# led_fader

==> led_fader/wire_density.png <==
40 x 24 tiles, from black (low) to pale yellow (high), scaled to the fullest tile. Values are wire area over tile area, all layers added.
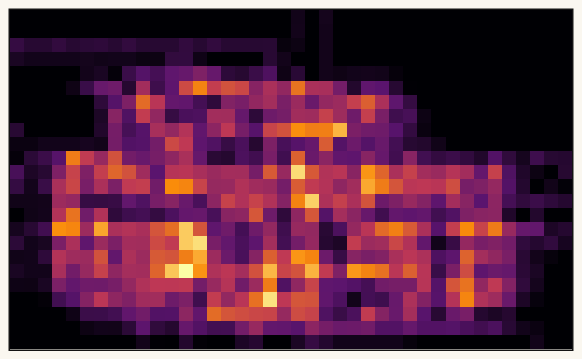

<file path="src/rtl/led_pkg.sv">
// Shared types and constants for the LED output stage.
package led_pkg;

    localparam int LED_COUNT = 8;
    localparam int LEVEL_W   = 8;

    typedef logic [LEVEL_W-1:0] led_level_t;

    localparam led_level_t LEVEL_MAX = 8'hFF;

    // Subtract one decay step, clamping at zero so a dim channel never wraps to bright.
    function automatic led_level_t sat_decay(input led_level_t level, input led_level_t step);
        led_level_t result;
        if (level > step) begin
            result = level - step;
        end else begin
            result = 8'd0;
        end
        return result;
    endfunction

endpackage

</file>
<file path="src/rtl/led_fader_channel.sv">
// One LED channel: brightness level register plus its PWM compare.
module led_fader_channel
    import led_pkg::*;
#(
    parameter int DECAY_STEP = 32
) (
    input  logic       clk,
    input  logic       rst_n,
    input  logic       lit,
    input  led_level_t max_level,
    input  logic       tick,
    input  logic [7:0] pwm_cnt,
    output logic       pwm
);

    localparam led_level_t STEP = led_level_t'(DECAY_STEP);

    led_level_t level_q;
    led_level_t level_d;
    logic       pwm_q;

    // Next level: a lit bit reloads (beating any tick), otherwise a tick decays, otherwise hold.
    always_comb begin
        level_d = level_q;
        if (lit) begin
            level_d = max_level;
        end else if (tick) begin
            level_d = sat_decay(level_q, STEP);
        end else begin
            level_d = level_q;
        end
    end

    // Level register and registered PWM compare; full level is forced constantly on.
    always_ff @(posedge clk or negedge rst_n) begin
        if (!rst_n) begin
            level_q <= 8'd0;
            pwm_q   <= 1'b0;
        end else begin
            level_q <= level_d;
            pwm_q   <= (level_q == LEVEL_MAX) | (pwm_cnt < level_q);
        end
    end

    assign pwm = pwm_q;

endmodule

</file>
<file path="src/rtl/led_fader.sv">
// LED output stage: per-channel PWM with a stepped fade after each pattern bit drops.
module led_fader
    import led_pkg::*;
#(
    parameter int CLK_FREQ   = 25_000_000,
    parameter int DECAY_HZ   = 64,
    parameter int DECAY_STEP = 32
) (
    input  logic                 clk,
    input  logic                 rst_n,
    input  logic [LED_COUNT-1:0] pattern_in,
    input  led_level_t           max_level,
    output logic [LED_COUNT-1:0] pwm_out,
    output logic                 tick_o
);

    localparam int          TICK_CYCLES = CLK_FREQ / DECAY_HZ;
    localparam logic [31:0] TICK_LAST   = 32'(TICK_CYCLES - 1);

    logic [31:0]          tick_cnt_q;
    logic [31:0]          tick_cnt_d;
    logic [7:0]           pwm_cnt_q;
    logic [7:0]           pwm_cnt_d;
    logic                 tick_o_q;
    logic                 tick_s;
    logic [LED_COUNT-1:0] pwm_s;

    // Tick divider and free-running PWM ramp; neither is re-phased by the pattern.
    always_comb begin
        tick_s     = (tick_cnt_q == TICK_LAST);
        tick_cnt_d = tick_cnt_q + 32'd1;
        if (tick_s) begin
            tick_cnt_d = 32'd0;
        end else begin
            tick_cnt_d = tick_cnt_q + 32'd1;
        end
        pwm_cnt_d = pwm_cnt_q + 8'd1;
    end

    // Counter state and the registered one-cycle tick pulse.
    always_ff @(posedge clk or negedge rst_n) begin
        if (!rst_n) begin
            tick_cnt_q <= 32'd0;
            pwm_cnt_q  <= 8'd0;
            tick_o_q   <= 1'b0;
        end else begin
            tick_cnt_q <= tick_cnt_d;
            pwm_cnt_q  <= pwm_cnt_d;
            tick_o_q   <= tick_s;
        end
    end

    for (genvar i = 0; i < LED_COUNT; i++) begin : g_chan
        led_fader_channel #(
            .DECAY_STEP (DECAY_STEP)
        ) u_chan (
            .clk       (clk),
            .rst_n     (rst_n),
            .lit       (pattern_in[i]),
            .max_level (max_level),
            .tick      (tick_s),
            .pwm_cnt   (pwm_cnt_q),
            .pwm       (pwm_s[i])
        );
    end

    assign pwm_out = pwm_s;
    assign tick_o  = tick_o_q;

endmodule

</file>
<file path="config.mk">
export PLATFORM = sky130hd
export DESIGN_NAME = led_fader
export DESIGN_NICKNAME = d
export VERILOG_FILES = /design/src/rtl/led_pkg.sv /design/src/rtl/led_fader_channel.sv /design/src/rtl/led_fader.sv
export SDC_FILE = /design/constraint.sdc
export NUM_CORES = 1
export LEC_CHECK = 0
export CAP_MARGIN = 20
export CORE_ASPECT_RATIO = 0.6
export CORE_UTILIZATION = 30
export DETAILED_ROUTE_END_ITERATION = 12
export PLACE_DENSITY = 0.53
export SLEW_MARGIN = 15
export SYNTH_ARGS = -nofsm -noshare
export SYNTH_HDL_FRONTEND = slang
export SYNTH_SLANG_ARGS = --single-unit
</file>
<file path="constraint.sdc">
create_clock -name clk -period 2.4 [get_ports clk]
set_input_delay 0.48 -clock clk [delete_from_list [all_inputs] [get_ports clk]]
set_output_delay 0.48 -clock clk [all_outputs]
set_load 0.02 [all_outputs]
</file>
# fare_counter

<file path="config.mk">
export PLATFORM = sky130hd
export DESIGN_NAME = fare_counter
export DESIGN_NICKNAME = d
export VERILOG_FILES = /design/src/rtl/fare_pkg.sv /design/src/rtl/bcd_add4.sv /design/src/rtl/fare_counter.sv
export SDC_FILE = /design/constraint.sdc
export NUM_CORES = 1
export LEC_CHECK = 0
export ABC_AREA = 1
export CAP_MARGIN = 25
export CORE_ASPECT_RATIO = 0.8
export CORE_MARGIN = 2
export CORE_UTILIZATION = 35
export CTS_BUF_LIST = sky130_fd_sc_hd__clkbuf_2 sky130_fd_sc_hd__clkbuf_4 sky130_fd_sc_hd__clkbuf_8
export CTS_CLUSTER_SIZE = 28
export DETAILED_ROUTE_END_ITERATION = 16
export GPL_TIMING_DRIVEN = 0
export PLACE_DENSITY = 0.58
export SLEW_MARGIN = 20
export SYNTH_ARGS = -nofsm -noshare
export SYNTH_HDL_FRONTEND = slang
export SYNTH_SLANG_ARGS = --single-unit
</file>
<file path="constraint.sdc">
create_clock -name clk -period 5.05 [get_ports clk]
set_input_delay 1.2625 -clock clk [delete_from_list [all_inputs] [get_ports clk]]
set_output_delay 1.2625 -clock clk [all_outputs]
set_load 0.1 [all_outputs]
</file>
<file path="src/rtl/fare_pkg.sv">
// Shared types and default constants for the taxi fare counter.
package fare_pkg;

    localparam int unsigned BCD_W = 16;

    localparam logic [BCD_W-1:0] DEF_BASE_FEE  = 16'h0100;
    localparam logic [BCD_W-1:0] DEF_BASE_DIST = 16'h0030;
    localparam logic [BCD_W-1:0] DEF_RATE      = 16'h0002;
    localparam logic [BCD_W-1:0] DEF_WAIT_RATE = 16'h0001;
    localparam logic [BCD_W-1:0] BCD_MAX       = 16'h9999;

    typedef enum logic [1:0] {
        IDLE = 2'd0,
        RUN  = 2'd1,
        HOLD = 2'd2
    } fare_state_t;

endpackage

</file>
<file path="src/rtl/bcd_add4.sv">
// Combinational 4-digit BCD adder; a carry out of the top digit saturates to 9999.
module bcd_add4
    import fare_pkg::*;
(
    input  logic [BCD_W-1:0] a,
    input  logic [BCD_W-1:0] b,
    output logic [BCD_W-1:0] sum_c
);

    logic [4:0]       digit_sum;
    logic             carry;
    logic [BCD_W-1:0] raw_sum;

    // Ripple digit by digit with decimal carry, then clamp on overflow.
    always_comb begin
        digit_sum = '0;
        carry     = 1'b0;
        raw_sum   = '0;
        for (int i = 0; i < 4; i++) begin
            digit_sum = 5'(a[4*i +: 4]) + 5'(b[4*i +: 4]) + 5'(carry);
            if (digit_sum > 5'd9) begin
                raw_sum[4*i +: 4] = 4'(digit_sum - 5'd10);
                carry             = 1'b1;
            end else begin
                raw_sum[4*i +: 4] = digit_sum[3:0];
                carry             = 1'b0;
            end
        end
        sum_c = carry ? BCD_MAX : raw_sum;
    end

endmodule

</file>
<file path="src/rtl/fare_counter.sv">
// Taxi fare counter: BCD distance and fare accumulated from wheel pulses.
// Optional waiting charge while stationary is enabled by defining FARE_WAIT_EN.
module fare_counter
    import fare_pkg::*;
#(
    parameter logic [BCD_W-1:0] BASE_FEE    = DEF_BASE_FEE,
    parameter logic [BCD_W-1:0] BASE_DIST   = DEF_BASE_DIST,
    parameter logic [BCD_W-1:0] RATE        = DEF_RATE,
    parameter int unsigned      WAIT_CYCLES = 50_000_000,
    parameter logic [BCD_W-1:0] WAIT_RATE   = DEF_WAIT_RATE
) (
    input  logic             clk,
    input  logic             rst,
    input  logic             start,
    input  logic             stop,
    input  logic             wheel,
    output logic [BCD_W-1:0] fee,
    output logic [BCD_W-1:0] distance,
    output logic             running
);

    // Reject configurations that could never charge correctly.
    if (WAIT_CYCLES == 0 || WAIT_RATE > BCD_MAX) begin : g_cfg_check
        $error("fare_counter: invalid waiting-charge configuration");
    end

    fare_state_t      state_q, state_d;
    logic [BCD_W-1:0] fee_q, fee_d;
    logic [BCD_W-1:0] dist_q, dist_d;
    logic             running_q, running_d;
    logic             wheel_s1_q, wheel_s1_d;
    logic             wheel_s2_q, wheel_s2_d;
    logic             wheel_s3_q, wheel_s3_d;

    logic             wheel_rise_c;
    logic             wait_tick_c;
    logic [BCD_W-1:0] fee_inc_c;
    logic [BCD_W-1:0] dist_sum_c;
    logic [BCD_W-1:0] fee_sum_c;

    assign wheel_rise_c = wheel_s2_q & ~wheel_s3_q;

`ifdef FARE_WAIT_EN
    localparam int unsigned WAIT_W = $clog2(WAIT_CYCLES + 1);

    logic [WAIT_W-1:0] wait_cnt_q, wait_cnt_d;

    assign wait_tick_c = (state_q == RUN) && !wheel_rise_c
                         && (wait_cnt_q == WAIT_W'(WAIT_CYCLES - 1));

    // Idle-wheel cycle counter: runs only in RUN, restarts on motion or after a charge.
    always_comb begin
        wait_cnt_d = '0;
        if (state_q == RUN && !wheel_rise_c && !wait_tick_c) begin
            wait_cnt_d = wait_cnt_q + WAIT_W'(1);
        end
    end

    // Wait counter register.
    always_ff @(posedge clk or posedge rst) begin
        if (rst) begin
            wait_cnt_q <= '0;
        end else begin
            wait_cnt_q <= wait_cnt_d;
        end
    end
`else
    assign wait_tick_c = 1'b0;
`endif

    // Select what the fee adder adds this cycle; distance charge and wait charge never coincide.
    always_comb begin
        fee_inc_c = '0;
        if (wheel_rise_c && (dist_q >= BASE_DIST)) begin
            fee_inc_c = RATE;
        end else if (wait_tick_c) begin
            fee_inc_c = WAIT_RATE;
        end
    end

    bcd_add4 u_dist_add (
        .a     (dist_q),
        .b     (BCD_W'(1)),
        .sum_c (dist_sum_c)
    );

    bcd_add4 u_fee_add (
        .a     (fee_q),
        .b     (fee_inc_c),
        .sum_c (fee_sum_c)
    );

    // Next-state, synchronizer and output computation.
    always_comb begin
        state_d    = state_q;
        fee_d      = fee_q;
        dist_d     = dist_q;
        wheel_s1_d = wheel;
        wheel_s2_d = wheel_s1_q;
        wheel_s3_d = wheel_s2_q;

        case (state_q)
            IDLE, HOLD: begin
                if (start) begin
                    state_d = RUN;
                    dist_d  = '0;
                    fee_d   = BASE_FEE;
                end
            end
            RUN: begin
                if (wheel_rise_c) begin
                    dist_d = dist_sum_c;
                end
                fee_d = fee_sum_c;
                if (stop) begin
                    state_d = HOLD;
                end
            end
            default: begin
                state_d = IDLE;
            end
        endcase

        running_d = (state_d == RUN);
    end

    // State, output and synchronizer registers.
    always_ff @(posedge clk or posedge rst) begin
        if (rst) begin
            state_q    <= IDLE;
            fee_q      <= '0;
            dist_q     <= '0;
            running_q  <= 1'b0;
            wheel_s1_q <= 1'b0;
            wheel_s2_q <= 1'b0;
            wheel_s3_q <= 1'b0;
        end else begin
            state_q    <= state_d;
            fee_q      <= fee_d;
            dist_q     <= dist_d;
            running_q  <= running_d;
            wheel_s1_q <= wheel_s1_d;
            wheel_s2_q <= wheel_s2_d;
            wheel_s3_q <= wheel_s3_d;
        end
    end

    assign fee      = fee_q;
    assign distance = dist_q;
    assign running  = running_q;

endmodule

</file>
# bt656_timing_decoder_flat

## src/rtl/bt656_timing_decoder_if.sv

```systemverilog
// Pixel-clock bundle between the BT.656 byte source and the video receiver.
// The master drives the byte stream and control; the decoder (slave) returns pixel words.
interface bt656_timing_decoder_if #(
  parameter int CNT_W = 11
);
  logic             en_i;
  logic [7:0]       data_i;
  logic             err_clr_i;
  logic [15:0]      pix_data_o;
  logic             pix_valid_o;
  logic             sof_o;
  logic             eol_o;
  logic             field_o;
  logic [CNT_W-1:0] pix_cnt_o;
  logic [CNT_W-1:0] line_cnt_o;
  logic [3:0]       err_o;

  modport master (
    output en_i, data_i, err_clr_i,
    input  pix_data_o, pix_valid_o, sof_o, eol_o, field_o,
           pix_cnt_o, line_cnt_o, err_o
  );

  modport slave (
    input  en_i, data_i, err_clr_i,
    output pix_data_o, pix_valid_o, sof_o, eol_o, field_o,
           pix_cnt_o, line_cnt_o, err_o
  );
endinterface

```

## src/rtl/bt656_timing_decoder.sv

```systemverilog
// BT.656 byte stream to 16-bit pixel words with SOF/EOL markers, field and sticky framing errors.
// state  | meaning
// SEEK   | waiting for a valid timing code with V=1 (vertical blanking)
// BLANK  | between lines; waiting for an SAV with V=0
// ACTIVE | pairing active-video bytes into words until the next EAV
module bt656_timing_decoder #(
  parameter int ACT_PIX   = 640,
  parameter int ACT_LINES = 480,
  parameter int CNT_W     = 11
) (
  input  logic                  ACLK,
  input  logic                  ARESETn,
  bt656_timing_decoder_if.slave bus
);

  typedef enum logic [1:0] {SEEK, BLANK, ACTIVE} state_t;

  localparam logic [CNT_W:0]   PIX_MAX  = (CNT_W+1)'(ACT_PIX);
  localparam logic [CNT_W-1:0] PIX_LAST = CNT_W'(ACT_PIX - 1);
  localparam logic [CNT_W-1:0] LINES    = CNT_W'(ACT_LINES);
  localparam logic [CNT_W-1:0] ONE      = CNT_W'(1);

  state_t     state;
  logic [7:0] d3, d2, d1, d0;
  logic [7:0] hi_byte;
  logic       phase;
  logic       vblank;
  logic       sof_arm;

  logic           hdr, xy_ok, code_ok, f_bit, v_bit, h_bit;
  logic [CNT_W:0] words_done;
  logic [3:0]     err_set;

  always_comb begin
    f_bit   = d0[6];
    v_bit   = d0[5];
    h_bit   = d0[4];
    hdr     = (d3 == 8'hFF) && (d2 == 8'h00) && (d1 == 8'h00);
    xy_ok   = d0[7] && (d0[3] == (v_bit ^ h_bit)) && (d0[2] == (f_bit ^ h_bit)) &&
              (d0[1] == (f_bit ^ v_bit)) && (d0[0] == (f_bit ^ v_bit ^ h_bit));
    code_ok = bus.en_i && hdr && xy_ok;
    // a word strobed last cycle is not yet reflected in pix_cnt_o
    words_done = {1'b0, bus.pix_cnt_o} + {{CNT_W{1'b0}}, bus.pix_valid_o};
    err_set    = 4'h0;
    err_set[0] = bus.en_i && hdr && !xy_ok;
    if (bus.en_i && (state == ACTIVE) && (d0 == 8'hFF))
      err_set[1] = phase || (words_done < PIX_MAX);
    if (bus.en_i && (state == ACTIVE) && phase && (d0 != 8'hFF))
      err_set[2] = ({1'b0, bus.pix_cnt_o} >= PIX_MAX);
    if (code_ok && (state == BLANK) && v_bit && !vblank)
      err_set[3] = (bus.line_cnt_o != LINES);
  end

  always_ff @(posedge ACLK or negedge ARESETn) begin
    if (!ARESETn) begin
      state           <= SEEK;
      {d3, d2, d1, d0} <= 32'h0;
      hi_byte         <= 8'h00;
      phase           <= 1'b0;
      vblank          <= 1'b0;
      sof_arm         <= 1'b0;
      bus.pix_data_o  <= 16'h0000;
      bus.pix_valid_o <= 1'b0;
      bus.sof_o       <= 1'b0;
      bus.eol_o       <= 1'b0;
      bus.field_o     <= 1'b0;
      bus.pix_cnt_o   <= '0;
      bus.line_cnt_o  <= '0;
      bus.err_o       <= 4'h0;
    end else begin
      {d3, d2, d1, d0} <= {d2, d1, d0, bus.data_i};
      bus.pix_valid_o  <= 1'b0;
      bus.sof_o        <= 1'b0;
      bus.eol_o        <= 1'b0;
      bus.err_o        <= (bus.err_clr_i ? 4'h0 : bus.err_o) | err_set;
      if (bus.pix_valid_o)
        bus.pix_cnt_o <= bus.pix_cnt_o + ONE;

      if (!bus.en_i) begin
        state   <= SEEK;
        phase   <= 1'b0;
        sof_arm <= 1'b0;
      end else begin
        if (code_ok) begin
          vblank <= v_bit;
          if (!h_bit)
            bus.field_o <= f_bit;
        end
        case (state)
          SEEK: begin
            if (code_ok && v_bit)
              state <= BLANK;
          end
          BLANK: begin
            if (code_ok && !h_bit && !v_bit) begin
              state         <= ACTIVE;
              phase         <= 1'b0;
              bus.pix_cnt_o <= '0;
              if (vblank) begin
                sof_arm        <= 1'b1;
                bus.line_cnt_o <= '0;
              end
            end
          end
          ACTIVE: begin
            if (d0 == 8'hFF) begin
              // even phase: EAV start; odd phase: pending half word is discarded
              state <= BLANK;
              phase <= 1'b0;
              if (bus.line_cnt_o != {CNT_W{1'b1}})
                bus.line_cnt_o <= bus.line_cnt_o + ONE;
            end else if (phase) begin
              phase <= 1'b0;
              if ({1'b0, bus.pix_cnt_o} < PIX_MAX) begin
                bus.pix_valid_o <= 1'b1;
                bus.pix_data_o  <= {hi_byte, d0};
                bus.sof_o       <= sof_arm;
                bus.eol_o       <= (bus.pix_cnt_o == PIX_LAST);
                sof_arm         <= 1'b0;
              end
            end else begin
              hi_byte <= d0;
              phase   <= 1'b1;
            end
          end
          default: state <= SEEK;
        endcase
      end
    end
  end

endmodule

```

## src/flat_wrapper.sv

```systemverilog
// flat-port wrapper written by rule: the top's interface ports become plain ports
module bt656_timing_decoder_flat 
#(
  parameter int ACT_PIX   = 640,
  parameter int ACT_LINES = 480,
  parameter int CNT_W     = 11
)
  (ACLK, ARESETn, bus_en_i, bus_data_i, bus_err_clr_i, bus_pix_data_o, bus_pix_valid_o, bus_sof_o, bus_eol_o, bus_field_o, bus_pix_cnt_o, bus_line_cnt_o, bus_err_o);
  bt656_timing_decoder_if #(.CNT_W(CNT_W)) bus_i ();
  input  logic ACLK;
  input  logic ARESETn;
  input wire logic [$bits(bus_i.en_i)-1:0] bus_en_i;
  input wire logic [$bits(bus_i.data_i)-1:0] bus_data_i;
  input wire logic [$bits(bus_i.err_clr_i)-1:0] bus_err_clr_i;
  output wire logic [$bits(bus_i.pix_data_o)-1:0] bus_pix_data_o;
  output wire logic [$bits(bus_i.pix_valid_o)-1:0] bus_pix_valid_o;
  output wire logic [$bits(bus_i.sof_o)-1:0] bus_sof_o;
  output wire logic [$bits(bus_i.eol_o)-1:0] bus_eol_o;
  output wire logic [$bits(bus_i.field_o)-1:0] bus_field_o;
  output wire logic [$bits(bus_i.pix_cnt_o)-1:0] bus_pix_cnt_o;
  output wire logic [$bits(bus_i.line_cnt_o)-1:0] bus_line_cnt_o;
  output wire logic [$bits(bus_i.err_o)-1:0] bus_err_o;
  assign bus_i.en_i = bus_en_i;
  assign bus_i.data_i = bus_data_i;
  assign bus_i.err_clr_i = bus_err_clr_i;
  assign bus_pix_data_o = bus_i.pix_data_o;
  assign bus_pix_valid_o = bus_i.pix_valid_o;
  assign bus_sof_o = bus_i.sof_o;
  assign bus_eol_o = bus_i.eol_o;
  assign bus_field_o = bus_i.field_o;
  assign bus_pix_cnt_o = bus_i.pix_cnt_o;
  assign bus_line_cnt_o = bus_i.line_cnt_o;
  assign bus_err_o = bus_i.err_o;
  bt656_timing_decoder #(.ACT_PIX(ACT_PIX), .ACT_LINES(ACT_LINES), .CNT_W(CNT_W)) u_core (.ACLK(ACLK), .ARESETn(ARESETn), .bus(bus_i));
endmodule
```

## config.mk

```make
export PLATFORM = sky130hd
export DESIGN_NAME = bt656_timing_decoder_flat
export DESIGN_NICKNAME = d
export VERILOG_FILES = /design/src/rtl/bt656_timing_decoder_if.sv /design/src/rtl/bt656_timing_decoder.sv /design/src/flat_wrapper.sv
export SDC_FILE = /design/constraint.sdc
export NUM_CORES = 1
export LEC_CHECK = 0
export CORE_ASPECT_RATIO = 0.9
export CORE_MARGIN = 2
export CORE_UTILIZATION = 52
export DETAILED_ROUTE_END_ITERATION = 6
export GPL_TIMING_DRIVEN = 0
export MAX_ROUTING_LAYER = met4
export PLACE_DENSITY = 0.77
export SYNTH_ARGS = -nofsm -noshare
export SYNTH_HDL_FRONTEND = slang
export SYNTH_SLANG_ARGS = --single-unit
```

## constraint.sdc

```tcl
create_clock -name ACLK -period 2.8 [get_ports ACLK]
set_input_delay 0.42 -clock ACLK [delete_from_list [all_inputs] [get_ports ACLK]]
set_output_delay 0.42 -clock ACLK [all_outputs]
set_load 0.01 [all_outputs]
```

==> led_fader/met3.png <==
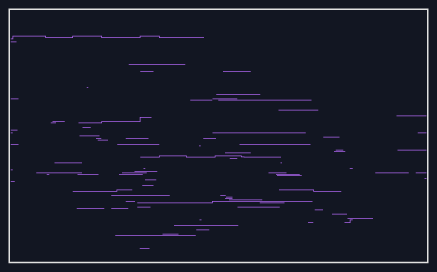
nets with wire on the layer	61
main direction	horizontal
share of all routed wire	5.7%
wire length on this layer	1090 um
longest straight run	47.6 um

==> led_fader/port_nets.png <==
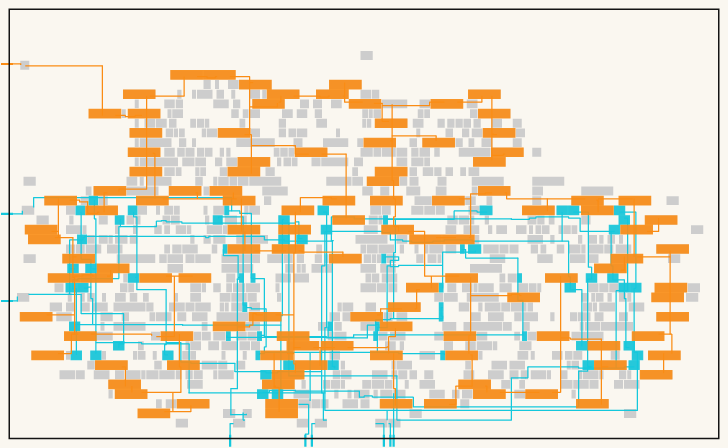
colour	port	bits	direction	edge	end cells	buffers	wire
orange	rst_n	1	input	left	113	4	1070 um
cyan	max_level	8	input	6 bottom, 2 left	63	9	2200 um

Notes on led_fader/wire_density.png above:
emptiest ninth of the die	top right
tiles over half the peak	13%
nearly empty tiles	28%
fullest tile	0.55
mean over tiles	0.13
densest ninth of the die	middle

==> Changelog: implementation, led_fader <==
### Metrics

- Outcome: completed
- Number of flops mapped to enable cells by yosys: 0
- Gpl congestion: around 0.78
- Most instantiated logic cell after routing: dfrtp_1
- Pwr dens: about 680 nW/um^2
- Synth Instances: roughly 700
- Flops & latches, synth: ~110
- Critical path buffer and inverter count: 0
- Worst path depth: 4
- Largest net degree at the start of global routing: between 40 and 50
- CTS clock-pin slew for the worst setup and hold paths: about 60 ps
- Synth mux share: 0.286%
- Antenna cells: 0
- Largest cell class: logic gates
- Arrival time worst endpoint: 2630 ps
- WS Path Type: reg -> reg
- Finished Cell Area: roughly 8400 um^2
- Max reg flops: ~64
- Cell taking the most area after synthesis: dfrtp_1
led_fader: worst reg2reg max path, delay by kind of cell, from the launching register on:
kind | cells | cell delay, ps
and+or+nand+nor | 2 | 1160
AOI/OAI and AO/OA | 2 | 640
DFF | 1 | 410
led_fader: power breakdown:
part	total, W	internal (W)	switching [W]
Combinational	0.000686	0.000315	0.000371
Clock	0.00287	0.00186	0.00102
Sequential	0.00216	0.00203	0.000134
Total	0.00572	0.00420	0.00152
led_fader: stage by stage:
step                      std cells  hold WS (ps)
after floorplan                 701           184
after global placement         1023           483
after detailed placement       1023           490
after CTS                      1055          71.6
after global routing           1055          80.1
final                          1055          59.0
==> bt656_timing_decoder_flat/met3.png <==
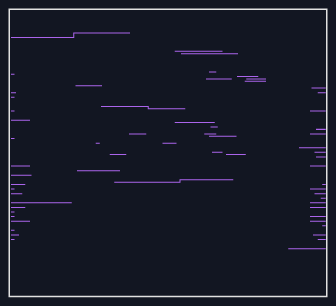
main direction	horizontal
share of all routed wire	4.9%
longest straight run	19.3 um
nets with wire on the layer	56

==> Changelog: implementation, bt656_timing_decoder_flat <==
### Metrics

- Outcome: completed
- Buffers on Ports: approximately 56
- Detailed Route Iter0 Violations: 163
- # nets final: 401
- Reg2reg path depth: 6
- HPWL after DPL: around 5.1 mm
- Met2 GRT Util: 31.0%
- Critical path capture point: u_core.bus.pix_data_o[15]
- VDD IR max: approximately 310 uV
- WS Path Type: reg -> reg
- PostCTS Resize Cnt: 1
- Antenna violations before repair: 0
- Antenna cells: 0
- First-pass GRT wire length: approximately 13 mm
- Comb area share: a little under a third
- Clock Power: ~0.0009 W
- Leak pwr: 2.07 nW
- Most numerous cell in the Yosys netlist: dfrtp_1
- Hold Path Class: in -> async
- Grt met3 use: 5.48%
- Total Neg Setup Slack: 0 ps
- Cell taking the most area after synthesis: dfrtp_1
- Final core utilization: between 60% and 70%
- CP max FO: 10
- Flop share of the area: roughly half
- Sw power: around 0.00050 W
- Met2 Wirelength: around 3.4 mm
- Max stage delay on crit path: 560 ps
- Post-synth ARST share: 100%
- DR vias/cell: 5.47
- Synth Instances: 315
- Nature of the critical path startpoint: flip-flop
- Largest cell class: registers
- Clock share of power: 38.2%
- Simple-gate share of the synthesized area: roughly 17%
- Internal: 0.00183 W
==> bt656_timing_decoder_flat: state kept, by name, summed over array words and instances, names as in the netlist <==
register	count
u_core.bus.pix_data_o	16
u_core.bus.line_cnt_o	11
u_core.bus.pix_cnt_o	11
u_core.d0	8
u_core.d1	8
u_core.d2	8
u_core.d3	8
u_core.hi_byte	8
u_core.bus.err_o	4
u_core.state	2
u_core.bus.eol_o	1
u_core.bus.field_o	1
u_core.bus.pix_valid_o	1
u_core.bus.sof_o	1
u_core.phase	1
u_core.sof_arm	1
u_core.vblank	1
==> fare_counter/port_nets.png <==
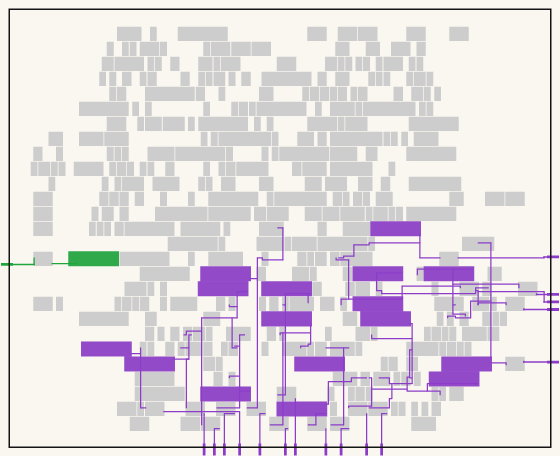
colour	port	bits	direction	edge	end cells	buffers	wire
green	wheel	1	input	left	1	1	9.60 um
purple	fee	16	output	11 bottom, 5 right	16	16	603 um

==> Changelog: implementation, fare_counter <==
### Metrics

- Outcome: completed
- Worst hold path depth: 0
- H-Tree Depth: 2
- Vias in the first global route: roughly 2100
- Total routed wirelength: 5.82 mm
- Most frequent cells in the layout: 101 x nand2_1, 37 x clkdlybuf4s50_1, 34 x nand3_1, 34 x inv_1, 32 x dfrtp_1
- Sequential share of power: 45.6%
- Grt met3 use: 2.73%
- Avg Synthesized Cell Area: 7.74 um^2
- Chip footprint: a little under 8000 um^2
- Area after DPL: between 2000 and 3000 um^2
- Commonest flop: dfrtp_1
- Gpl congestion: roughly 0.84
- Grt met1 use: a little under a quarter
- MaxCap Viol Count: 0
- Synth mux share: 0%
- Fin crit period: 4730 ps
- Post-Synthesis Net Count: 348
- Slowest CP cell: dfrtp_2
- Total Neg Setup Slack: 0 ps
[fare_counter: worst paths after layout]
path	startpoint	endpoint	slack, ps
max	distance[14]	fee[15]	320
min	wheel_s1_q	wheel_s2_q	350
max reg2reg	distance[14]	fee[15]	320
min reg2reg	wheel_s1_q	wheel_s2_q	350
max in group asynchronous	rst	distance[1]	3330
min in group asynchronous	rst	distance[11]	1260
[fare_counter: what timing repair did]
item	in CTS	in global routing
setup endpoints to repair	25	32
pin swaps	0	7
resized	8	34
setup buffers	0	9
cloned	0	0

==> layout pictures side by side <==
Cell placement.
shot_01.png
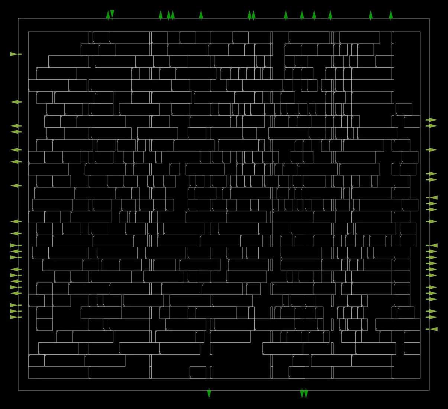
shot_02.png
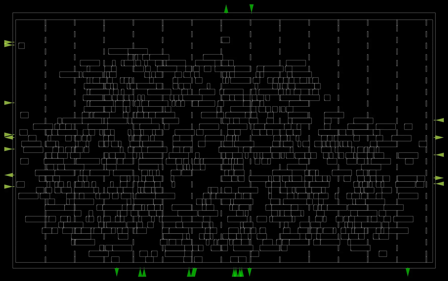
shot_03.png
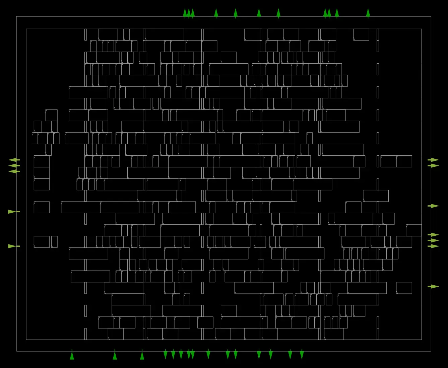
- most cells: shot_02.png
- fewest sequential cells: shot_03.png
- shot_02.png = led_fader
- shot_01.png = bt656_timing_decoder_flat
- shot_03.png = fare_counter


# mux_n_scan

`config.mk`:
```
export PLATFORM = sky130hd
export DESIGN_NAME = mux_n_scan
export DESIGN_NICKNAME = d
export VERILOG_FILES = /design/src/rtl/mux_n_scan.sv
export SDC_FILE = /design/constraint.sdc
export NUM_CORES = 1
export LEC_CHECK = 0
export CORE_AREA = 2 2 39 41
export CTS_CLUSTER_DIAMETER = 30
export CTS_CLUSTER_SIZE = 30
export DETAILED_ROUTE_END_ITERATION = 6
export DIE_AREA = 0 0 41 43
export HOLD_SLACK_MARGIN = 0.12
export PLACE_DENSITY_LB_ADDON = 0.2
export SYNTH_ARGS = -nofsm -noshare
export SYNTH_HDL_FRONTEND = slang
export SYNTH_SLANG_ARGS = --single-unit
```
`constraint.sdc`:
```
create_clock -name clk -period 2.2 [get_ports clk]
set_input_delay 0.66 -clock clk [delete_from_list [all_inputs] [get_ports clk]]
set_output_delay 0.66 -clock clk [all_outputs]
set_load 0.1 [all_outputs]
```
`src/rtl/mux_n_scan.sv`:
```
// mux_n_scan: registered N:1 mux with direct select or auto-scan of all channels,
// dwelling DWELL enabled cycles on each channel.
module mux_n_scan #(
  parameter int N_CH  = 8,
  parameter int WIDTH = 1,
  parameter int SEL_W = 3,
  parameter int DWELL = 1
) (
  input  logic                    clk,
  input  logic                    rst,
  input  logic [N_CH*WIDTH-1:0]   i,
  input  logic [SEL_W-1:0]        s,
  input  logic                    mode,
  input  logic                    en,
  output logic [WIDTH-1:0]        y,
  output logic                    y_valid,
  output logic [SEL_W-1:0]        cur_sel,
  output logic                    wrap,
  output logic                    sel_err
);
  localparam int DW_W = DWELL > 1 ? $clog2(DWELL) : 1;
  localparam logic [SEL_W-1:0] P_LAST = SEL_W'(N_CH - 1);
  localparam logic [DW_W-1:0]  D_LAST = DW_W'(DWELL - 1);
  logic [WIDTH-1:0] w_ch [2**SEL_W];
  logic [SEL_W-1:0] r_ptr, w_sel, r_cur;
  logic [DW_W-1:0]  r_dwell;
  logic [WIDTH-1:0] r_y;
  logic             r_valid, r_wrap, r_err, w_s_ok, w_dlast, w_plast;
  // table padded to the full select range so any s indexes safely
  for (genvar k = 0; k < 2**SEL_W; k++) begin : g_ch
    if (k < N_CH) begin : g_used
      assign w_ch[k] = i[k*WIDTH +: WIDTH];
    end else begin : g_pad
      assign w_ch[k] = '0;
    end
  end
  assign w_s_ok  = s <= P_LAST;
  assign w_dlast = r_dwell == D_LAST;
  assign w_plast = r_ptr == P_LAST;
  assign w_sel   = mode ? r_ptr : s;
  always_ff @(posedge clk) begin
    if (rst) begin
      r_y     <= '0;
      r_valid <= 1'b0;
      r_cur   <= '0;
      r_wrap  <= 1'b0;
      r_err   <= 1'b0;
      r_ptr   <= '0;
      r_dwell <= '0;
    end else begin
      r_valid <= en & (mode | w_s_ok);
      r_err   <= en & ~mode & ~w_s_ok;
      r_wrap  <= en & mode & w_dlast & w_plast;
      if (en) begin
        r_cur   <= w_sel;
        if (mode | w_s_ok) r_y <= w_ch[w_sel];
        r_dwell <= (~mode | w_dlast) ? '0 : r_dwell + 1'b1;
        r_ptr   <= (~mode | (w_dlast & w_plast)) ? '0 : w_dlast ? r_ptr + 1'b1 : r_ptr;
      end
    end
  end
  assign y       = r_y;
  assign y_valid = r_valid;
  assign cur_sel = r_cur;
  assign wrap    = r_wrap;
  assign sel_err = r_err;
endmodule

```
# branch_pred

`config.mk`:
```
export PLATFORM = sky130hd
export DESIGN_NAME = branch_pred
export DESIGN_NICKNAME = d
export VERILOG_FILES = /design/src/rtl/branch_pred.sv
export SDC_FILE = /design/constraint.sdc
export NUM_CORES = 2
export LEC_CHECK = 0
export CAP_MARGIN = 20
export CORE_UTILIZATION = 55
export CTS_CLUSTER_DIAMETER = 80
export DETAILED_ROUTE_END_ITERATION = 10
export MAX_ROUTING_LAYER = met4
export PLACE_DENSITY_LB_ADDON = 0.12
export SETUP_SLACK_MARGIN = 0.05
export SLEW_MARGIN = 20
export SYNTH_ARGS = -nofsm -noshare
export SYNTH_HDL_FRONTEND = slang
export SYNTH_SLANG_ARGS = --single-unit
```
`constraint.sdc`:
```
create_clock -name clk -period 120.2 [get_ports clk]
set_input_delay 24.04 -clock clk [delete_from_list [all_inputs] [get_ports clk]]
set_output_delay 24.04 -clock clk [all_outputs]
set_load 0.02 [all_outputs]
```
`src/rtl/branch_pred.sv`:
```
// Direct-mapped 2-bit BHT + BTB: zero-latency lookup, trained on resolved branches.
// Registered one-cycle mispredict pulse; saturating branch/mispredict statistics.
module branch_pred #(
  parameter int ENTRIES = 32,
  parameter int CNT_W   = 32
) (
  input  logic             clk,
  input  logic             rst,
  input  logic [31:0]      fetch_pc,
  output logic             pred_hit,
  output logic             pred_taken,
  output logic [31:0]      pred_target,
  input  logic             update_valid,
  input  logic [31:0]      update_pc,
  input  logic [31:0]      update_target,
  input  logic             br_en,
  input  logic             update_pred_taken,
  input  logic [31:0]      update_pred_tgt,
  output logic             mispredict,
  output logic [CNT_W-1:0] branch_count,
  output logic [CNT_W-1:0] mispred_count
);

  localparam int IDX_W = $clog2(ENTRIES);
  localparam int TAG_W = 30 - IDX_W;
  localparam logic [CNT_W-1:0] CNT_ONE = {{(CNT_W-1){1'b0}}, 1'b1};

  logic [ENTRIES-1:0] valid_q;
  logic [TAG_W-1:0]   tag_q    [ENTRIES];
  logic [31:0]        target_q [ENTRIES];
  logic [1:0]         ctr_q    [ENTRIES];

  logic [IDX_W-1:0] f_idx, u_idx;
  logic [TAG_W-1:0] f_tag, u_tag;
  logic             u_hit;
  logic             mis_cond;
  logic             unused_pc_bits;

  assign f_idx = fetch_pc[IDX_W+1:2];
  assign f_tag = fetch_pc[31:IDX_W+2];
  assign u_idx = update_pc[IDX_W+1:2];
  assign u_tag = update_pc[31:IDX_W+2];
  assign unused_pc_bits = ^{fetch_pc[1:0], update_pc[1:0]};

  // Lookup reads registered state only, so a same-cycle update is not bypassed.
  assign pred_hit    = valid_q[f_idx] && (tag_q[f_idx] == f_tag);
  assign pred_taken  = pred_hit && ctr_q[f_idx][1];
  assign pred_target = pred_taken ? target_q[f_idx] : (fetch_pc + 32'd4);

  assign u_hit    = valid_q[u_idx] && (tag_q[u_idx] == u_tag);
  assign mis_cond = update_valid &&
                    ((update_pred_taken != br_en) ||
                     (br_en && update_pred_taken && (update_pred_tgt != update_target)));

  always_ff @(posedge clk or posedge rst) begin
    if (rst) begin
      valid_q <= '0;
      for (int i = 0; i < ENTRIES; i++) begin
        tag_q[i]    <= '0;
        target_q[i] <= '0;
        ctr_q[i]    <= 2'b01;
      end
    end else if (update_valid) begin
      if (u_hit) begin
        if (br_en) begin
          if (ctr_q[u_idx] != 2'b11) ctr_q[u_idx] <= ctr_q[u_idx] + 2'd1;
          target_q[u_idx] <= update_target;
        end else if (ctr_q[u_idx] != 2'b00) begin
          ctr_q[u_idx] <= ctr_q[u_idx] - 2'd1;
        end
      end else if (br_en) begin
        // Miss on a taken branch evicts whatever aliased into this slot.
        valid_q[u_idx]  <= 1'b1;
        tag_q[u_idx]    <= u_tag;
        target_q[u_idx] <= update_target;
        ctr_q[u_idx]    <= 2'b10;
      end
    end
  end

  always_ff @(posedge clk or posedge rst) begin
    if (rst) begin
      mispredict    <= 1'b0;
      branch_count  <= '0;
      mispred_count <= '0;
    end else begin
      mispredict <= mis_cond;
      if (update_valid && (branch_count != {CNT_W{1'b1}}))
        branch_count <= branch_count + CNT_ONE;
      if (mis_cond && (mispred_count != {CNT_W{1'b1}}))
        mispred_count <= mispred_count + CNT_ONE;
    end
  end

endmodule

```
==> mux_n_scan/wire_density.png <==
8 x 9 tiles, from black (low) to pale yellow (high), scaled to the fullest tile. Values are wire area over tile area, all layers added.
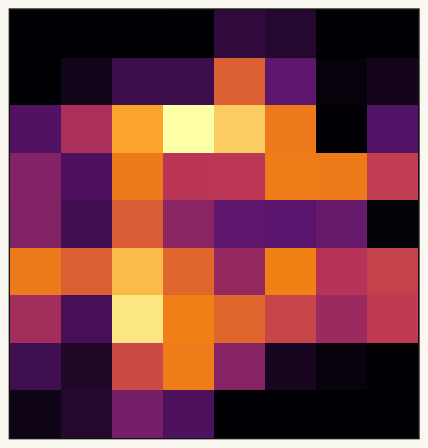
tiles over half the peak	32%
mean over tiles	0.088
nearly empty tiles	22%
emptiest ninth of the die	top right
fullest tile	0.26

==> Changelog: implementation, mux_n_scan <==
### Metrics

- Reg2reg path depth: 5
- Fill count: 138
- Comb area share: 33.5%
- Adder share: 5.28%
- Nature of the critical path startpoint: input pin
- Sw Ratio: between 20 and 30%
- Max stage delay on crit path: between 500 and 600 ps
- Inserted Clock Buffers: 3
- Combinational share of power: about a quarter
- Final core utilization: a little over half
- Total routed wirelength: ~950 um
- AO/OA Area Share: around 9%
- Dominant comb cell: multiplexers
- Synth mux share: a little over a fifth
- Total Power: ~0.00047 W
- Comb group: approximately 0.00012 W
- PnR worst setup slack: between 70 and 80 ps
- Simple-gate share of the synthesized area: around 15%
- Pwr dens: ~640 nW/um^2
- Inverter count: 0
- Most frequent cells in the layout: 14 x clkdlybuf4s50_1, 11 x dfxtp_1, 11 x buf_4, 8 x nor2_1, 4 x mux2i_1
- Late-Pin Clk Latency: between 200 and 300 ps
- Clock share of power: between 20% and 30%
- R2r setup slk: 710 ps
- Seq power: roughly 0.00021 W
- Clk sinks: 11
- Share of cells above drive strength 1: 21.1%
- Outcome: completed
- Post-synth ARST share: 0%
- Floorplan core density: 34.3%
- DR vias: 410
- Comb area: about 250 um^2
- Element type at the critical path end: flip-flop
- # nets final: around 90
- Post-CTS setup buffers: 0
- Avg Synthesized Cell Area: around 11 um^2
- VDD IR max: around 310 uV
- Seq_cells: 11
- Core area: ~1400 um^2
- CTS Root Cell: clkbuf_4
- Post-Synthesis Net Count: 61
- Leak pwr: approximately 0.33 nW
- Area after DPL: between 700 and 800 um^2
- MaxCap Viol Count: 0
- Most instantiated logic cell after routing: clkdlybuf4s50_1
- Tool warnings: 26
- Total GRT Usage: 13.4%
- Flops & latches, synth: 11
- Arrival time worst endpoint: roughly 2300 ps
- Internal: approximately 0.00033 W
- Crit path top cell by count: mux2i_1
- Layout Skew: roughly 2.5 ps
- Die width: 41 um
- Pre-CTS setup slack: -214 ps
- Finished Cell Area: between 700 and 800 um^2
- Max Fclk: approximately 470 MHz
- Distinct cell type count after synthesis: 16
-- mux_n_scan: routing by layer --
layer	share of wire (%)	GRT usage, %	routed length [um]	vias to the layer above
met1	49	18.2	461	175
met3	8.3	3.14	79	2
li1	-	-	-	213
met5	0	0	0	-
met2	42	17.5	397	20
met4	0.84	10.0	8	0
-- mux_n_scan: worst max path at each step --
stage | slack (ps) | cells past startpoint | startpoint | to
2_1_floorplan | 350 | 4 | mode | y
6_report | 80 | 6 | mode | y
4_1_cts | 80 | 6 | mode | y
3_3_place_gp | -190 | 6 | mode | y
5_1_grt | 30 | 6 | mode | y
3_5_place_dp | -210 | 6 | mode | y
==> branch_pred/final_placement.png <==
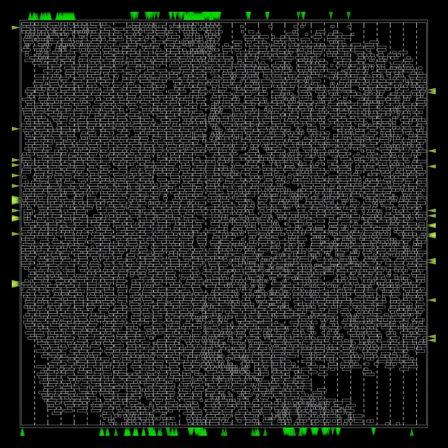
fill count: 13700
final core utilization: 61.5%
Non-Filler Instances: 9457

==> branch_pred/wire_density.png <==
21 x 21 tiles, from black (low) to pale yellow (high), scaled to the fullest tile. Values are wire area over tile area, all layers added.
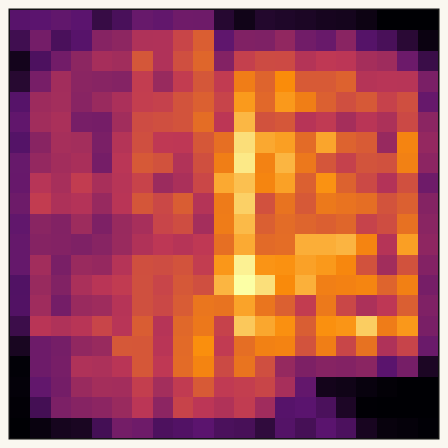
fullest tile	0.61
nearly empty tiles	3.6%
densest ninth of the die	middle
tiles over half the peak	45%
mean over tiles	0.28

==> Changelog: implementation, branch_pred <==
### Metrics

- Top sig layer: met4
- Antenna cells: 8
- Clk cell area share: 6.29%
- # nets final: between 7000 and 8000
- Met2 GRT Util: between 50% and 60%
- Flop share of the area: 45.2%
- Dpl cells: roughly 9100
- HPWL after DPL: 171 mm
- Global route overflow: 0
- Most frequent cells in the layout: 1953 x dfrtp_1, 1764 x mux2_2, 668 x mux2i_1, 462 x mux4_2, 215 x o22ai_1
- PostCTS Resize Cnt: 0
- Most numerous cell in the Yosys netlist: dfrtp_1
- Clk sinks: just under 2000
- Initial DRT Pass Iterations: 6
- Req. time, crit path: slightly below 100000 ps
- Worst-margin pin slew: 1250 ps
- Flops & latches, synth: 1985
- Metal3 WL: roughly 22 mm
- Grt met1 use: 46.0%
- Met2 Wirelength: 149 mm
- H-Tree Depth: 4
- Nature of the critical path startpoint: input pin
- Chip area in the Yosys report: 99400 um^2
- Critical path buffer and inverter count: 6
- CTS Root Cell: clkbuf_16
- Total routed wirelength: 313 mm
- VDD IR max: 14.1 uV
- Post-CTS setup buffers: 0
- Seq share, synth: between 50% and 60%
- Post-Synthesis Net Count: ~7100
- Gpl congestion: between 0.8 and 0.9
- Outcome: completed
- First-pass GRT wire length: 456 mm
- Sequential share of power: 47.1%
- Top cells by count: 1953 x dfrtp_1, 1764 x mux2_2, 668 x mux2i_1
- Storage cell area: around 50000 um^2
- Pwr dens: around 15 nW/um^2
- Clock share of power: 39.0%
- Worst path depth: 15
- Bufs w/o clock: 388
- Largest cell class: registers
- Area delta synth->final: 10.7%
- Combinational share of power: between 10% and 20%
- Max stage delay on crit path: 740 ps
- CP top delay family: buffers and inverters
- Floorplan core density: a little under three fifths
- Synth Instances: 6965
- Worst hold path depth: 1
- Avg Synthesized Cell Area: 14.3 um^2
- Number of flops mapped to enable cells by yosys: 0
- Final ANT Viol Nets: 0
- Layout Skew: approximately 45 ps
- Buffers on Ports: 229
- Crit path from: fetch_pc[3]
- Residual DRC: 0
[branch_pred: registers in the layout (all words and copies together), names as in the netlist]
register	flops
ctr_q	64
valid_q	32
mispred_count	32
target_q	1024
branch_count	32
tag_q	800
mispredict	1
[branch_pred: cell families after synthesis]
family,Yosys count,share of synthesized area [%]
flops,1985,50.0
compound gates,493,3.22
buf+inv,652,3.23
mux,2969,38.1
xor+xnor,144,1.27
simple gates,716,4.11
fa+ha+maj,6,0.0755

# fc_spike_readout

==> fc_spike_readout/port_nets.png <==
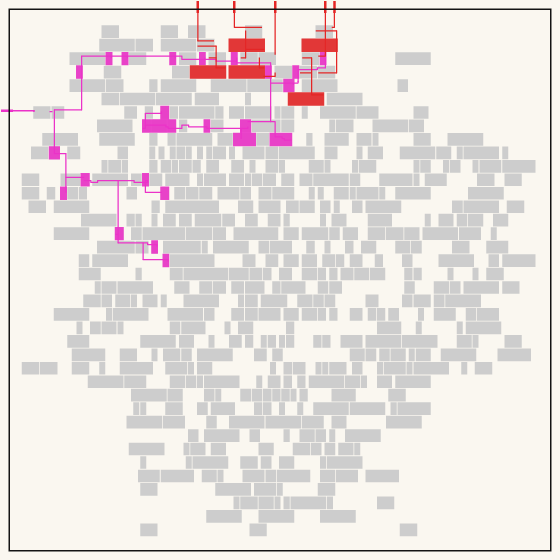

### config.mk
export PLATFORM = sky130hd
export DESIGN_NAME = fc_spike_readout
export DESIGN_NICKNAME = d
export VERILOG_FILES = /design/src/rtl/fc_pkg.sv /design/src/rtl/sat_counter.sv /design/src/rtl/fc_spike_readout.sv
export SDC_FILE = /design/constraint.sdc
export NUM_CORES = 1
export LEC_CHECK = 0
export ABC_CLOCK_PERIOD_IN_PS = 2940
export CAP_MARGIN = 20
export CORE_MARGIN = 2
export CORE_UTILIZATION = 38
export DETAILED_ROUTE_END_ITERATION = 7
export GPL_ROUTABILITY_DRIVEN = 1
export GPL_TIMING_DRIVEN = 1
export HOLD_SLACK_MARGIN = 0.06
export PLACE_DENSITY = 0.64
export SLEW_MARGIN = 20
export SYNTH_ARGS = -nofsm -noshare
export SYNTH_HDL_FRONTEND = slang
export SYNTH_SLANG_ARGS = --single-unit
### constraint.sdc
create_clock -name clk -period 2.94 [get_ports clk]
set_input_delay 0.588 -clock clk [delete_from_list [all_inputs] [get_ports clk]]
set_output_delay 0.588 -clock clk [all_outputs]
set_load 0.01 [all_outputs]
### src/rtl/fc_pkg.sv
// Shared constants and state encoding for the FC-layer spike readout path.
package fc_pkg;

  localparam int N_OUT   = 10;
  localparam int CNT_W   = 5;
  localparam int IDX_W   = 4;
  localparam int N_ROWS  = 28;
  localparam int T_STEPS = 20;

  typedef enum logic [1:0] {
    ST_ACC  = 2'd0,
    ST_SCAN = 2'd1,
    ST_OUT  = 2'd2
  } fc_state_t;

endpackage

### src/rtl/sat_counter.sv
// Saturating up-counter: counts inc pulses and holds at all-ones instead of wrapping.
module sat_counter #(
  parameter int CNT_W = 5
) (
  input  logic             clk,
  input  logic             rst,
  input  logic             clr,
  input  logic             inc,
  output logic [CNT_W-1:0] q
);

  localparam logic [CNT_W-1:0] CNT_MAX = '1;

  always_ff @(posedge clk) begin
    if (rst || clr) begin
      q <= '0;
    end else if (inc && (q != CNT_MAX)) begin
      q <= q + 1'b1;
    end
  end

endmodule

### src/rtl/fc_spike_readout.sv
// Accumulates per-timestep output spikes, picks the argmax class on done's rising
// edge and hands the result downstream.
module fc_spike_readout #(
  parameter int N_OUT = fc_pkg::N_OUT,
  parameter int CNT_W = fc_pkg::CNT_W,
  parameter int IDX_W = fc_pkg::IDX_W
) (
  input  logic             clk,
  input  logic             rst,
  input  logic             spk_valid,
  input  logic [N_OUT-1:0] spk_vec,
  input  logic             done,
  output logic             out_valid,
  input  logic             out_ready,
  output logic [IDX_W-1:0] out_class,
  output logic [CNT_W-1:0] out_count,
  output logic             busy,
  output logic             overrun
);

  import fc_pkg::*;

  // Output handshake: out_valid rises only in OUT and, once high, out_class and
  // out_count hold until the edge where out_valid & out_ready are both 1; that
  // edge is the transfer, which clears the counters and returns to ACC.

  fc_state_t state;
  fc_state_t state_nxt;

  logic                        done_d;
  logic                        done_rise;
  logic                        xfer;
  logic [N_OUT-1:0]            cnt_inc;
  logic [N_OUT-1:0][CNT_W-1:0] cnt;
  logic [IDX_W-1:0]            scan_idx;
  logic                        scan_last;
  logic [CNT_W-1:0]            cnt_sel;
  logic [CNT_W-1:0]            best_cnt;
  logic [IDX_W-1:0]            best_idx;

  assign done_rise = done & ~done_d;
  assign xfer      = (state == ST_OUT) & out_valid & out_ready;
  assign scan_last = (scan_idx == IDX_W'(N_OUT - 1));
  assign busy      = (state != ST_ACC);
  assign cnt_inc   = ((state == ST_ACC) && spk_valid) ? spk_vec : '0;

  for (genvar g = 0; g < N_OUT; g++) begin : g_cnt
    sat_counter #(
      .CNT_W (CNT_W)
    ) u_cnt (
      .clk (clk),
      .rst (rst),
      .clr (xfer),
      .inc (cnt_inc[g]),
      .q   (cnt[g])
    );
  end

  // Compare-select mux keeps the scan index in range without an out-of-bounds select.
  always_comb begin
    cnt_sel = '0;
    for (int i = 0; i < N_OUT; i++) begin
      if (scan_idx == IDX_W'(i)) begin
        cnt_sel = cnt[i];
      end
    end
  end

  always_ff @(posedge clk) begin
    if (rst) begin
      state <= ST_ACC;
    end else begin
      state <= state_nxt;
    end
  end

  always_comb begin
    state_nxt = state;
    case (state)
      ST_ACC:  if (done_rise) state_nxt = ST_SCAN;
      ST_SCAN: if (scan_last) state_nxt = ST_OUT;
      ST_OUT:  if (out_valid && out_ready) state_nxt = ST_ACC;
      default: state_nxt = ST_ACC;
    endcase
  end

  // The first OUT cycle latches the scan winner into the output registers, so
  // out_valid rises one edge after the scan finishes.
  always_ff @(posedge clk) begin
    if (rst) begin
      done_d    <= 1'b0;
      scan_idx  <= '0;
      best_cnt  <= '0;
      best_idx  <= '0;
      out_valid <= 1'b0;
      out_class <= '0;
      out_count <= '0;
      overrun   <= 1'b0;
    end else begin
      done_d <= done;
      if (spk_valid && (state != ST_ACC)) begin
        overrun <= 1'b1;
      end
      case (state)
        ST_ACC: begin
          scan_idx <= '0;
        end
        ST_SCAN: begin
          scan_idx <= scan_idx + 1'b1;
          if (scan_idx == '0) begin
            best_cnt <= cnt_sel;
            best_idx <= '0;
          end else if (cnt_sel > best_cnt) begin
            best_cnt <= cnt_sel;
            best_idx <= scan_idx;
          end
        end
        ST_OUT: begin
          if (!out_valid) begin
            out_valid <= 1'b1;
            out_class <= best_idx;
            out_count <= best_cnt;
          end else if (out_ready) begin
            out_valid <= 1'b0;
          end
        end
        default: begin
          scan_idx <= '0;
        end
      endcase
    end
  end

endmodule

# sync_fifo_buffer

<file path="src/rtl/sync_fifo_buffer.sv">
// Single-clock FIFO with occupancy count, programmable almost-full/empty thresholds,
// registered read data/valid and sticky overflow/underflow flags.
module sync_fifo_buffer #(
    parameter int unsigned WIDTH    = 4,
    parameter int unsigned ADDR     = 2,
    parameter int unsigned AF_LEVEL = 3,
    parameter int unsigned AE_LEVEL = 1
) (
    input  logic             clk,
    input  logic             rst,
    input  logic             w_en,
    input  logic [WIDTH-1:0] w_data,
    input  logic             r_en,
    output logic [WIDTH-1:0] r_data,
    output logic             r_valid,
    output logic             full,
    output logic             empty,
    output logic             almost_full,
    output logic             almost_empty,
    output logic [ADDR:0]    count,
    output logic             overflow,
    output logic             underflow,
    input  logic             err_clr
);

    localparam int unsigned DEPTH = 2 ** ADDR;
    localparam logic [ADDR:0] DepthCnt = DEPTH[ADDR:0];
    localparam logic [ADDR:0] AfCnt    = AF_LEVEL[ADDR:0];
    localparam logic [ADDR:0] AeCnt    = AE_LEVEL[ADDR:0];

    logic [WIDTH-1:0] mem_q [DEPTH];

    logic [ADDR-1:0]  wptr_q, wptr_d;
    logic [ADDR-1:0]  rptr_q, rptr_d;
    logic [ADDR:0]    count_q, count_d;
    logic [WIDTH-1:0] r_data_q, r_data_d;
    logic             r_valid_q, r_valid_d;
    logic             overflow_q, overflow_d;
    logic             underflow_q, underflow_d;
    logic             wr_ok, rd_ok;

    // Status flags come only from the registered count, never from inputs.
    always_comb begin
        full         = (count_q == DepthCnt);
        empty        = (count_q == '0);
        almost_full  = (count_q >= AfCnt);
        almost_empty = (count_q <= AeCnt);
    end

    always_comb begin
        wr_ok = w_en & ~full;
        rd_ok = r_en & ~empty;
    end

    always_comb begin
        wptr_d      = wptr_q;
        rptr_d      = rptr_q;
        count_d     = count_q;
        r_data_d    = r_data_q;
        r_valid_d   = rd_ok;
        overflow_d  = overflow_q;
        underflow_d = underflow_q;

        if (wr_ok) begin
            wptr_d = wptr_q + 1'b1;
        end
        if (rd_ok) begin
            rptr_d   = rptr_q + 1'b1;
            r_data_d = mem_q[rptr_q];
        end

        unique case ({wr_ok, rd_ok})
            2'b10:   count_d = count_q + 1'b1;
            2'b01:   count_d = count_q - 1'b1;
            default: count_d = count_q;
        endcase

        // A new error event in the same cycle as err_clr must win.
        if (err_clr) begin
            overflow_d  = 1'b0;
            underflow_d = 1'b0;
        end
        if (w_en && full) begin
            overflow_d = 1'b1;
        end
        if (r_en && empty) begin
            underflow_d = 1'b1;
        end
    end

    always_ff @(posedge clk) begin
        if (!rst) begin
            wptr_q      <= '0;
            rptr_q      <= '0;
            count_q     <= '0;
            r_data_q    <= '0;
            r_valid_q   <= 1'b0;
            overflow_q  <= 1'b0;
            underflow_q <= 1'b0;
        end else begin
            wptr_q      <= wptr_d;
            rptr_q      <= rptr_d;
            count_q     <= count_d;
            r_data_q    <= r_data_d;
            r_valid_q   <= r_valid_d;
            overflow_q  <= overflow_d;
            underflow_q <= underflow_d;
        end
    end

    // Storage is not reset; a write is simply suppressed while reset is held.
    always_ff @(posedge clk) begin
        if (rst && wr_ok) begin
            mem_q[wptr_q] <= w_data;
        end
    end

    always_comb begin
        r_data    = r_data_q;
        r_valid   = r_valid_q;
        count     = count_q;
        overflow  = overflow_q;
        underflow = underflow_q;
    end

endmodule

</file>
<file path="config.mk">
export PLATFORM = sky130hd
export DESIGN_NAME = sync_fifo_buffer
export DESIGN_NICKNAME = d
export VERILOG_FILES = /design/src/rtl/sync_fifo_buffer.sv
export SDC_FILE = /design/constraint.sdc
export NUM_CORES = 1
export LEC_CHECK = 0
export CORE_UTILIZATION = 46
export CTS_BUF_LIST = sky130_fd_sc_hd__clkbuf_16
export DETAILED_ROUTE_END_ITERATION = 7
export GPL_ROUTABILITY_DRIVEN = 0
export PLACE_DENSITY = 0.74
export SKIP_CTS_REPAIR_TIMING = 1
export SLEW_MARGIN = 0
export SYNTH_ARGS = -nofsm -noshare
export SYNTH_HDL_FRONTEND = slang
export SYNTH_SLANG_ARGS = --single-unit
</file>
<file path="constraint.sdc">
create_clock -name clk -period 1.9 [get_ports clk]
set_input_delay 0.57 -clock clk [delete_from_list [all_inputs] [get_ports clk]]
set_output_delay 0.57 -clock clk [all_outputs]
set_load 0.02 [all_outputs]
</file>
# w_wb_arbiter

`src/rtl/w_wb_arbiter.sv`:
```
// w_wb_arbiter: owns the single GRF write port, merging in-order W-stage
// writebacks with MDU results buffered in a small FIFO and drained in idle
// W slots. Also provides pending-destination lookup and a starvation stall.
module w_wb_arbiter #(
    parameter int unsigned DEPTH        = 4,
    parameter int unsigned STARVE_LIMIT = 8
) (
    input  logic                   clk,
    input  logic                   reset,
    // W-stage writeback
    input  logic                   p_we,
    input  logic [4:0]             p_a3,
    input  logic [31:0]            p_wd,
    input  logic [31:0]            p_pc,
    // MDU result stream
    input  logic                   m_valid,
    output logic                   m_ready,
    input  logic [4:0]             m_a3,
    input  logic [31:0]            m_wd,
    input  logic [31:0]            m_pc,
    // GRF write port
    output logic [4:0]             grf_a3,
    output logic [31:0]            grf_wd,
    output logic [31:0]            grf_pc,
    // Hazard unit interface
    input  logic [4:0]             q_a1,
    input  logic [4:0]             q_a2,
    output logic                   q_hit1,
    output logic                   q_hit2,
    output logic                   stall_req,
    output logic [$clog2(DEPTH):0] fifo_cnt
);

    localparam int unsigned PW = $clog2(DEPTH);
    localparam int unsigned CW = PW + 1;
    localparam int unsigned SW = $clog2(STARVE_LIMIT + 1);

    typedef struct packed {
        logic [4:0]  a3;
        logic [31:0] wd;
        logic [31:0] pc;
    } mdu_entry_t;

    mdu_entry_t     mem_q [DEPTH];
    logic [PW-1:0]  rd_ptr_q, rd_ptr_d;
    logic [PW-1:0]  wr_ptr_q, wr_ptr_d;
    logic [CW-1:0]  cnt_q, cnt_d;
    logic [SW-1:0]  starve_q, starve_d;

    logic           empty;
    logic           full;
    logic           p_sel;
    logic           enq;
    logic           deq;
    mdu_entry_t     head;
    logic [PW-1:0]  offs [DEPTH];
    logic [DEPTH-1:0] entry_valid;

    // Occupancy flags and handshake/dequeue decisions from registered state
    always_comb begin
        empty   = (cnt_q == '0);
        full    = (cnt_q == CW'(DEPTH));
        p_sel   = p_we && (p_a3 != 5'd0);
        m_ready = !reset && !full;
        enq     = m_valid && m_ready && (m_a3 != 5'd0);
        deq     = !reset && !empty && !p_sel;
        head    = mem_q[rd_ptr_q];
    end

    // Write-port select: pipeline has priority, FIFO head fills idle slots
    always_comb begin
        grf_a3 = 5'd0;
        grf_wd = 32'd0;
        grf_pc = 32'd0;
        if (!reset) begin
            if (p_sel) begin
                grf_a3 = p_a3;
                grf_wd = p_wd;
                grf_pc = p_pc;
            end else if (!empty) begin
                grf_a3 = head.a3;
                grf_wd = head.wd;
                grf_pc = head.pc;
            end
        end
    end

    // Slot i is live when its distance from the head is below the occupancy
    always_comb begin
        for (int i = 0; i < DEPTH; i++) begin
            offs[i]        = PW'(i) - rd_ptr_q;
            entry_valid[i] = ({1'b0, offs[i]} < cnt_q);
        end
    end

    // Pending-destination lookup over all live entries, register 0 excluded
    always_comb begin
        q_hit1 = 1'b0;
        q_hit2 = 1'b0;
        for (int i = 0; i < DEPTH; i++) begin
            if (entry_valid[i] && (mem_q[i].a3 == q_a1) && (q_a1 != 5'd0)) begin
                q_hit1 = 1'b1;
            end
            if (entry_valid[i] && (mem_q[i].a3 == q_a2) && (q_a2 != 5'd0)) begin
                q_hit2 = 1'b1;
            end
        end
    end

    // Next pointer and occupancy values
    always_comb begin
        rd_ptr_d = rd_ptr_q;
        wr_ptr_d = wr_ptr_q;
        cnt_d    = cnt_q;
        if (enq) begin
            wr_ptr_d = wr_ptr_q + PW'(1);
        end
        if (deq) begin
            rd_ptr_d = rd_ptr_q + PW'(1);
        end
        if (enq && !deq) begin
            cnt_d = cnt_q + CW'(1);
        end else if (!enq && deq) begin
            cnt_d = cnt_q - CW'(1);
        end
    end

    // Starvation counter: counts blocked cycles, saturating at the limit
    always_comb begin
        starve_d = starve_q;
        if (empty || deq) begin
            starve_d = '0;
        end else if (starve_q != SW'(STARVE_LIMIT)) begin
            starve_d = starve_q + SW'(1);
        end
    end

    // Control state registers with synchronous reset
    always_ff @(posedge clk) begin
        if (reset) begin
            rd_ptr_q <= '0;
            wr_ptr_q <= '0;
            cnt_q    <= '0;
            starve_q <= '0;
        end else begin
            rd_ptr_q <= rd_ptr_d;
            wr_ptr_q <= wr_ptr_d;
            cnt_q    <= cnt_d;
            starve_q <= starve_d;
        end
    end

    // Entry storage; contents are qualified by occupancy so no reset needed
    always_ff @(posedge clk) begin
        if (enq) begin
            mem_q[wr_ptr_q] <= '{a3: m_a3, wd: m_wd, pc: m_pc};
        end
    end

    assign stall_req = (starve_q == SW'(STARVE_LIMIT));
    assign fifo_cnt  = cnt_q;

endmodule

```
`config.mk`:
```
export PLATFORM = sky130hd
export DESIGN_NAME = w_wb_arbiter
export DESIGN_NICKNAME = d
export VERILOG_FILES = /design/src/rtl/w_wb_arbiter.sv
export SDC_FILE = /design/constraint.sdc
export NUM_CORES = 1
export LEC_CHECK = 0
export ABC_AREA = 1
export CAP_MARGIN = 30
export CORE_MARGIN = 4
export CORE_UTILIZATION = 57
export DETAILED_ROUTE_END_ITERATION = 8
export PLACE_DENSITY = 0.86
export SLEW_MARGIN = 20
export SYNTH_ARGS = -nofsm -noshare
export SYNTH_HDL_FRONTEND = slang
export SYNTH_SLANG_ARGS = --single-unit
```
`constraint.sdc`:
```
create_clock -name clk -period 9.86 [get_ports clk]
set_input_delay 1.479 -clock clk [delete_from_list [all_inputs] [get_ports clk]]
set_output_delay 1.479 -clock clk [all_outputs]
set_load 0.02 [all_outputs]
```
# bsg_mul_iterative_booth4

==> config.mk <==
export PLATFORM = sky130hd
export DESIGN_NAME = bsg_mul_iterative_booth4
export DESIGN_NICKNAME = d
export VERILOG_FILES = /design/src/rtl/bsg_mul_iterative_booth4.sv
export SDC_FILE = /design/constraint.sdc
export NUM_CORES = 2
export LEC_CHECK = 0
export CORE_ASPECT_RATIO = 1.5
export CORE_MARGIN = 1
export CORE_UTILIZATION = 31
export CTS_CLUSTER_SIZE = 25
export DETAILED_ROUTE_END_ITERATION = 6
export DONT_BUFFER_PORTS = 1
export MAX_ROUTING_LAYER = met4
export PLACE_DENSITY_LB_ADDON = 0.12
export SYNTH_ARGS = -nofsm -noshare
export SYNTH_HDL_FRONTEND = slang
export SYNTH_SLANG_ARGS = --single-unit
==> constraint.sdc <==
create_clock -name clk_i -period 11.2 [get_ports clk_i]
set_input_delay 1.12 -clock clk_i [delete_from_list [all_inputs] [get_ports clk_i]]
set_output_delay 1.12 -clock clk_i [all_outputs]
set_load 0.03 [all_outputs]
==> src/rtl/bsg_mul_iterative_booth4.sv <==
// Iterative radix-4 Booth multiplier: folds digits_per_iter_p Booth digits per cycle
// into a carry-save accumulator, then resolves the product with one carry-propagate add.
module bsg_mul_iterative_booth4 #(
  parameter int width_p           = 32,
  parameter int digits_per_iter_p = 4
) (
  input  logic                   clk_i,
  input  logic                   reset_n_i,
  output logic                   ready_o,
  input  logic                   v_i,
  input  logic [width_p-1:0]     opA_i,
  input  logic [width_p-1:0]     opB_i,
  input  logic                   opA_signed_i,
  input  logic                   opB_signed_i,
  input  logic                   kill_i,
  output logic                   v_o,
  output logic [2*width_p-1:0]   result_o,
  input  logic                   yumi_i
);

  localparam int booth_digits_lp = (width_p + 2) / 2;
  localparam int iter_lp         = (booth_digits_lp + digits_per_iter_p - 1) / digits_per_iter_p;
  localparam int acc_w_lp        = 2 * width_p + 2;
  localparam int booth_w_lp      = width_p + 3;
  localparam int step_lp         = 2 * digits_per_iter_p;
  localparam int cnt_w_lp        = (iter_lp > 1) ? $clog2(iter_lp) : 1;
  localparam logic [cnt_w_lp-1:0] last_cnt_lp = cnt_w_lp'(iter_lp - 1);

  typedef enum logic [1:0] {eIdle, eCal, eCPA, eDone} state_e;

  state_e state_reg, state_next;

  logic [acc_w_lp-1:0]   a_reg;       // +A, pre-shifted to the current iteration's weight
  logic [acc_w_lp-1:0]   na_reg;      // ~A, same alignment as a_reg
  logic [acc_w_lp-1:0]   pos_reg;     // one-hot weight of digit 0 of this iteration
  logic [booth_w_lp-1:0] booth_reg;
  logic [acc_w_lp-1:0]   sum_reg, carry_reg;
  logic [cnt_w_lp-1:0]   cnt_reg;
  logic [2*width_p-1:0]  result_reg;

  logic                  accept_w;
  logic [acc_w_lp-1:0]   a_ext_w;
  logic [booth_w_lp-1:0] booth_load_w;
  logic [booth_w_lp-1:0] booth_shift_w;
  logic                  b_ext_w;

  logic [acc_w_lp-1:0]   pp_w      [digits_per_iter_p];
  logic [acc_w_lp-1:0]   corr_pp_w [digits_per_iter_p];
  logic [acc_w_lp-1:0]   corr_all_w;
  logic [acc_w_lp-1:0]   csa_s, csa_c, csa_t;

  assign accept_w      = ready_o & v_i;
  assign a_ext_w       = {{(width_p + 2){opA_signed_i & opA_i[width_p-1]}}, opA_i};
  assign b_ext_w       = opB_signed_i & opB_i[width_p-1];
  assign booth_load_w  = {{2{b_ext_w}}, opB_i, 1'b0};
  // Arithmetic shift so digits beyond the top read as 000/111, i.e. zero digits.
  assign booth_shift_w = $signed(booth_reg) >>> step_lp;

  // Partial product and negation correction for each digit slot of this iteration.
  for (genvar gi = 0; gi < digits_per_iter_p; gi++) begin : gen_digit
    logic [2:0] trip_w;
    logic       pos1_w, pos2_w, neg1_w, neg2_w;
    assign trip_w = booth_reg[2*gi+2 -: 3];
    assign pos1_w = (trip_w == 3'b001) | (trip_w == 3'b010);
    assign pos2_w = (trip_w == 3'b011);
    assign neg2_w = (trip_w == 3'b100);
    assign neg1_w = (trip_w == 3'b101) | (trip_w == 3'b110);
    // -2A: ~(2A) has a 1 in its LSB, which lands at the digit's own weight.
    assign pp_w[gi] = pos1_w ? (a_reg << (2*gi))
                    : pos2_w ? (a_reg << (2*gi + 1))
                    : neg2_w ? ((na_reg << (2*gi + 1)) | (pos_reg << (2*gi)))
                    : neg1_w ? (na_reg << (2*gi))
                    : '0;
    assign corr_pp_w[gi] = (neg1_w | neg2_w) ? (pos_reg << (2*gi)) : '0;
  end

  // 3:2 compressor chain: fold every partial product, then the correction vector.
  always_comb begin
    corr_all_w = '0;
    for (int j = 0; j < digits_per_iter_p; j++) begin
      corr_all_w = corr_all_w | corr_pp_w[j];
    end
    csa_s = sum_reg;
    csa_c = carry_reg;
    csa_t = '0;
    for (int j = 0; j < digits_per_iter_p; j++) begin
      csa_t = csa_s ^ csa_c ^ pp_w[j];
      csa_c = ((csa_s & csa_c) | (csa_s & pp_w[j]) | (csa_c & pp_w[j])) << 1;
      csa_s = csa_t;
    end
    csa_t = csa_s ^ csa_c ^ corr_all_w;
    csa_c = ((csa_s & csa_c) | (csa_s & corr_all_w) | (csa_c & corr_all_w)) << 1;
    csa_s = csa_t;
  end

  always_ff @(posedge clk_i or negedge reset_n_i) begin
    if (!reset_n_i) begin
      state_reg <= eIdle;
    end else begin
      state_reg <= state_next;
    end
  end

  always_comb begin
    state_next = state_reg;
    ready_o    = 1'b0;
    v_o        = 1'b0;
    case (state_reg)
      eIdle: begin
        ready_o = 1'b1;
        if (v_i) state_next = eCal;
      end
      eCal:    if (cnt_reg == last_cnt_lp) state_next = eCPA;
      eCPA:    state_next = eDone;
      eDone: begin
        v_o = 1'b1;
        if (yumi_i) state_next = eIdle;
      end
      default: state_next = eIdle;
    endcase
    if (kill_i && state_reg != eIdle) state_next = eIdle;
  end

  always_ff @(posedge clk_i or negedge reset_n_i) begin
    if (!reset_n_i) begin
      a_reg      <= '0;
      na_reg     <= '0;
      pos_reg    <= '0;
      booth_reg  <= '0;
      sum_reg    <= '0;
      carry_reg  <= '0;
      cnt_reg    <= '0;
      result_reg <= '0;
    end else begin
      if (accept_w) begin
        a_reg     <= a_ext_w;
        na_reg    <= ~a_ext_w;
        pos_reg   <= acc_w_lp'(1);
        booth_reg <= booth_load_w;
        sum_reg   <= '0;
        carry_reg <= '0;
        cnt_reg   <= '0;
      end else if (state_reg == eCal && !kill_i) begin
        a_reg     <= a_reg << step_lp;
        na_reg    <= na_reg << step_lp;
        pos_reg   <= pos_reg << step_lp;
        booth_reg <= booth_shift_w;
        sum_reg   <= csa_s;
        carry_reg <= csa_c;
        cnt_reg   <= cnt_reg + cnt_w_lp'(1);
      end
      if (state_reg == eCPA && !kill_i) begin
        result_reg <= sum_reg[2*width_p-1:0] + carry_reg[2*width_p-1:0];
      end
    end
  end

  assign result_o = result_reg;

  yumi_legal_a: assert property (@(posedge clk_i) disable iff (!reset_n_i) yumi_i |-> v_o);

endmodule

==> fc_spike_readout/registers.png <==
Other sequential cells in the stronger grey, the rest of the logic in the fainter grey.
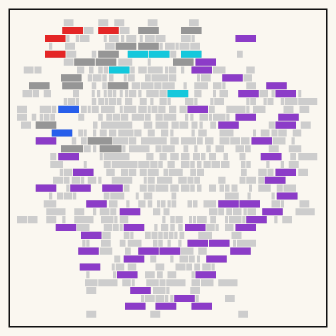
colour	signal	placed flops
blue	state	2
purple	g_cnt.u_cnt.q	50
red	out_class	4
cyan	best_cnt	5

==> fc_spike_readout/met3.png <==
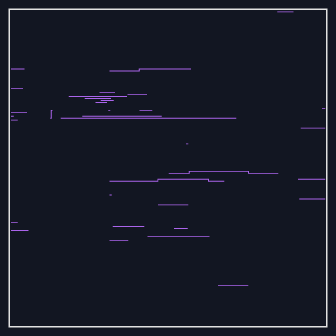
share of all routed wire	3.9%
longest straight run	60.3 um
main direction	horizontal
nets with wire on the layer	26
wire length on this layer	370 um

Notes on fc_spike_readout/port_nets.png above:
colour	port	bits	direction	edge	end cells	buffers	wire
magenta	rst	1	input	left	26	2	209 um
red	out_count	5	output	top	5	5	98.5 um

==> Changelog: implementation, fc_spike_readout <==
### Metrics

- Critical R2R Capture: best_cnt[2]
- Share of cells above drive strength 1: a little under a fifth
- H-Tree Depth: 3
- Final Setup Violations: 4
- Dominant comb cell: simple AND/OR/NAND/NOR gates
- Top cells by count: 77 x dfxtp_1, 67 x nor2_1, 30 x mux2i_1
- Nature of the critical path startpoint: flip-flop
- Late-Pin Clk Latency: roughly 370 ps
- Synth warn: 0
- # nets final: ~560
- Adder share: between 8 and 9%
- Core area: 10800 um^2
- Layout Skew: 7.75 ps
- Clock Tree Buf Depth: 2
- Synth Instances: 465
- Buffers on Ports: 26
- Area delta synth->final: 22.1%
- Finished Cell Area: roughly 5000 um^2
- Max Fclk: 336 MHz
- Row Count: 38
- Total routed wirelength: approximately 9.4 mm
- Outcome: finished, violations left
- Critical path capture point: best_cnt[2]
- AO/OA Area Share: between 10% and 20%
- Vias in the first global route: around 3300
- Crit path from: scan_idx[0]
- Fill count: 996
- CP top delay family: AND-OR/OR-AND gates
- Reg2reg path depth: 12
- Critical-path cell list: inv_4, ha_4, nor4bb_4, a31oi_1, or3_1, a211oi_2, ha_1, and4_1, a211o_1, a21oi_4, nor2_1, o21a_1
- Avg Synthesized Cell Area: between 9 and 10 um^2
- TritonCTS clock tree: yes
- Req. time, crit path: 3200 ps
- Element type at the critical path end: flip-flop
- Failing checks: setup timing
- Post-Synthesis Net Count: 509
- Final Hold Slack: just under 500 ps
- Die width: 109 um
- Synth top area share: between 30% and 40%
- Vert. Die Dim: 109 um
- Yosys stat cell total: about 470
- Simple-gate share of the synthesized area: 25.1%
- RSZ-0062 raised after global routing: yes
- Worst path depth: 12
- PnR worst setup slack: -32.6 ps
## fc_spike_readout: final cells by class
cell class | instances | area (um^2) | area share [%]
clock buffer | 9 | 124 | 2.42
clock inverter | 7 | 81.3 | 1.59
inverter | 14 | 55.1 | 1.07
multi-input combinational | 351 | 2600 | 50.7
sequential | 77 | 1550 | 30.2
tap | 140 | 175 | 3.42
timing repair buffer | 60 | 541 | 10.5
## fc_spike_readout: layer usage
metal	GRT usage (%)	wire length, um	vias to the layer above
li1	-	-	1736
met4	6.78	143	0
met2	26.5	4420	52
met5	0	0	-
met3	3.47	370	9
met1	22.1	4500	1615
==> w_wb_arbiter/met3.png <==
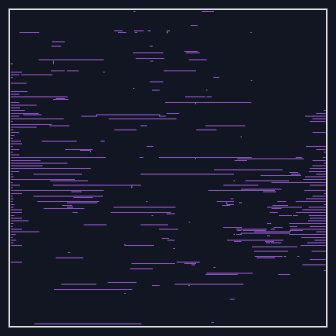
nets with wire on the layer	189
longest straight run	52.7 um
wire length on this layer	2470 um

==> Changelog: implementation, w_wb_arbiter <==
### Metrics

- Floorplan core density: between 50 and 60%
- Final Hold Slack: approximately 530 ps
- Core area: around 21000 um^2
- Worst path depth: 5
- # nets final: approximately 1500
- Worst-margin pin slew: roughly 970 ps
- Total routed wirelength: around 30 mm
- Row Count: 53
- Global route overflow: 0
- Slowest CP cell: clkdlybuf4s50_1
- Synth top area share: about 66%
- Element type at the critical path end: output pin
- Area delta synth->final: 26.8%
- Yosys stat cell total: 1096
- Post-CTS setup buffers: 0
- Pre-CTS setup slack: 3460 ps
- Antenna cells: 0
- Most numerous cell in the Yosys netlist: nand2_1
- Crit path top cell by count: clkdlybuf4s50_1
- Max stage delay on crit path: ~1100 ps
- WS Path Type: in -> out
- Top reg by flops: mem_q
- Share of cells above drive strength 1: around 4.6%
- Flops & latches, synth: just under 300
- Outcome: completed
- Slew HR: 35.2%
- Max reg flops: approximately 280
- CP max FO: about 46
- Final slew viol count: 0
- Synth warn: 0
- Total Neg Setup Slack: 0 ps
- Max Fclk: 155 MHz
- Final worst path period share: between 60% and 70%
- Synth mux share: 0%
- Avg Synthesized Cell Area: 11.4 um^2
- First-pass GRT wire length: about 46 mm
- Final Hold Vio Count: 0
- CTS Hold Buffers Added: 0
- Late-Pin Clk Latency: 530 ps
- Buffers on Ports: ~230
- DR vias/cell: ~5.7
- Chip footprint: 24400 um^2
- DR vias: between 9000 and 10000
==> w_wb_arbiter: cell type report <==
cell class              instances  area (um^2)
clock buffers                  34          744
inverters                      50          193
well taps                     275          344
flip-flops and latches        289         8550
clock inverters                17          100
repair buffers                241         2460
fillers                      1335         5410
multi-input cells             691         3490
==> w_wb_arbiter: routing by layer <==
layer / up-vias / part of all wire (%) / GRT usage, % / wire length, um
li1: 4304 / - / - / -
met1: 4368 / 38 / 30.0 / 11600
met2: 390 / 51 / 42.4 / 15500
met3: 57 / 8.1 / 4.56 / 2470
met4: 0 / 2.3 / 7.11 / 684
met5: - / 0 / 0 / 0
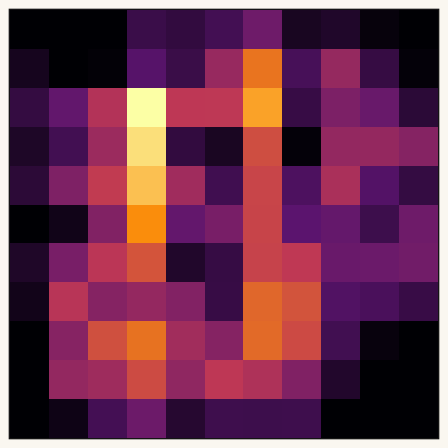
(sync_fifo_buffer/wire_density.png)
11 x 11 tiles, from black (low) to pale yellow (high), scaled to the fullest tile. Values are wire area over tile area, all layers added.
fullest tile	0.42
mean over tiles	0.12
nearly empty tiles	16%
emptiest ninth of the die	bottom right

==> Changelog: implementation, sync_fifo_buffer <==
### Metrics

- Top sig layer: met4
- Number of flops mapped to enable cells by yosys: 16
- Late-Pin Clk Latency: 270 ps
- Synth Instances: between 100 and 150
- Grt met3 use: around 5.6%
- Chip footprint: between 3000 and 4000 um^2
- Nature of the critical path startpoint: flip-flop
- Outcome: completed
- Largest cell class: registers
- Most frequent cells in the layout: 16 x clkdlybuf4s50_1, 16 x edfxtp_1, 14 x buf_4, 13 x dfxtp_1
- Top reg by flops: mem_q
- Flop share of the area: between 40% and 50%
- Final Setup Violations: 0
- Fill count: between 200 and 250
- Final core utilization: between 60% and 70%
- Hold Path Class: reg -> reg
- Final Hold Vio Count: 0
- Vert. Die Dim: between 50 and 60 um
- Share of cells above drive strength 1: between 20% and 30%
- Layout Skew: 4.40 ps
- Worst hold path depth: 2
- DR vias/cell: roughly 5.1
- WL per Instance: roughly 13 um
- Max reg flops: 16
- Row Count: 19
- Most numerous cell in the Yosys netlist: edfxtp_1
- Non-Filler Instances: between 150 and 200
- Residual DRC: 0
- Seq share, synth: roughly 57%
- Antenna violations before repair: 0
- Commonest flop: edfxtp_1
- HPWL after DPL: between 1.5 and 2 mm
- Seq_cells: 30
- Crit path from: count[0]
- Ports: 23
- Global route overflow: 0
- Distinct cell type count after synthesis: 30
- Tool warnings: 32
[sync_fifo_buffer: worst max-delay path, cell delays in order, from the launching register on]
cell     delay [ps]
dfxtp_2         330
ha_2            190
ha_1            180
nor2_1           80
o21ai_0          70
buf_2           160
[sync_fifo_buffer: logic make-up (layout without fill, tap and decap cells)]
logic type | Yosys count | in the layout | synth area share, %
AOI/OAI and AO/OA | 17 | 17 | 8.90
xor gates and xnor gates | 3 | 3 | 1.97
adders and majority gates | 10 | 10 | 9.37
buffers and inverters | 14 | 54 | 5.44
DFF | 30 | 30 | 57.0
muxes | 5 | 5 | 7.50
and+or+nand+nor | 25 | 25 | 9.84
==> bsg_mul_iterative_booth4/registers.png <==
Other sequential cells in the stronger grey, the rest of the logic in the fainter grey.
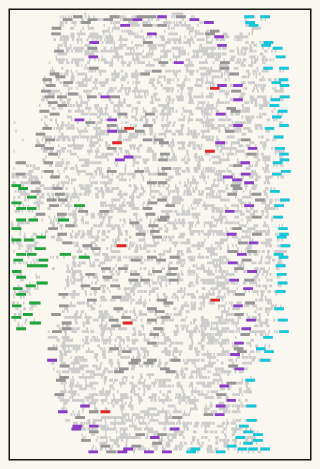
colour	signal	placed flops
green	booth_reg	35
cyan	result_o	64
red	pos_reg	8
purple	carry_reg	61
not coloured	197

==> bsg_mul_iterative_booth4/wire_density.png <==
14 x 21 tiles, from black (low) to pale yellow (high), scaled to the fullest tile. Values are wire area over tile area, all layers added.
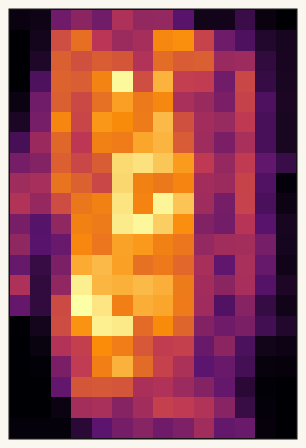
tiles over half the peak	41%
fullest tile	0.47
nearly empty tiles	8.2%

==> Changelog: implementation, bsg_mul_iterative_booth4 <==
### Metrics

- PostCTS Resize Cnt: 0
- WL per Instance: 26.0 um
- Area delta synth->final: 6.20%
- Cell taking the most area after synthesis: dfrtp_1
- R2r setup slk: 4980 ps
- Failing checks: slew limit
- Final worst path period share: between 50% and 60%
- Met2 Wirelength: 71.7 mm
- Pre-CTS setup slack: 5100 ps
- Grt met3 use: 3.00%
- Clk sinks: around 370
- Buffers on Ports: 0
- H-Tree Depth: 2
- Synth Instances: 4707
- Seq share, synth: 24.5%
- Final slew viol count: between 70 and 80
- Cell Area, Synth: around 37000 um^2
- Dominant comb cell: AND-OR/OR-AND gates
- Hold Path Class: in -> async
- Non-Filler Instances: ~5900
- Seq_cells: around 370
- Crit path top cell by count: fa_1
- Metal3 WL: 8.96 mm
- Fin crit period: around 6200 ps
- Reg2reg path depth: 16
- Antenna cells: 3
- Chip area in the Yosys report: 37300 um^2
- Outcome: finished, violations left
- Worst-margin pin slew: approximately 1700 ps
- Ports: 137
- Final Hold Vio Count: 0
- Final ANT Viol Nets: 0
- Inserted Clock Buffers: approximately 46
- Adder share: roughly a fifth
- TritonCTS clock tree: yes
## bsg_mul_iterative_booth4: worst max path at each step
| stage | start | endpoint | slack, ps | depth (start not counted) |
|---|---|---|---|---|
| floorplan | booth_reg[0] | sum_reg[63] | 6500 | 17 |
| global placement | booth_reg[2] | sum_reg[14] | 5170 | 15 |
| detailed placement | booth_reg[1] | sum_reg[32] | 5100 | 16 |
| CTS | booth_reg[2] | sum_reg[14] | 5070 | 15 |
| global route | booth_reg[1] | sum_reg[16] | 4800 | 16 |
| finish | booth_reg[1] | sum_reg[32] | 4980 | 16 |

## Gallery

I/O nets highlighted.
Plate I
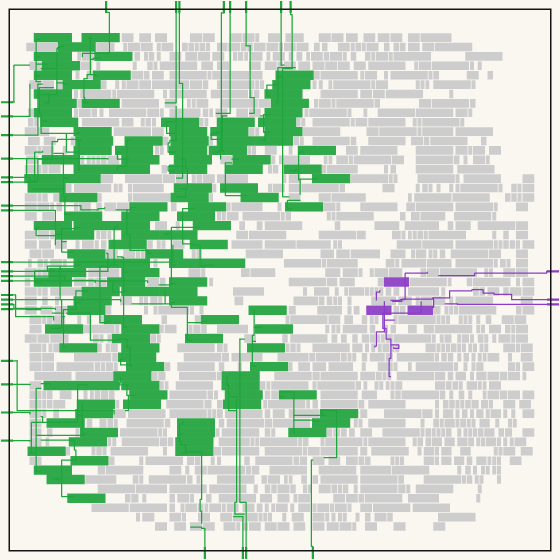
Plate II
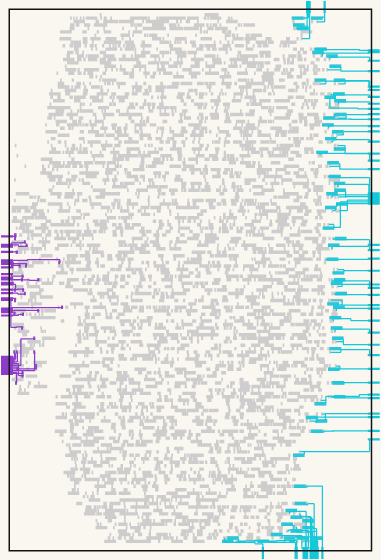
Plate III
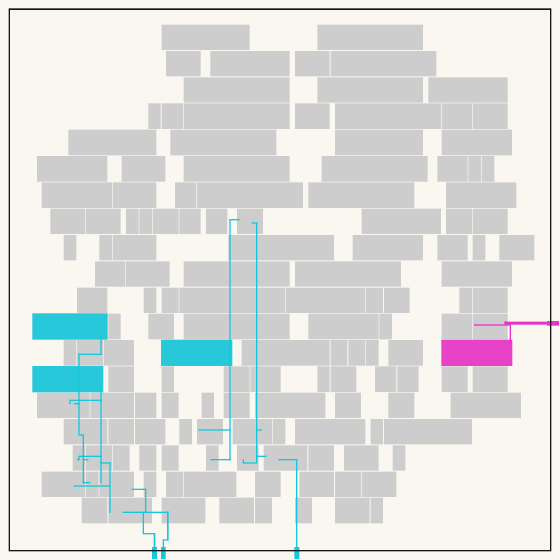
Plate II is bsg_mul_iterative_booth4.
Plate I is w_wb_arbiter.
Plate III is sync_fifo_buffer.
Of these, most cells: Plate II
Of these, fewest cells: Plate III


# regfile_16x32

==> src/rtl/regfile_16x32.sv <==
// rtl/regfile_16x32.sv - 16-entry register file with pending scoreboard and write-through reads
//
// Ports:
//   clock       in   single clock, all state updates on the rising edge
//   reset       in   synchronous, active-high
//   wr_en       in   write-back strobe
//   wr_sel      in   16-bit one-hot destination select
//   wr_data     in   write-back value
//   claim_en    in   issue strobe, marks claim_sel as pending
//   claim_sel   in   4-bit binary index of the claimed register
//   rd_a_sel    in   4-bit binary read index, port A
//   rd_b_sel    in   4-bit binary read index, port B
//   rd_a_data   out  registered read data, port A
//   rd_b_data   out  registered read data, port B
//   busy_a      out  pending bit of the register addressed by rd_a_sel
//   busy_b      out  pending bit of the register addressed by rd_b_sel
//   err_sel     out  sticky flag, set by a write with more than one wr_sel bit
module regfile_16x32 #(
  parameter int DATA_W  = 32,
  parameter int R0_ZERO = 1
) (
  input  logic              clock,
  input  logic              reset,
  input  logic              wr_en,
  input  logic [15:0]       wr_sel,
  input  logic [DATA_W-1:0] wr_data,
  input  logic              claim_en,
  input  logic [3:0]        claim_sel,
  input  logic [3:0]        rd_a_sel,
  input  logic [3:0]        rd_b_sel,
  output logic [DATA_W-1:0] rd_a_data,
  output logic [DATA_W-1:0] rd_b_data,
  output logic              busy_a,
  output logic              busy_b,
  output logic              err_sel
);

  logic [DATA_W-1:0] regs [16];
  logic [15:0]       pending;

  logic              sel_nonzero;
  logic              sel_onehot;
  logic              wr_multi;
  logic [15:0]       wr_mask;
  logic [15:0]       claim_mask;
  logic [DATA_W-1:0] rd_a_next;
  logic [DATA_W-1:0] rd_b_next;

  // wr_mask is the set of registers actually written this edge: empty for
  // no-op or illegal selects, and with register 0 removed when it is hardwired.
  always_comb begin
    sel_nonzero = |wr_sel;
    sel_onehot  = sel_nonzero && ((wr_sel & (wr_sel - 16'd1)) == 16'd0);
    wr_multi    = wr_en && sel_nonzero && !sel_onehot;
    wr_mask     = (wr_en && sel_onehot) ? wr_sel : 16'd0;
    claim_mask  = claim_en ? (16'd1 << claim_sel) : 16'd0;
    if (R0_ZERO != 0) begin
      wr_mask[0]    = 1'b0;
      claim_mask[0] = 1'b0;
    end
  end

  // Read muxes with write-through: a committing write to the addressed
  // register is forwarded so the registered output never shows stale data.
  always_comb begin
    rd_a_next = regs[rd_a_sel];
    if (wr_mask[rd_a_sel]) rd_a_next = wr_data;
    if (R0_ZERO != 0 && rd_a_sel == 4'd0) rd_a_next = '0;

    rd_b_next = regs[rd_b_sel];
    if (wr_mask[rd_b_sel]) rd_b_next = wr_data;
    if (R0_ZERO != 0 && rd_b_sel == 4'd0) rd_b_next = '0;
  end

  always_ff @(posedge clock) begin
    if (reset) begin
      for (int i = 0; i < 16; i++) regs[i] <= '0;
      pending   <= '0;
      rd_a_data <= '0;
      rd_b_data <= '0;
      err_sel   <= 1'b0;
    end else begin
      for (int i = 0; i < 16; i++) begin
        if (wr_mask[i]) regs[i] <= wr_data;
      end
      // Claim is applied after the write clear so a same-cycle claim wins.
      pending   <= (pending & ~wr_mask) | claim_mask;
      rd_a_data <= rd_a_next;
      rd_b_data <= rd_b_next;
      if (wr_multi) err_sel <= 1'b1;
    end
  end

  // No bypass: busy reflects only the registered pending vector.
  assign busy_a = pending[rd_a_sel];
  assign busy_b = pending[rd_b_sel];

endmodule

==> config.mk <==
export PLATFORM = sky130hd
export DESIGN_NAME = regfile_16x32
export DESIGN_NICKNAME = d
export VERILOG_FILES = /design/src/rtl/regfile_16x32.sv
export SDC_FILE = /design/constraint.sdc
export NUM_CORES = 1
export LEC_CHECK = 0
export CAP_MARGIN = 10
export CORE_MARGIN = 3
export CORE_UTILIZATION = 50
export DETAILED_ROUTE_END_ITERATION = 8
export HOLD_SLACK_MARGIN = 0.05
export MAX_ROUTING_LAYER = met4
export PLACE_DENSITY = 0.76
export SLEW_MARGIN = 20
export SYNTH_ARGS = -nofsm -noshare
export SYNTH_HDL_FRONTEND = slang
export SYNTH_SLANG_ARGS = --single-unit
==> constraint.sdc <==
create_clock -name clock -period 4.45 [get_ports clock]
set_input_delay 0.6675 -clock clock [delete_from_list [all_inputs] [get_ports clock]]
set_output_delay 0.6675 -clock clock [all_outputs]
set_load 0.01 [all_outputs]
# rx_string

==> src/rtl/rx_string.sv <==
// rx_string: stores UART receiver bytes into byte-wide memory as a null-terminated string.
// Optional backspace editing: define RX_BACKSPACE_EN.
module rx_string #(
  parameter int         ADDR_WIDTH = 8,
  parameter int         MAX_LEN    = 32,
  parameter logic [7:0] TERM_CHAR  = 8'h0D
) (
  input  logic                  clock,
  input  logic                  reset,
  input  logic                  rx_string_ready,
  input  logic [ADDR_WIDTH-1:0] start_addr,
  input  logic [7:0]            rx_data,
  input  logic                  rx_done,
  output logic [ADDR_WIDTH-1:0] addr,
  output logic [7:0]            wr_data,
  output logic                  wr_en,
  output logic                  rx_string_done,
  output logic [ADDR_WIDTH-1:0] rx_string_len,
  output logic                  rx_overflow,
  output logic [3:0]            state_dbg
);

  // Handshake: rx_string_ready and rx_done are levels; only a rising edge
  // (level high now, low on the previous clock) is acted upon. rx_data is
  // taken on the same clock that sees the rx_done rise. There is no back-pressure.

  typedef enum logic [3:0] {
    S_IDLE  = 4'b0001,
    S_WAIT  = 4'b0010,
    S_WRITE = 4'b0100,
    S_TERM  = 4'b1000
  } state_t;

  localparam logic [ADDR_WIDTH-1:0] ADDR_ONE  = {{(ADDR_WIDTH-1){1'b0}}, 1'b1};
  localparam logic [ADDR_WIDTH-1:0] LEN_LIMIT = ADDR_WIDTH'(MAX_LEN - 1);

  state_t                state, state_nx;
  logic                  ready_q, done_q;
  logic                  start_edge, byte_edge;
  logic [ADDR_WIDTH-1:0] addr_nx, len_nx;
  logic [7:0]            data_nx;
  logic                  wr_en_nx, done_nx, ovf_nx;

  assign start_edge = rx_string_ready & ~ready_q;
  assign byte_edge  = rx_done & ~done_q;
  assign state_dbg  = state;

  always_ff @(posedge clock or negedge reset) begin
    if (!reset) begin
      state          <= S_IDLE;
      ready_q        <= 1'b0;
      done_q         <= 1'b0;
      addr           <= '0;
      wr_data        <= 8'h00;
      wr_en          <= 1'b0;
      rx_string_done <= 1'b0;
      rx_string_len  <= '0;
      rx_overflow    <= 1'b0;
    end else begin
      state          <= state_nx;
      ready_q        <= rx_string_ready;
      done_q         <= rx_done;
      addr           <= addr_nx;
      wr_data        <= data_nx;
      wr_en          <= wr_en_nx;
      rx_string_done <= done_nx;
      rx_string_len  <= len_nx;
      rx_overflow    <= ovf_nx;
    end
  end

  always_comb begin
    state_nx = state;
    addr_nx  = addr;
    data_nx  = wr_data;
    wr_en_nx = 1'b0;
    done_nx  = 1'b0;
    len_nx   = rx_string_len;
    ovf_nx   = rx_overflow;
    case (state)
      S_IDLE: begin
        if (start_edge) begin
          addr_nx  = start_addr;
          len_nx   = '0;
          ovf_nx   = 1'b0;
          state_nx = S_WAIT;
        end
      end
      S_WAIT: begin
        // The terminator strobe is issued on entry to TERM so that it meets
        // the same one-cycle latency as a data byte.
        if (byte_edge) begin
          if (rx_data == TERM_CHAR || rx_data == 8'h00) begin
            data_nx  = 8'h00;
            wr_en_nx = 1'b1;
            state_nx = S_TERM;
          end
`ifdef RX_BACKSPACE_EN
          else if (rx_data == 8'h08 || rx_data == 8'h7F) begin
            if (rx_string_len != '0) begin
              addr_nx = addr - ADDR_ONE;
              len_nx  = rx_string_len - ADDR_ONE;
            end
          end
`endif
          else if (rx_string_len == LEN_LIMIT) begin
            ovf_nx   = 1'b1;
            data_nx  = 8'h00;
            wr_en_nx = 1'b1;
            state_nx = S_TERM;
          end else begin
            data_nx  = rx_data;
            wr_en_nx = 1'b1;
            state_nx = S_WRITE;
          end
        end
      end
      S_WRITE: begin
        addr_nx  = addr + ADDR_ONE;
        len_nx   = rx_string_len + ADDR_ONE;
        state_nx = S_WAIT;
      end
      S_TERM: begin
        done_nx  = 1'b1;
        state_nx = S_IDLE;
      end
      default: state_nx = S_IDLE;
    endcase
  end

endmodule

==> config.mk <==
export PLATFORM = sky130hd
export DESIGN_NAME = rx_string
export DESIGN_NICKNAME = d
export VERILOG_FILES = /design/src/rtl/rx_string.sv
export SDC_FILE = /design/constraint.sdc
export NUM_CORES = 1
export LEC_CHECK = 0
export CAP_MARGIN = 20
export CORE_MARGIN = 2
export CORE_UTILIZATION = 50
export CTS_CLUSTER_DIAMETER = 30
export DETAILED_ROUTE_END_ITERATION = 8
export DONT_BUFFER_PORTS = 1
export SLEW_MARGIN = 20
export SYNTH_ARGS = -nofsm -noshare
export SYNTH_HDL_FRONTEND = slang
export SYNTH_SLANG_ARGS = --single-unit
==> constraint.sdc <==
create_clock -name clock -period 1.9 [get_ports clock]
set_input_delay 0.38 -clock clock [delete_from_list [all_inputs] [get_ports clock]]
set_output_delay 0.38 -clock clock [all_outputs]
set_load 0.01 [all_outputs]
# seq_divider

[config.mk]
export PLATFORM = sky130hd
export DESIGN_NAME = seq_divider
export DESIGN_NICKNAME = d
export VERILOG_FILES = /design/src/rtl/seq_divider.sv
export SDC_FILE = /design/constraint.sdc
export NUM_CORES = 1
export LEC_CHECK = 0
export ABC_AREA = 1
export CAP_MARGIN = 10
export CORE_MARGIN = 2
export CORE_UTILIZATION = 55
export DETAILED_ROUTE_END_ITERATION = 8
export DONT_BUFFER_PORTS = 1
export PLACE_DENSITY = 0.71
export SETUP_SLACK_MARGIN = 0.5
export SLEW_MARGIN = 10
export SYNTH_ARGS = -nofsm -noshare
export SYNTH_HDL_FRONTEND = slang
export SYNTH_SLANG_ARGS = --single-unit
[constraint.sdc]
create_clock -name clk -period 1.7 [get_ports clk]
set_input_delay 0.425 -clock clk [delete_from_list [all_inputs] [get_ports clk]]
set_output_delay 0.425 -clock clk [all_outputs]
set_load 0.01 [all_outputs]
[src/rtl/seq_divider.sv]
// Sequential restoring divider: one quotient bit per cycle, MSB first.
// Define SEQ_DIVIDER_SIGNED_EN for signed two's-complement division.
module seq_divider #(
  parameter int unsigned WIDTH = 8
) (
  input  logic             clk,
  input  logic             rst,
  input  logic             start,
  input  logic [WIDTH-1:0] dividend,
  input  logic [WIDTH-1:0] divisor,
  output logic             busy,
  output logic             done,
  output logic [WIDTH-1:0] quotient,
  output logic [WIDTH-1:0] remainder,
  output logic             div_zero
);

  localparam int unsigned CW = $clog2(WIDTH);

  typedef enum logic [1:0] {IDLE, BUSY, DONE} state_t;

  state_t           state_q, state_d;
  logic [CW-1:0]    cnt_q, cnt_d;
  logic [WIDTH-1:0] prem_q, prem_d;
  logic [WIDTH-1:0] dvd_q, dvd_d;
  logic [WIDTH-1:0] dvs_q, dvs_d;
  logic [WIDTH-1:0] quot_q, quot_d;
  logic [WIDTH-1:0] rem_q, rem_d;
  logic             dz_q, dz_d;
  logic             busy_q, busy_d;
  logic             done_q, done_d;

  logic [WIDTH:0]   shifted;
  logic             trial_ge;
  logic [WIDTH-1:0] step_rem, step_quo;
  logic [WIDTH-1:0] fin_quo, fin_rem;
  logic [WIDTH-1:0] mag_a, mag_b;

`ifdef SEQ_DIVIDER_SIGNED_EN
  logic qneg_q, qneg_d;
  logic rneg_q, rneg_d;
`endif

  assign busy      = busy_q;
  assign done      = done_q;
  assign quotient  = quot_q;
  assign remainder = rem_q;
  assign div_zero  = dz_q;

  always_comb begin
    state_d = state_q;
    cnt_d   = cnt_q;
    prem_d  = prem_q;
    dvd_d   = dvd_q;
    dvs_d   = dvs_q;
    quot_d  = quot_q;
    rem_d   = rem_q;
    dz_d    = dz_q;
    busy_d  = busy_q;
    done_d  = 1'b0;

    // One restoring step: shift {prem, dvd} left, trial-subtract the divisor.
    shifted  = {prem_q, dvd_q[WIDTH-1]};
    trial_ge = (shifted >= {1'b0, dvs_q});
    step_rem = trial_ge ? WIDTH'(shifted - {1'b0, dvs_q}) : shifted[WIDTH-1:0];
    step_quo = {dvd_q[WIDTH-2:0], trial_ge};

`ifdef SEQ_DIVIDER_SIGNED_EN
    qneg_d  = qneg_q;
    rneg_d  = rneg_q;
    mag_a   = dividend[WIDTH-1] ? WIDTH'(-dividend) : dividend;
    mag_b   = divisor[WIDTH-1]  ? WIDTH'(-divisor)  : divisor;
    fin_quo = qneg_q ? WIDTH'(-step_quo) : step_quo;
    fin_rem = rneg_q ? WIDTH'(-step_rem) : step_rem;
`else
    mag_a   = dividend;
    mag_b   = divisor;
    fin_quo = step_quo;
    fin_rem = step_rem;
`endif

    case (state_q)
      IDLE: begin
        if (start) begin
          busy_d = 1'b1;
          cnt_d  = '0;
          prem_d = '0;
          dvd_d  = mag_a;
          dvs_d  = mag_b;
`ifdef SEQ_DIVIDER_SIGNED_EN
          qneg_d = dividend[WIDTH-1] ^ divisor[WIDTH-1];
          rneg_d = dividend[WIDTH-1];
`endif
          if (divisor == '0) begin
            // Zero divisor bypasses the iteration entirely.
            state_d = DONE;
            done_d  = 1'b1;
            quot_d  = '1;
            rem_d   = dividend;
            dz_d    = 1'b1;
          end else begin
            state_d = BUSY;
          end
        end
      end
      BUSY: begin
        prem_d = step_rem;
        dvd_d  = step_quo;
        cnt_d  = cnt_q + CW'(1);
        if (cnt_q == CW'(WIDTH - 1)) begin
          state_d = DONE;
          done_d  = 1'b1;
          quot_d  = fin_quo;
          rem_d   = fin_rem;
          dz_d    = 1'b0;
        end
      end
      DONE: begin
        state_d = IDLE;
        busy_d  = 1'b0;
      end
      default: begin
        state_d = IDLE;
        busy_d  = 1'b0;
      end
    endcase
  end

  always_ff @(posedge clk or posedge rst) begin
    if (rst) begin
      state_q <= IDLE;
      cnt_q   <= '0;
      prem_q  <= '0;
      dvd_q   <= '0;
      dvs_q   <= '0;
      quot_q  <= '0;
      rem_q   <= '0;
      dz_q    <= 1'b0;
      busy_q  <= 1'b0;
      done_q  <= 1'b0;
`ifdef SEQ_DIVIDER_SIGNED_EN
      qneg_q  <= 1'b0;
      rneg_q  <= 1'b0;
`endif
    end else begin
      state_q <= state_d;
      cnt_q   <= cnt_d;
      prem_q  <= prem_d;
      dvd_q   <= dvd_d;
      dvs_q   <= dvs_d;
      quot_q  <= quot_d;
      rem_q   <= rem_d;
      dz_q    <= dz_d;
      busy_q  <= busy_d;
      done_q  <= done_d;
`ifdef SEQ_DIVIDER_SIGNED_EN
      qneg_q  <= qneg_d;
      rneg_q  <= rneg_d;
`endif
    end
  end

endmodule

# fpga_reset_sequencer

### config.mk
export PLATFORM = sky130hd
export DESIGN_NAME = fpga_reset_sequencer
export DESIGN_NICKNAME = d
export VERILOG_FILES = /design/src/rtl/fpga_reset_sequencer.sv
export SDC_FILE = /design/constraint.sdc
export NUM_CORES = 1
export LEC_CHECK = 0
export ABC_AREA = 1
export CAP_MARGIN = 5
export CELL_PAD_IN_SITES_DETAIL_PLACEMENT = 1
export CELL_PAD_IN_SITES_GLOBAL_PLACEMENT = 2
export CORE_MARGIN = 1
export CORE_UTILIZATION = 40
export DETAILED_ROUTE_END_ITERATION = 8
export PLACE_DENSITY = 0.87
export SLEW_MARGIN = 40
export SYNTH_ARGS = -nofsm -noshare
export SYNTH_HDL_FRONTEND = slang
export SYNTH_SLANG_ARGS = --single-unit
### constraint.sdc
create_clock -name ref_clk -period 4.59 [get_ports ref_clk]
set_clock_uncertainty 0.1 [all_clocks]
set_input_delay 0.459 -clock ref_clk [delete_from_list [all_inputs] [get_ports ref_clk]]
set_output_delay 0.459 -clock ref_clk [all_outputs]
set_load 0.005 [all_outputs]
### src/rtl/fpga_reset_sequencer.sv
// Board-level reset conditioning for the PULPissimo FPGA top.
// Synchronises the reset button and the clock-lock flag, debounces the
// button, stretches the reset, then releases JTAG TRST a fixed number of
// cycles ahead of the SoC reset. No handshakes: all inputs are level signals
// sampled every ref_clk cycle, and all outputs are plain registers.
module fpga_reset_sequencer #(
    parameter int SYNC_STAGES      = 2,
    parameter int DEBOUNCE_CYCLES  = 50000,
    parameter int STRETCH_CYCLES   = 1024,
    parameter int JTAG_LEAD_CYCLES = 256
) (
    input  logic       ref_clk,
    input  logic       rst,
    input  logic       btn_reset_n_i,
    input  logic       clk_locked_i,
    output logic       soc_reset_n_o,
    output logic       jtag_trst_n_o,
    output logic       reset_active_o,
    output logic [7:0] reset_count_o
);

    localparam int DB_W = $clog2(DEBOUNCE_CYCLES);
    localparam int ST_W = $clog2(STRETCH_CYCLES + 1);
    localparam int LD_W = $clog2(JTAG_LEAD_CYCLES + 1);

    localparam logic [DB_W-1:0] DB_LAST = DB_W'(DEBOUNCE_CYCLES - 1);
    localparam logic [ST_W-1:0] ST_LAST = ST_W'(STRETCH_CYCLES - 1);
    localparam logic [LD_W-1:0] LD_LAST = LD_W'(JTAG_LEAD_CYCLES - 1);

    typedef enum logic [2:0] {
        S_HOLD    = 3'd0,
        S_WAIT    = 3'd1,
        S_STRETCH = 3'd2,
        S_LEAD    = 3'd3,
        S_RUN     = 3'd4
    } state_t;

    logic [SYNC_STAGES-1:0] btn_sync_q;
    logic [SYNC_STAGES-1:0] lock_sync_q;
    logic                   btn_s;
    logic                   lock_s;
    logic                   btn_db;
    logic [DB_W-1:0]        db_cnt_q;
    logic                   ok;

    // State register kept under a stable name so checkers can probe it.
    state_t                 state_q;
    state_t                 state_d;
    logic [ST_W-1:0]        st_cnt_q;
    logic [ST_W-1:0]        st_cnt_d;
    logic [LD_W-1:0]        ld_cnt_q;
    logic [LD_W-1:0]        ld_cnt_d;
    logic                   count_inc;

    assign btn_s  = btn_sync_q[SYNC_STAGES-1];
    assign lock_s = lock_sync_q[SYNC_STAGES-1];
    assign ok     = btn_db & lock_s;

    // Shift both asynchronous inputs through their synchroniser chains.
    always_ff @(posedge ref_clk or posedge rst) begin
        if (rst) begin
            btn_sync_q  <= '0;
            lock_sync_q <= '0;
        end else begin
            btn_sync_q  <= {btn_sync_q[SYNC_STAGES-2:0], btn_reset_n_i};
            lock_sync_q <= {lock_sync_q[SYNC_STAGES-2:0], clk_locked_i};
        end
    end

    // Debounce: flip btn_db only after DEBOUNCE_CYCLES consecutive differing samples.
    always_ff @(posedge ref_clk or posedge rst) begin
        if (rst) begin
            btn_db   <= 1'b0;
            db_cnt_q <= '0;
        end else if (btn_s == btn_db) begin
            db_cnt_q <= '0;
        end else if (db_cnt_q == DB_LAST) begin
            btn_db   <= btn_s;
            db_cnt_q <= '0;
        end else begin
            db_cnt_q <= db_cnt_q + 1'b1;
        end
    end

    // Sequencer next-state, phase counters and reset-event detection.
    always_comb begin
        state_d   = state_q;
        st_cnt_d  = '0;
        ld_cnt_d  = '0;
        count_inc = 1'b0;
        case (state_q)
            S_HOLD: state_d = S_WAIT;
            S_WAIT: begin
                if (ok) state_d = S_STRETCH;
            end
            S_STRETCH: begin
                if (!ok)                        state_d = S_WAIT;
                else if (st_cnt_q == ST_LAST)   state_d = S_LEAD;
                else                            st_cnt_d = st_cnt_q + 1'b1;
            end
            S_LEAD: begin
                if (!ok)                        state_d = S_WAIT;
                else if (ld_cnt_q == LD_LAST)   state_d = S_RUN;
                else                            ld_cnt_d = ld_cnt_q + 1'b1;
            end
            S_RUN: begin
                if (!ok) begin
                    state_d   = S_WAIT;
                    count_inc = (reset_count_o != 8'hFF);
                end
            end
            default: state_d = S_HOLD;
        endcase
    end

    // State, counters and outputs; outputs decode the next state so they
    // move on the same edge as the transition that causes them.
    always_ff @(posedge ref_clk or posedge rst) begin
        if (rst) begin
            state_q        <= S_HOLD;
            st_cnt_q       <= '0;
            ld_cnt_q       <= '0;
            soc_reset_n_o  <= 1'b0;
            jtag_trst_n_o  <= 1'b0;
            reset_active_o <= 1'b1;
            reset_count_o  <= 8'd0;
        end else begin
            state_q        <= state_d;
            st_cnt_q       <= st_cnt_d;
            ld_cnt_q       <= ld_cnt_d;
            soc_reset_n_o  <= (state_d == S_RUN);
            jtag_trst_n_o  <= (state_d == S_LEAD) || (state_d == S_RUN);
            reset_active_o <= (state_d != S_RUN);
            if (count_inc) reset_count_o <= reset_count_o + 8'd1;
        end
    end

endmodule


==> gallery <==
Signal metal coverage by tile.
image #1
15 x 15 tiles, from black (low) to pale yellow (high), scaled to the fullest tile. Values are wire area over tile area, all layers added.
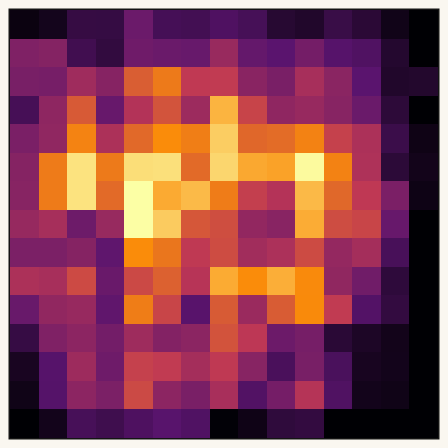
image #2
17 x 17 tiles, from black (low) to pale yellow (high), scaled to the fullest tile. Values are wire area over tile area, all layers added.
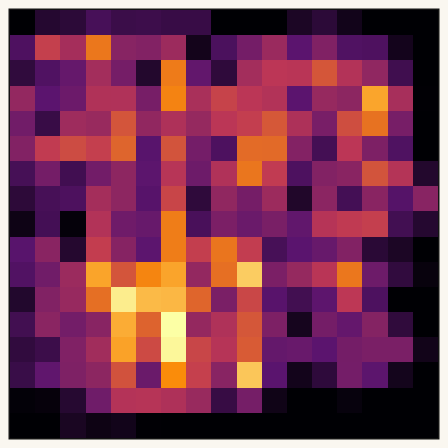
image #3
12 x 12 tiles, from black (low) to pale yellow (high), scaled to the fullest tile. Values are wire area over tile area, all layers added.
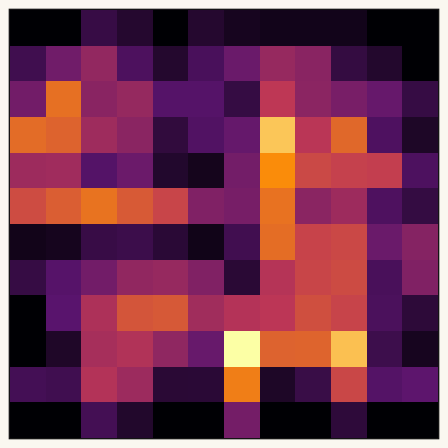
image #4
24 x 24 tiles, from black (low) to pale yellow (high), scaled to the fullest tile. Values are wire area over tile area, all layers added.
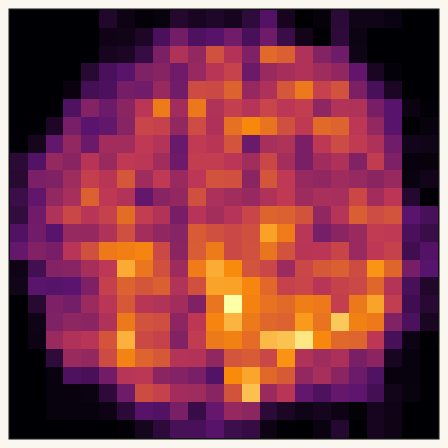
| picture | from |
|---|---|
| image #1 | seq_divider |
| image #2 | fpga_reset_sequencer |
| image #3 | rx_string |
| image #4 | regfile_16x32 |

Key to image #4:
emptiest ninth of the die	top left
densest ninth of the die	middle
fullest tile	0.68
tiles over half the peak	29%
mean over tiles	0.24
nearly empty tiles	14%

==> regfile_16x32/port_nets.png <==
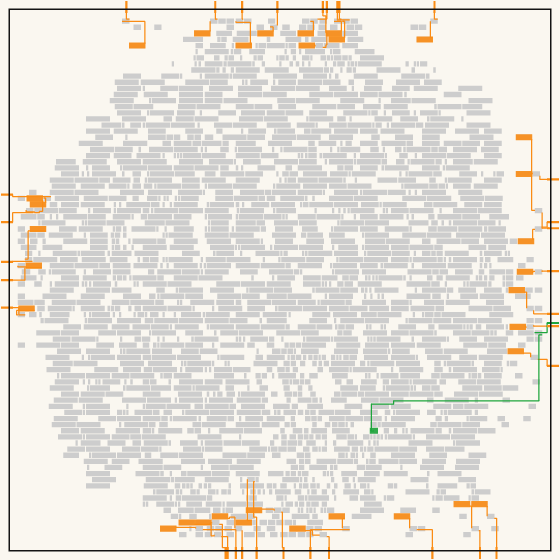
colour	port	bits	direction	edge	end cells	buffers	wire
orange	rd_a_data	32	output	11 bottom, 9 top, 7 right, 5 left	32	32	638 um
green	claim_en	1	input	right	2	1	131 um

==> Changelog: implementation, regfile_16x32 <==
### Metrics

- Outcome: completed
- Req. time, crit path: approximately 4700 ps
- RSZ-0062 raised after global routing: no
- Seq share, synth: approximately 58%
- First-pass GRT wire length: 119 mm
- Final Hold Slack: ~480 ps
- # nets final: about 2000
- WS Path Type: in -> reg
- Multi-input logic cell count: 1034
- Crit Reg-Reg Startpoint: regs[15][23]
- Non-clock buffering overhead: about 6%
- Late-Pin Clk Latency: ~620 ps
- Post-CTS setup buffers: 0
- PostCTS Resize Cnt: 0
- Antenna violations before repair: 3
- Top sig layer: met4
- Clk sinks: ~560
- Share of cells above drive strength 1: about a quarter
- Fill count: 3996
- Synth Instances: roughly 1800
- Bufs w/o clock: a little under 200
- Most numerous cell in the Yosys netlist: edfxtp_1
- Critical path buffer and inverter count: 3
- Pre-CTS setup slack: around 540 ps
- Critical R2R Capture: rd_b_data[23]
- Met2 Wirelength: roughly 40 mm
- Avg Synthesized Cell Area: 15.2 um^2
- Chip footprint: ~58000 um^2
- Commonest flop: edfxtp_1
- HPWL after DPL: between 40 and 50 mm
- Post-Synthesis Net Count: about 1900
- Flop share of the area: approximately half
- Total routed wirelength: approximately 81 mm
- H-Tree Depth: 2
- Finished Cell Area: about 32000 um^2
- Grt met3 use: 5.30%
[regfile_16x32: worst max path at each step]
stage           startpoint     endpoint  cells after the start
2_1_floorplan   wr_sel[12]   regs[8][0]                      9
3_3_place_gp     wr_sel[2]   regs[1][7]                      9
3_5_place_dp     wr_sel[2]  regs[1][31]                      9
4_1_cts        rd_b_sel[0]       busy_b                      5
5_1_grt          wr_sel[3]  regs[1][29]                      9
6_report         wr_sel[1]  regs[1][31]                      9
[regfile_16x32: registers in the layout, summed over array words and instances, names as in the netlist]
name and flops:
pending 15, rd_b_data 32, regs 480, err_sel 1, rd_a_data 32
==> rx_string/registers.png <==
Other sequential cells in the stronger grey, the rest of the logic in the fainter grey.
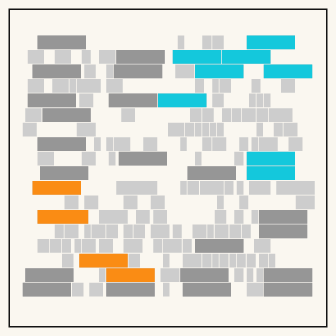
colour	signal	placed flops	where
orange	state_dbg	4	bottom left
cyan	rx_string_len	8	top right

==> Changelog: implementation, rx_string <==
### Metrics

- Residual DRC: 0
- Ports: a little over 50
- Outcome: completed
- Area delta synth->final: 12.4%
- Final ANT Viol Nets: 0
- Multi-input logic cell count: slightly above 100
- CTS Hold Buffers Added: 2
- Pre-CTS setup slack: between 100 and 150 ps
- Total routed wirelength: around 3.4 mm
- Grt met3 use: between 7 and 8%
- CTS Root Cell: clkbuf_4
- Fill count: 238
- TritonCTS clock tree: yes
- Distinct cell type count after synthesis: 39
- CTS clock-pin slew for the worst setup and hold paths: approximately 100 ps
- Bufs w/o clock: 15
- Most frequent cells in the layout: 32 x dfrtp_1, 15 x nand2_1, 13 x nor2_1, 13 x buf_4
- Cell Area, Synth: between 1500 and 2000 um^2
- AO/OA Area Share: 18.8%
- Clk sinks: 33
- Clk cell area share: under 10%
- Vias in the first global route: 1256
- R2r setup slk: 120 ps
- Post-synth ARST share: 100%
- Total GRT Usage: a little over a fifth
- Top Registers: addr x8, rx_string_len x8, wr_data x8
- Synth mux share: 1.32%
- Cell taking the most area after synthesis: dfrtp_1
- Adder share: 1.65%
- Simple-gate share of the synthesized area: approximately 20%
- Non-Filler Instances: ~190
- XORs/XNORs by Area: less than 1%
- Max stage delay on crit path: between 500 and 600 ps
- Commonest flop: dfrtp_1
- Initial DRT Pass Iterations: 4
- PnR worst setup slack: 123 ps
- Antenna cells: 0
- Antenna violations before repair: 0
- First-pass GRT wire length: around 5.5 mm
- H-Tree Depth: 2
- Inserted Clock Buffers: 5
- Final worst path period share: slightly above 90%
- Die width: 59.1 um
- MaxCap Viol Count: 0
- Max Fclk: 563 MHz
## rx_string: final timing paths
kind,cells after the start,end,from
min in group asynchronous,2,rx_string_len[2],reset
hold reg to reg,1,rx_string_len[7],rx_string_len[7]
max in group asynchronous,2,state_dbg[0],reset
setup / recovery,5,addr[2],state_dbg[0]
setup reg to reg,5,addr[2],state_dbg[0]
hold / removal,0,done_q,rx_done
## rx_string: metrics by stage
step                      instance area (um^2)
after floorplan                           1520
after global placement                    1630
after detailed placement                  1630
after CTS                                 1700
after global routing                      1700
final                                     1700
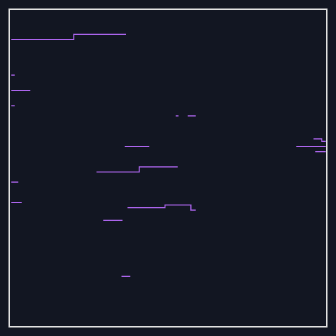
(fpga_reset_sequencer/met3.png)
wire length on this layer	114 um
share of all routed wire	2.0%
longest straight run	16.6 um
main direction	horizontal
nets with wire on the layer	12

==> Changelog: implementation, fpga_reset_sequencer <==
### Metrics

- Outcome: finished, violations left
- Failing checks: DRC
- AO/OA Area Share: ~4.6%
- R2r setup slk: 2980 ps
- Grt met1 use: a little under a quarter
- CP max FO: 1
- Req. time, crit path: 4030 ps
- Total routed wirelength: about 5.6 mm
- Global route overflow: 0
- Worst-margin pin slew: between 600 and 700 ps
- Final ANT Viol Nets: 0
- MaxCap Viol Count: 0
- Residual DRC: 2
- Flop share of the area: 45.1%
- Inserted Clock Buffers: 5
- Dpl cells: 402
- Grt met3 use: 3.64%
- Synth warn: 0
- Total GRT Usage: a little under a fifth
- Late-Pin Clk Latency: approximately 310 ps
- Biggest area cells: dfrtp_1 50%, nand2_1 8.2%, nor2_1 7.3%, inv_1 5.4%, xor2_1 4.2%
- Clock buf count: 5
- Initial DRT Pass Iterations: 6
- Non-Filler Instances: approximately 400
- CTS clock-pin slew for the worst setup and hold paths: 100 ps
- CTS Root Cell: clkbuf_8
- Critical R2R Capture: jtag_trst_n_o
- Comb area: between 1000 and 1500 um^2
- Max stage delay on crit path: roughly 530 ps
- Top cells by count: 59 x nand2_1, 54 x dfrtp_1, 53 x nor2_1
- PnR worst setup slack: 2700 ps
- Commonest flop: dfrtp_1
- Max Fclk: 530 MHz
- H-Tree Depth: 2
- Multi-input logic cell count: about 210
- Ports: 15
-- fpga_reset_sequencer: state kept, by name, summed over array words and instances, names as in the netlist --
signal / count
btn_db: 1
btn_sync_q: 2
db_cnt_q: 16
jtag_trst_n_o: 1
ld_cnt_q: 9
lock_sync_q: 2
reset_active_o: 1
reset_count_o: 8
soc_reset_n_o: 1
st_cnt_q: 11
state_q: 3
==> seq_divider/registers.png <==
Other sequential cells in the stronger grey, the rest of the logic in the fainter grey.
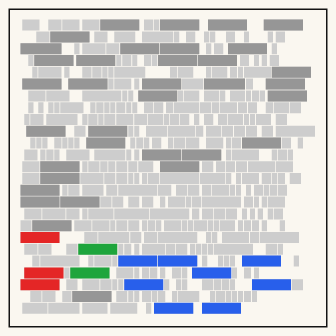
colour	signal	placed flops
blue	dvs_q	8
red	cnt_q	3
green	state_q	2
not coloured	35

==> Changelog: implementation, seq_divider <==
### Metrics

- Total routed wirelength: slightly below 8 mm
- Seq share, synth: 46.1%
- Slew HR: between 60% and 70%
- Element type at the critical path end: flip-flop
- Failing checks: setup timing
- Final slew viol count: 0
- Crit Reg-Reg Startpoint: dvs_q[2]
- R2r setup slk: -70 ps
- Share of cells above drive strength 1: between 40% and 50%
- Final Setup Violations: 9
- Clock Tree Buf Depth: 2
- Post-CTS setup buffers: 22
- Dominant comb cell: simple AND/OR/NAND/NOR gates
- H-Tree Depth: 2
- CP top delay family: simple AND/OR/NAND/NOR gates
- Outcome: finished, violations left
- Yosys stat cell total: ~330
- Gpl congestion: 0.859
- Antenna cells: 0
- Layout Skew: about 11 ps
- PnR worst setup slack: -71.0 ps
- Final worst path period share: 104%
- Commonest flop: dfrtp_1
- Post-Synthesis Net Count: about 360
- Req. time, crit path: ~1900 ps
- WS Path Type: reg -> reg
- GRT busiest layer: met2
- Biggest area cells: dfrtp_1 46%, nand2_1 11%, inv_1 8.5%, nand3_1 5.6%, ha_1 4.8%
-- seq_divider: cell type report --
type                       count  area (um^2)
timing repair inverter         1         16.3
inverter                      66          282
clock buffer                   7         76.3
tap                           54         67.6
clock inverter                 1         8.76
fill                         269          863
timing repair buffer          53          512
multi-input combinational    209         1600
sequential                    48         1200


==> layout pictures side by side <==
Signal metal coverage by tile.
picture 1
20 x 16 tiles, from black (low) to pale yellow (high), scaled to the fullest tile. Values are wire area over tile area, all layers added.
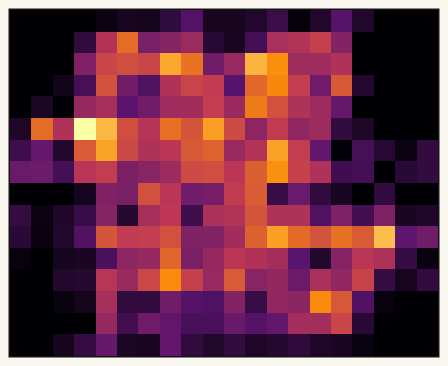
picture 2
19 x 17 tiles, from black (low) to pale yellow (high), scaled to the fullest tile. Values are wire area over tile area, all layers added.
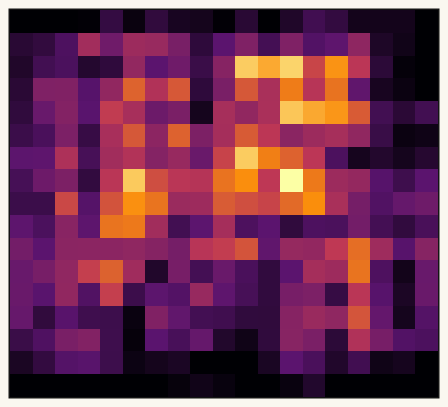
picture 3
31 x 31 tiles, from black (low) to pale yellow (high), scaled to the fullest tile. Values are wire area over tile area, all layers added.
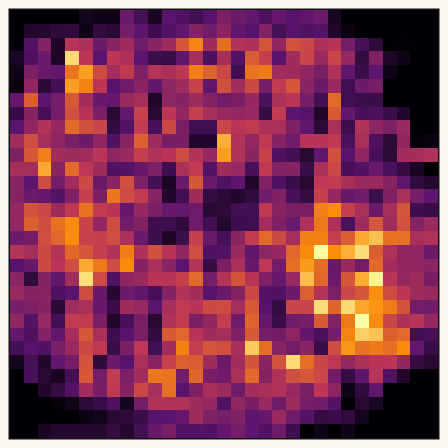
picture 4
22 x 22 tiles, from black (low) to pale yellow (high), scaled to the fullest tile. Values are wire area over tile area, all layers added.
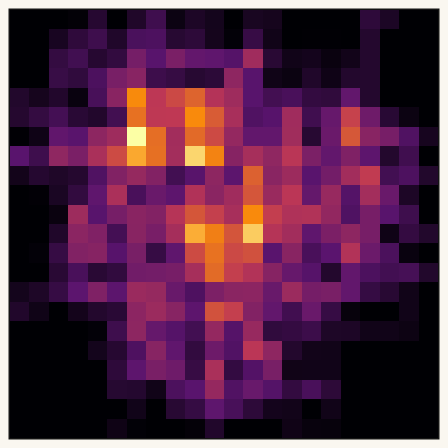
| from | picture |
|---|---|
| fc_spike_readout | picture 4 |
| fare_counter | picture 1 |
| bt656_timing_decoder_flat | picture 2 |
| w_wb_arbiter | picture 3 |


==> layout pictures side by side <==
I/O nets highlighted.
(a)
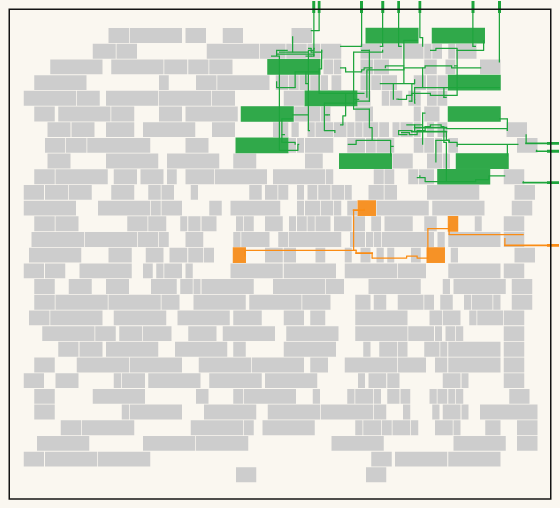
(b)
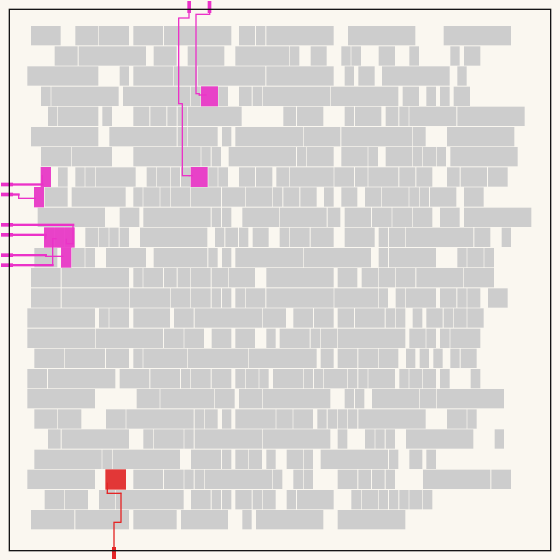
(c)
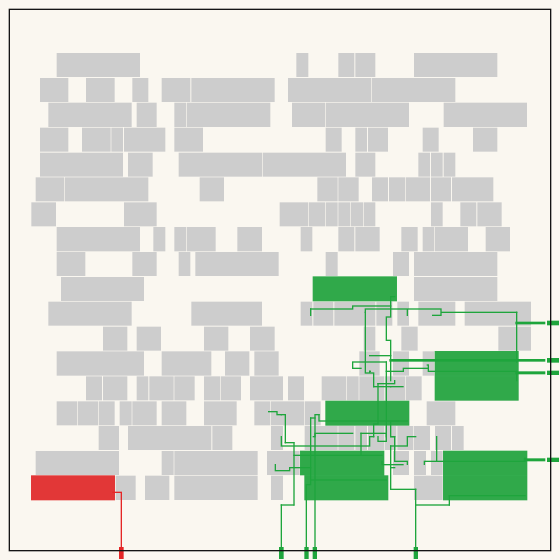
(d)
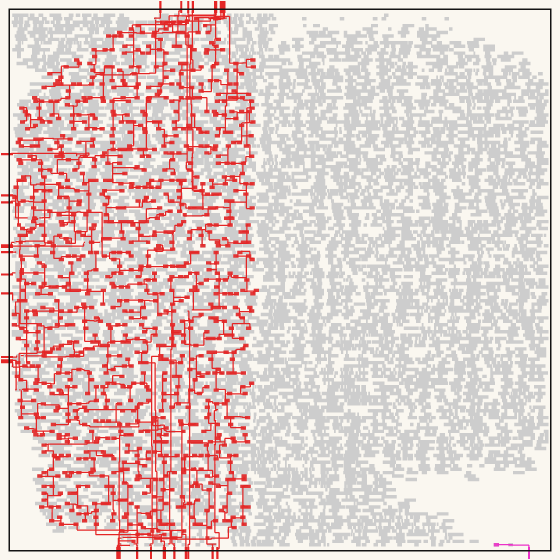
(e)
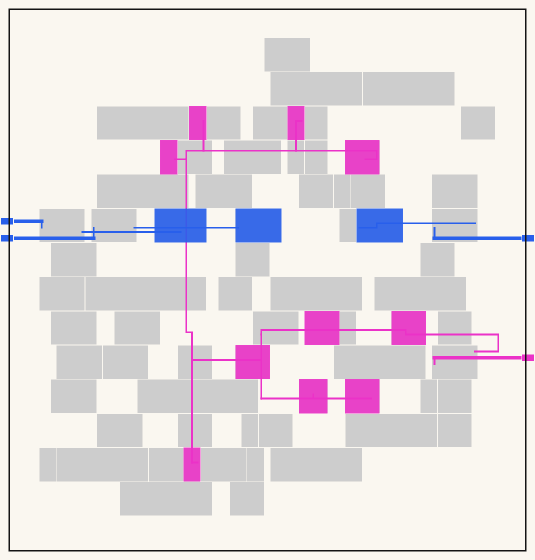
(f)
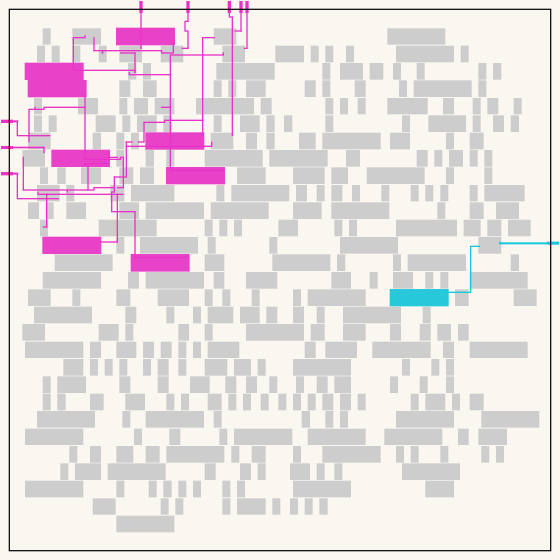
(a) comes from bt656_timing_decoder_flat.
(f) comes from fpga_reset_sequencer.
(e) comes from mux_n_scan.
(b) comes from seq_divider.
(d) comes from branch_pred.
(c) comes from rx_string.
The one with the most cells is (d).
The one with the fewest cells is (e).

Power figures rest on the tool's default switching activity, not on a simulated workload.
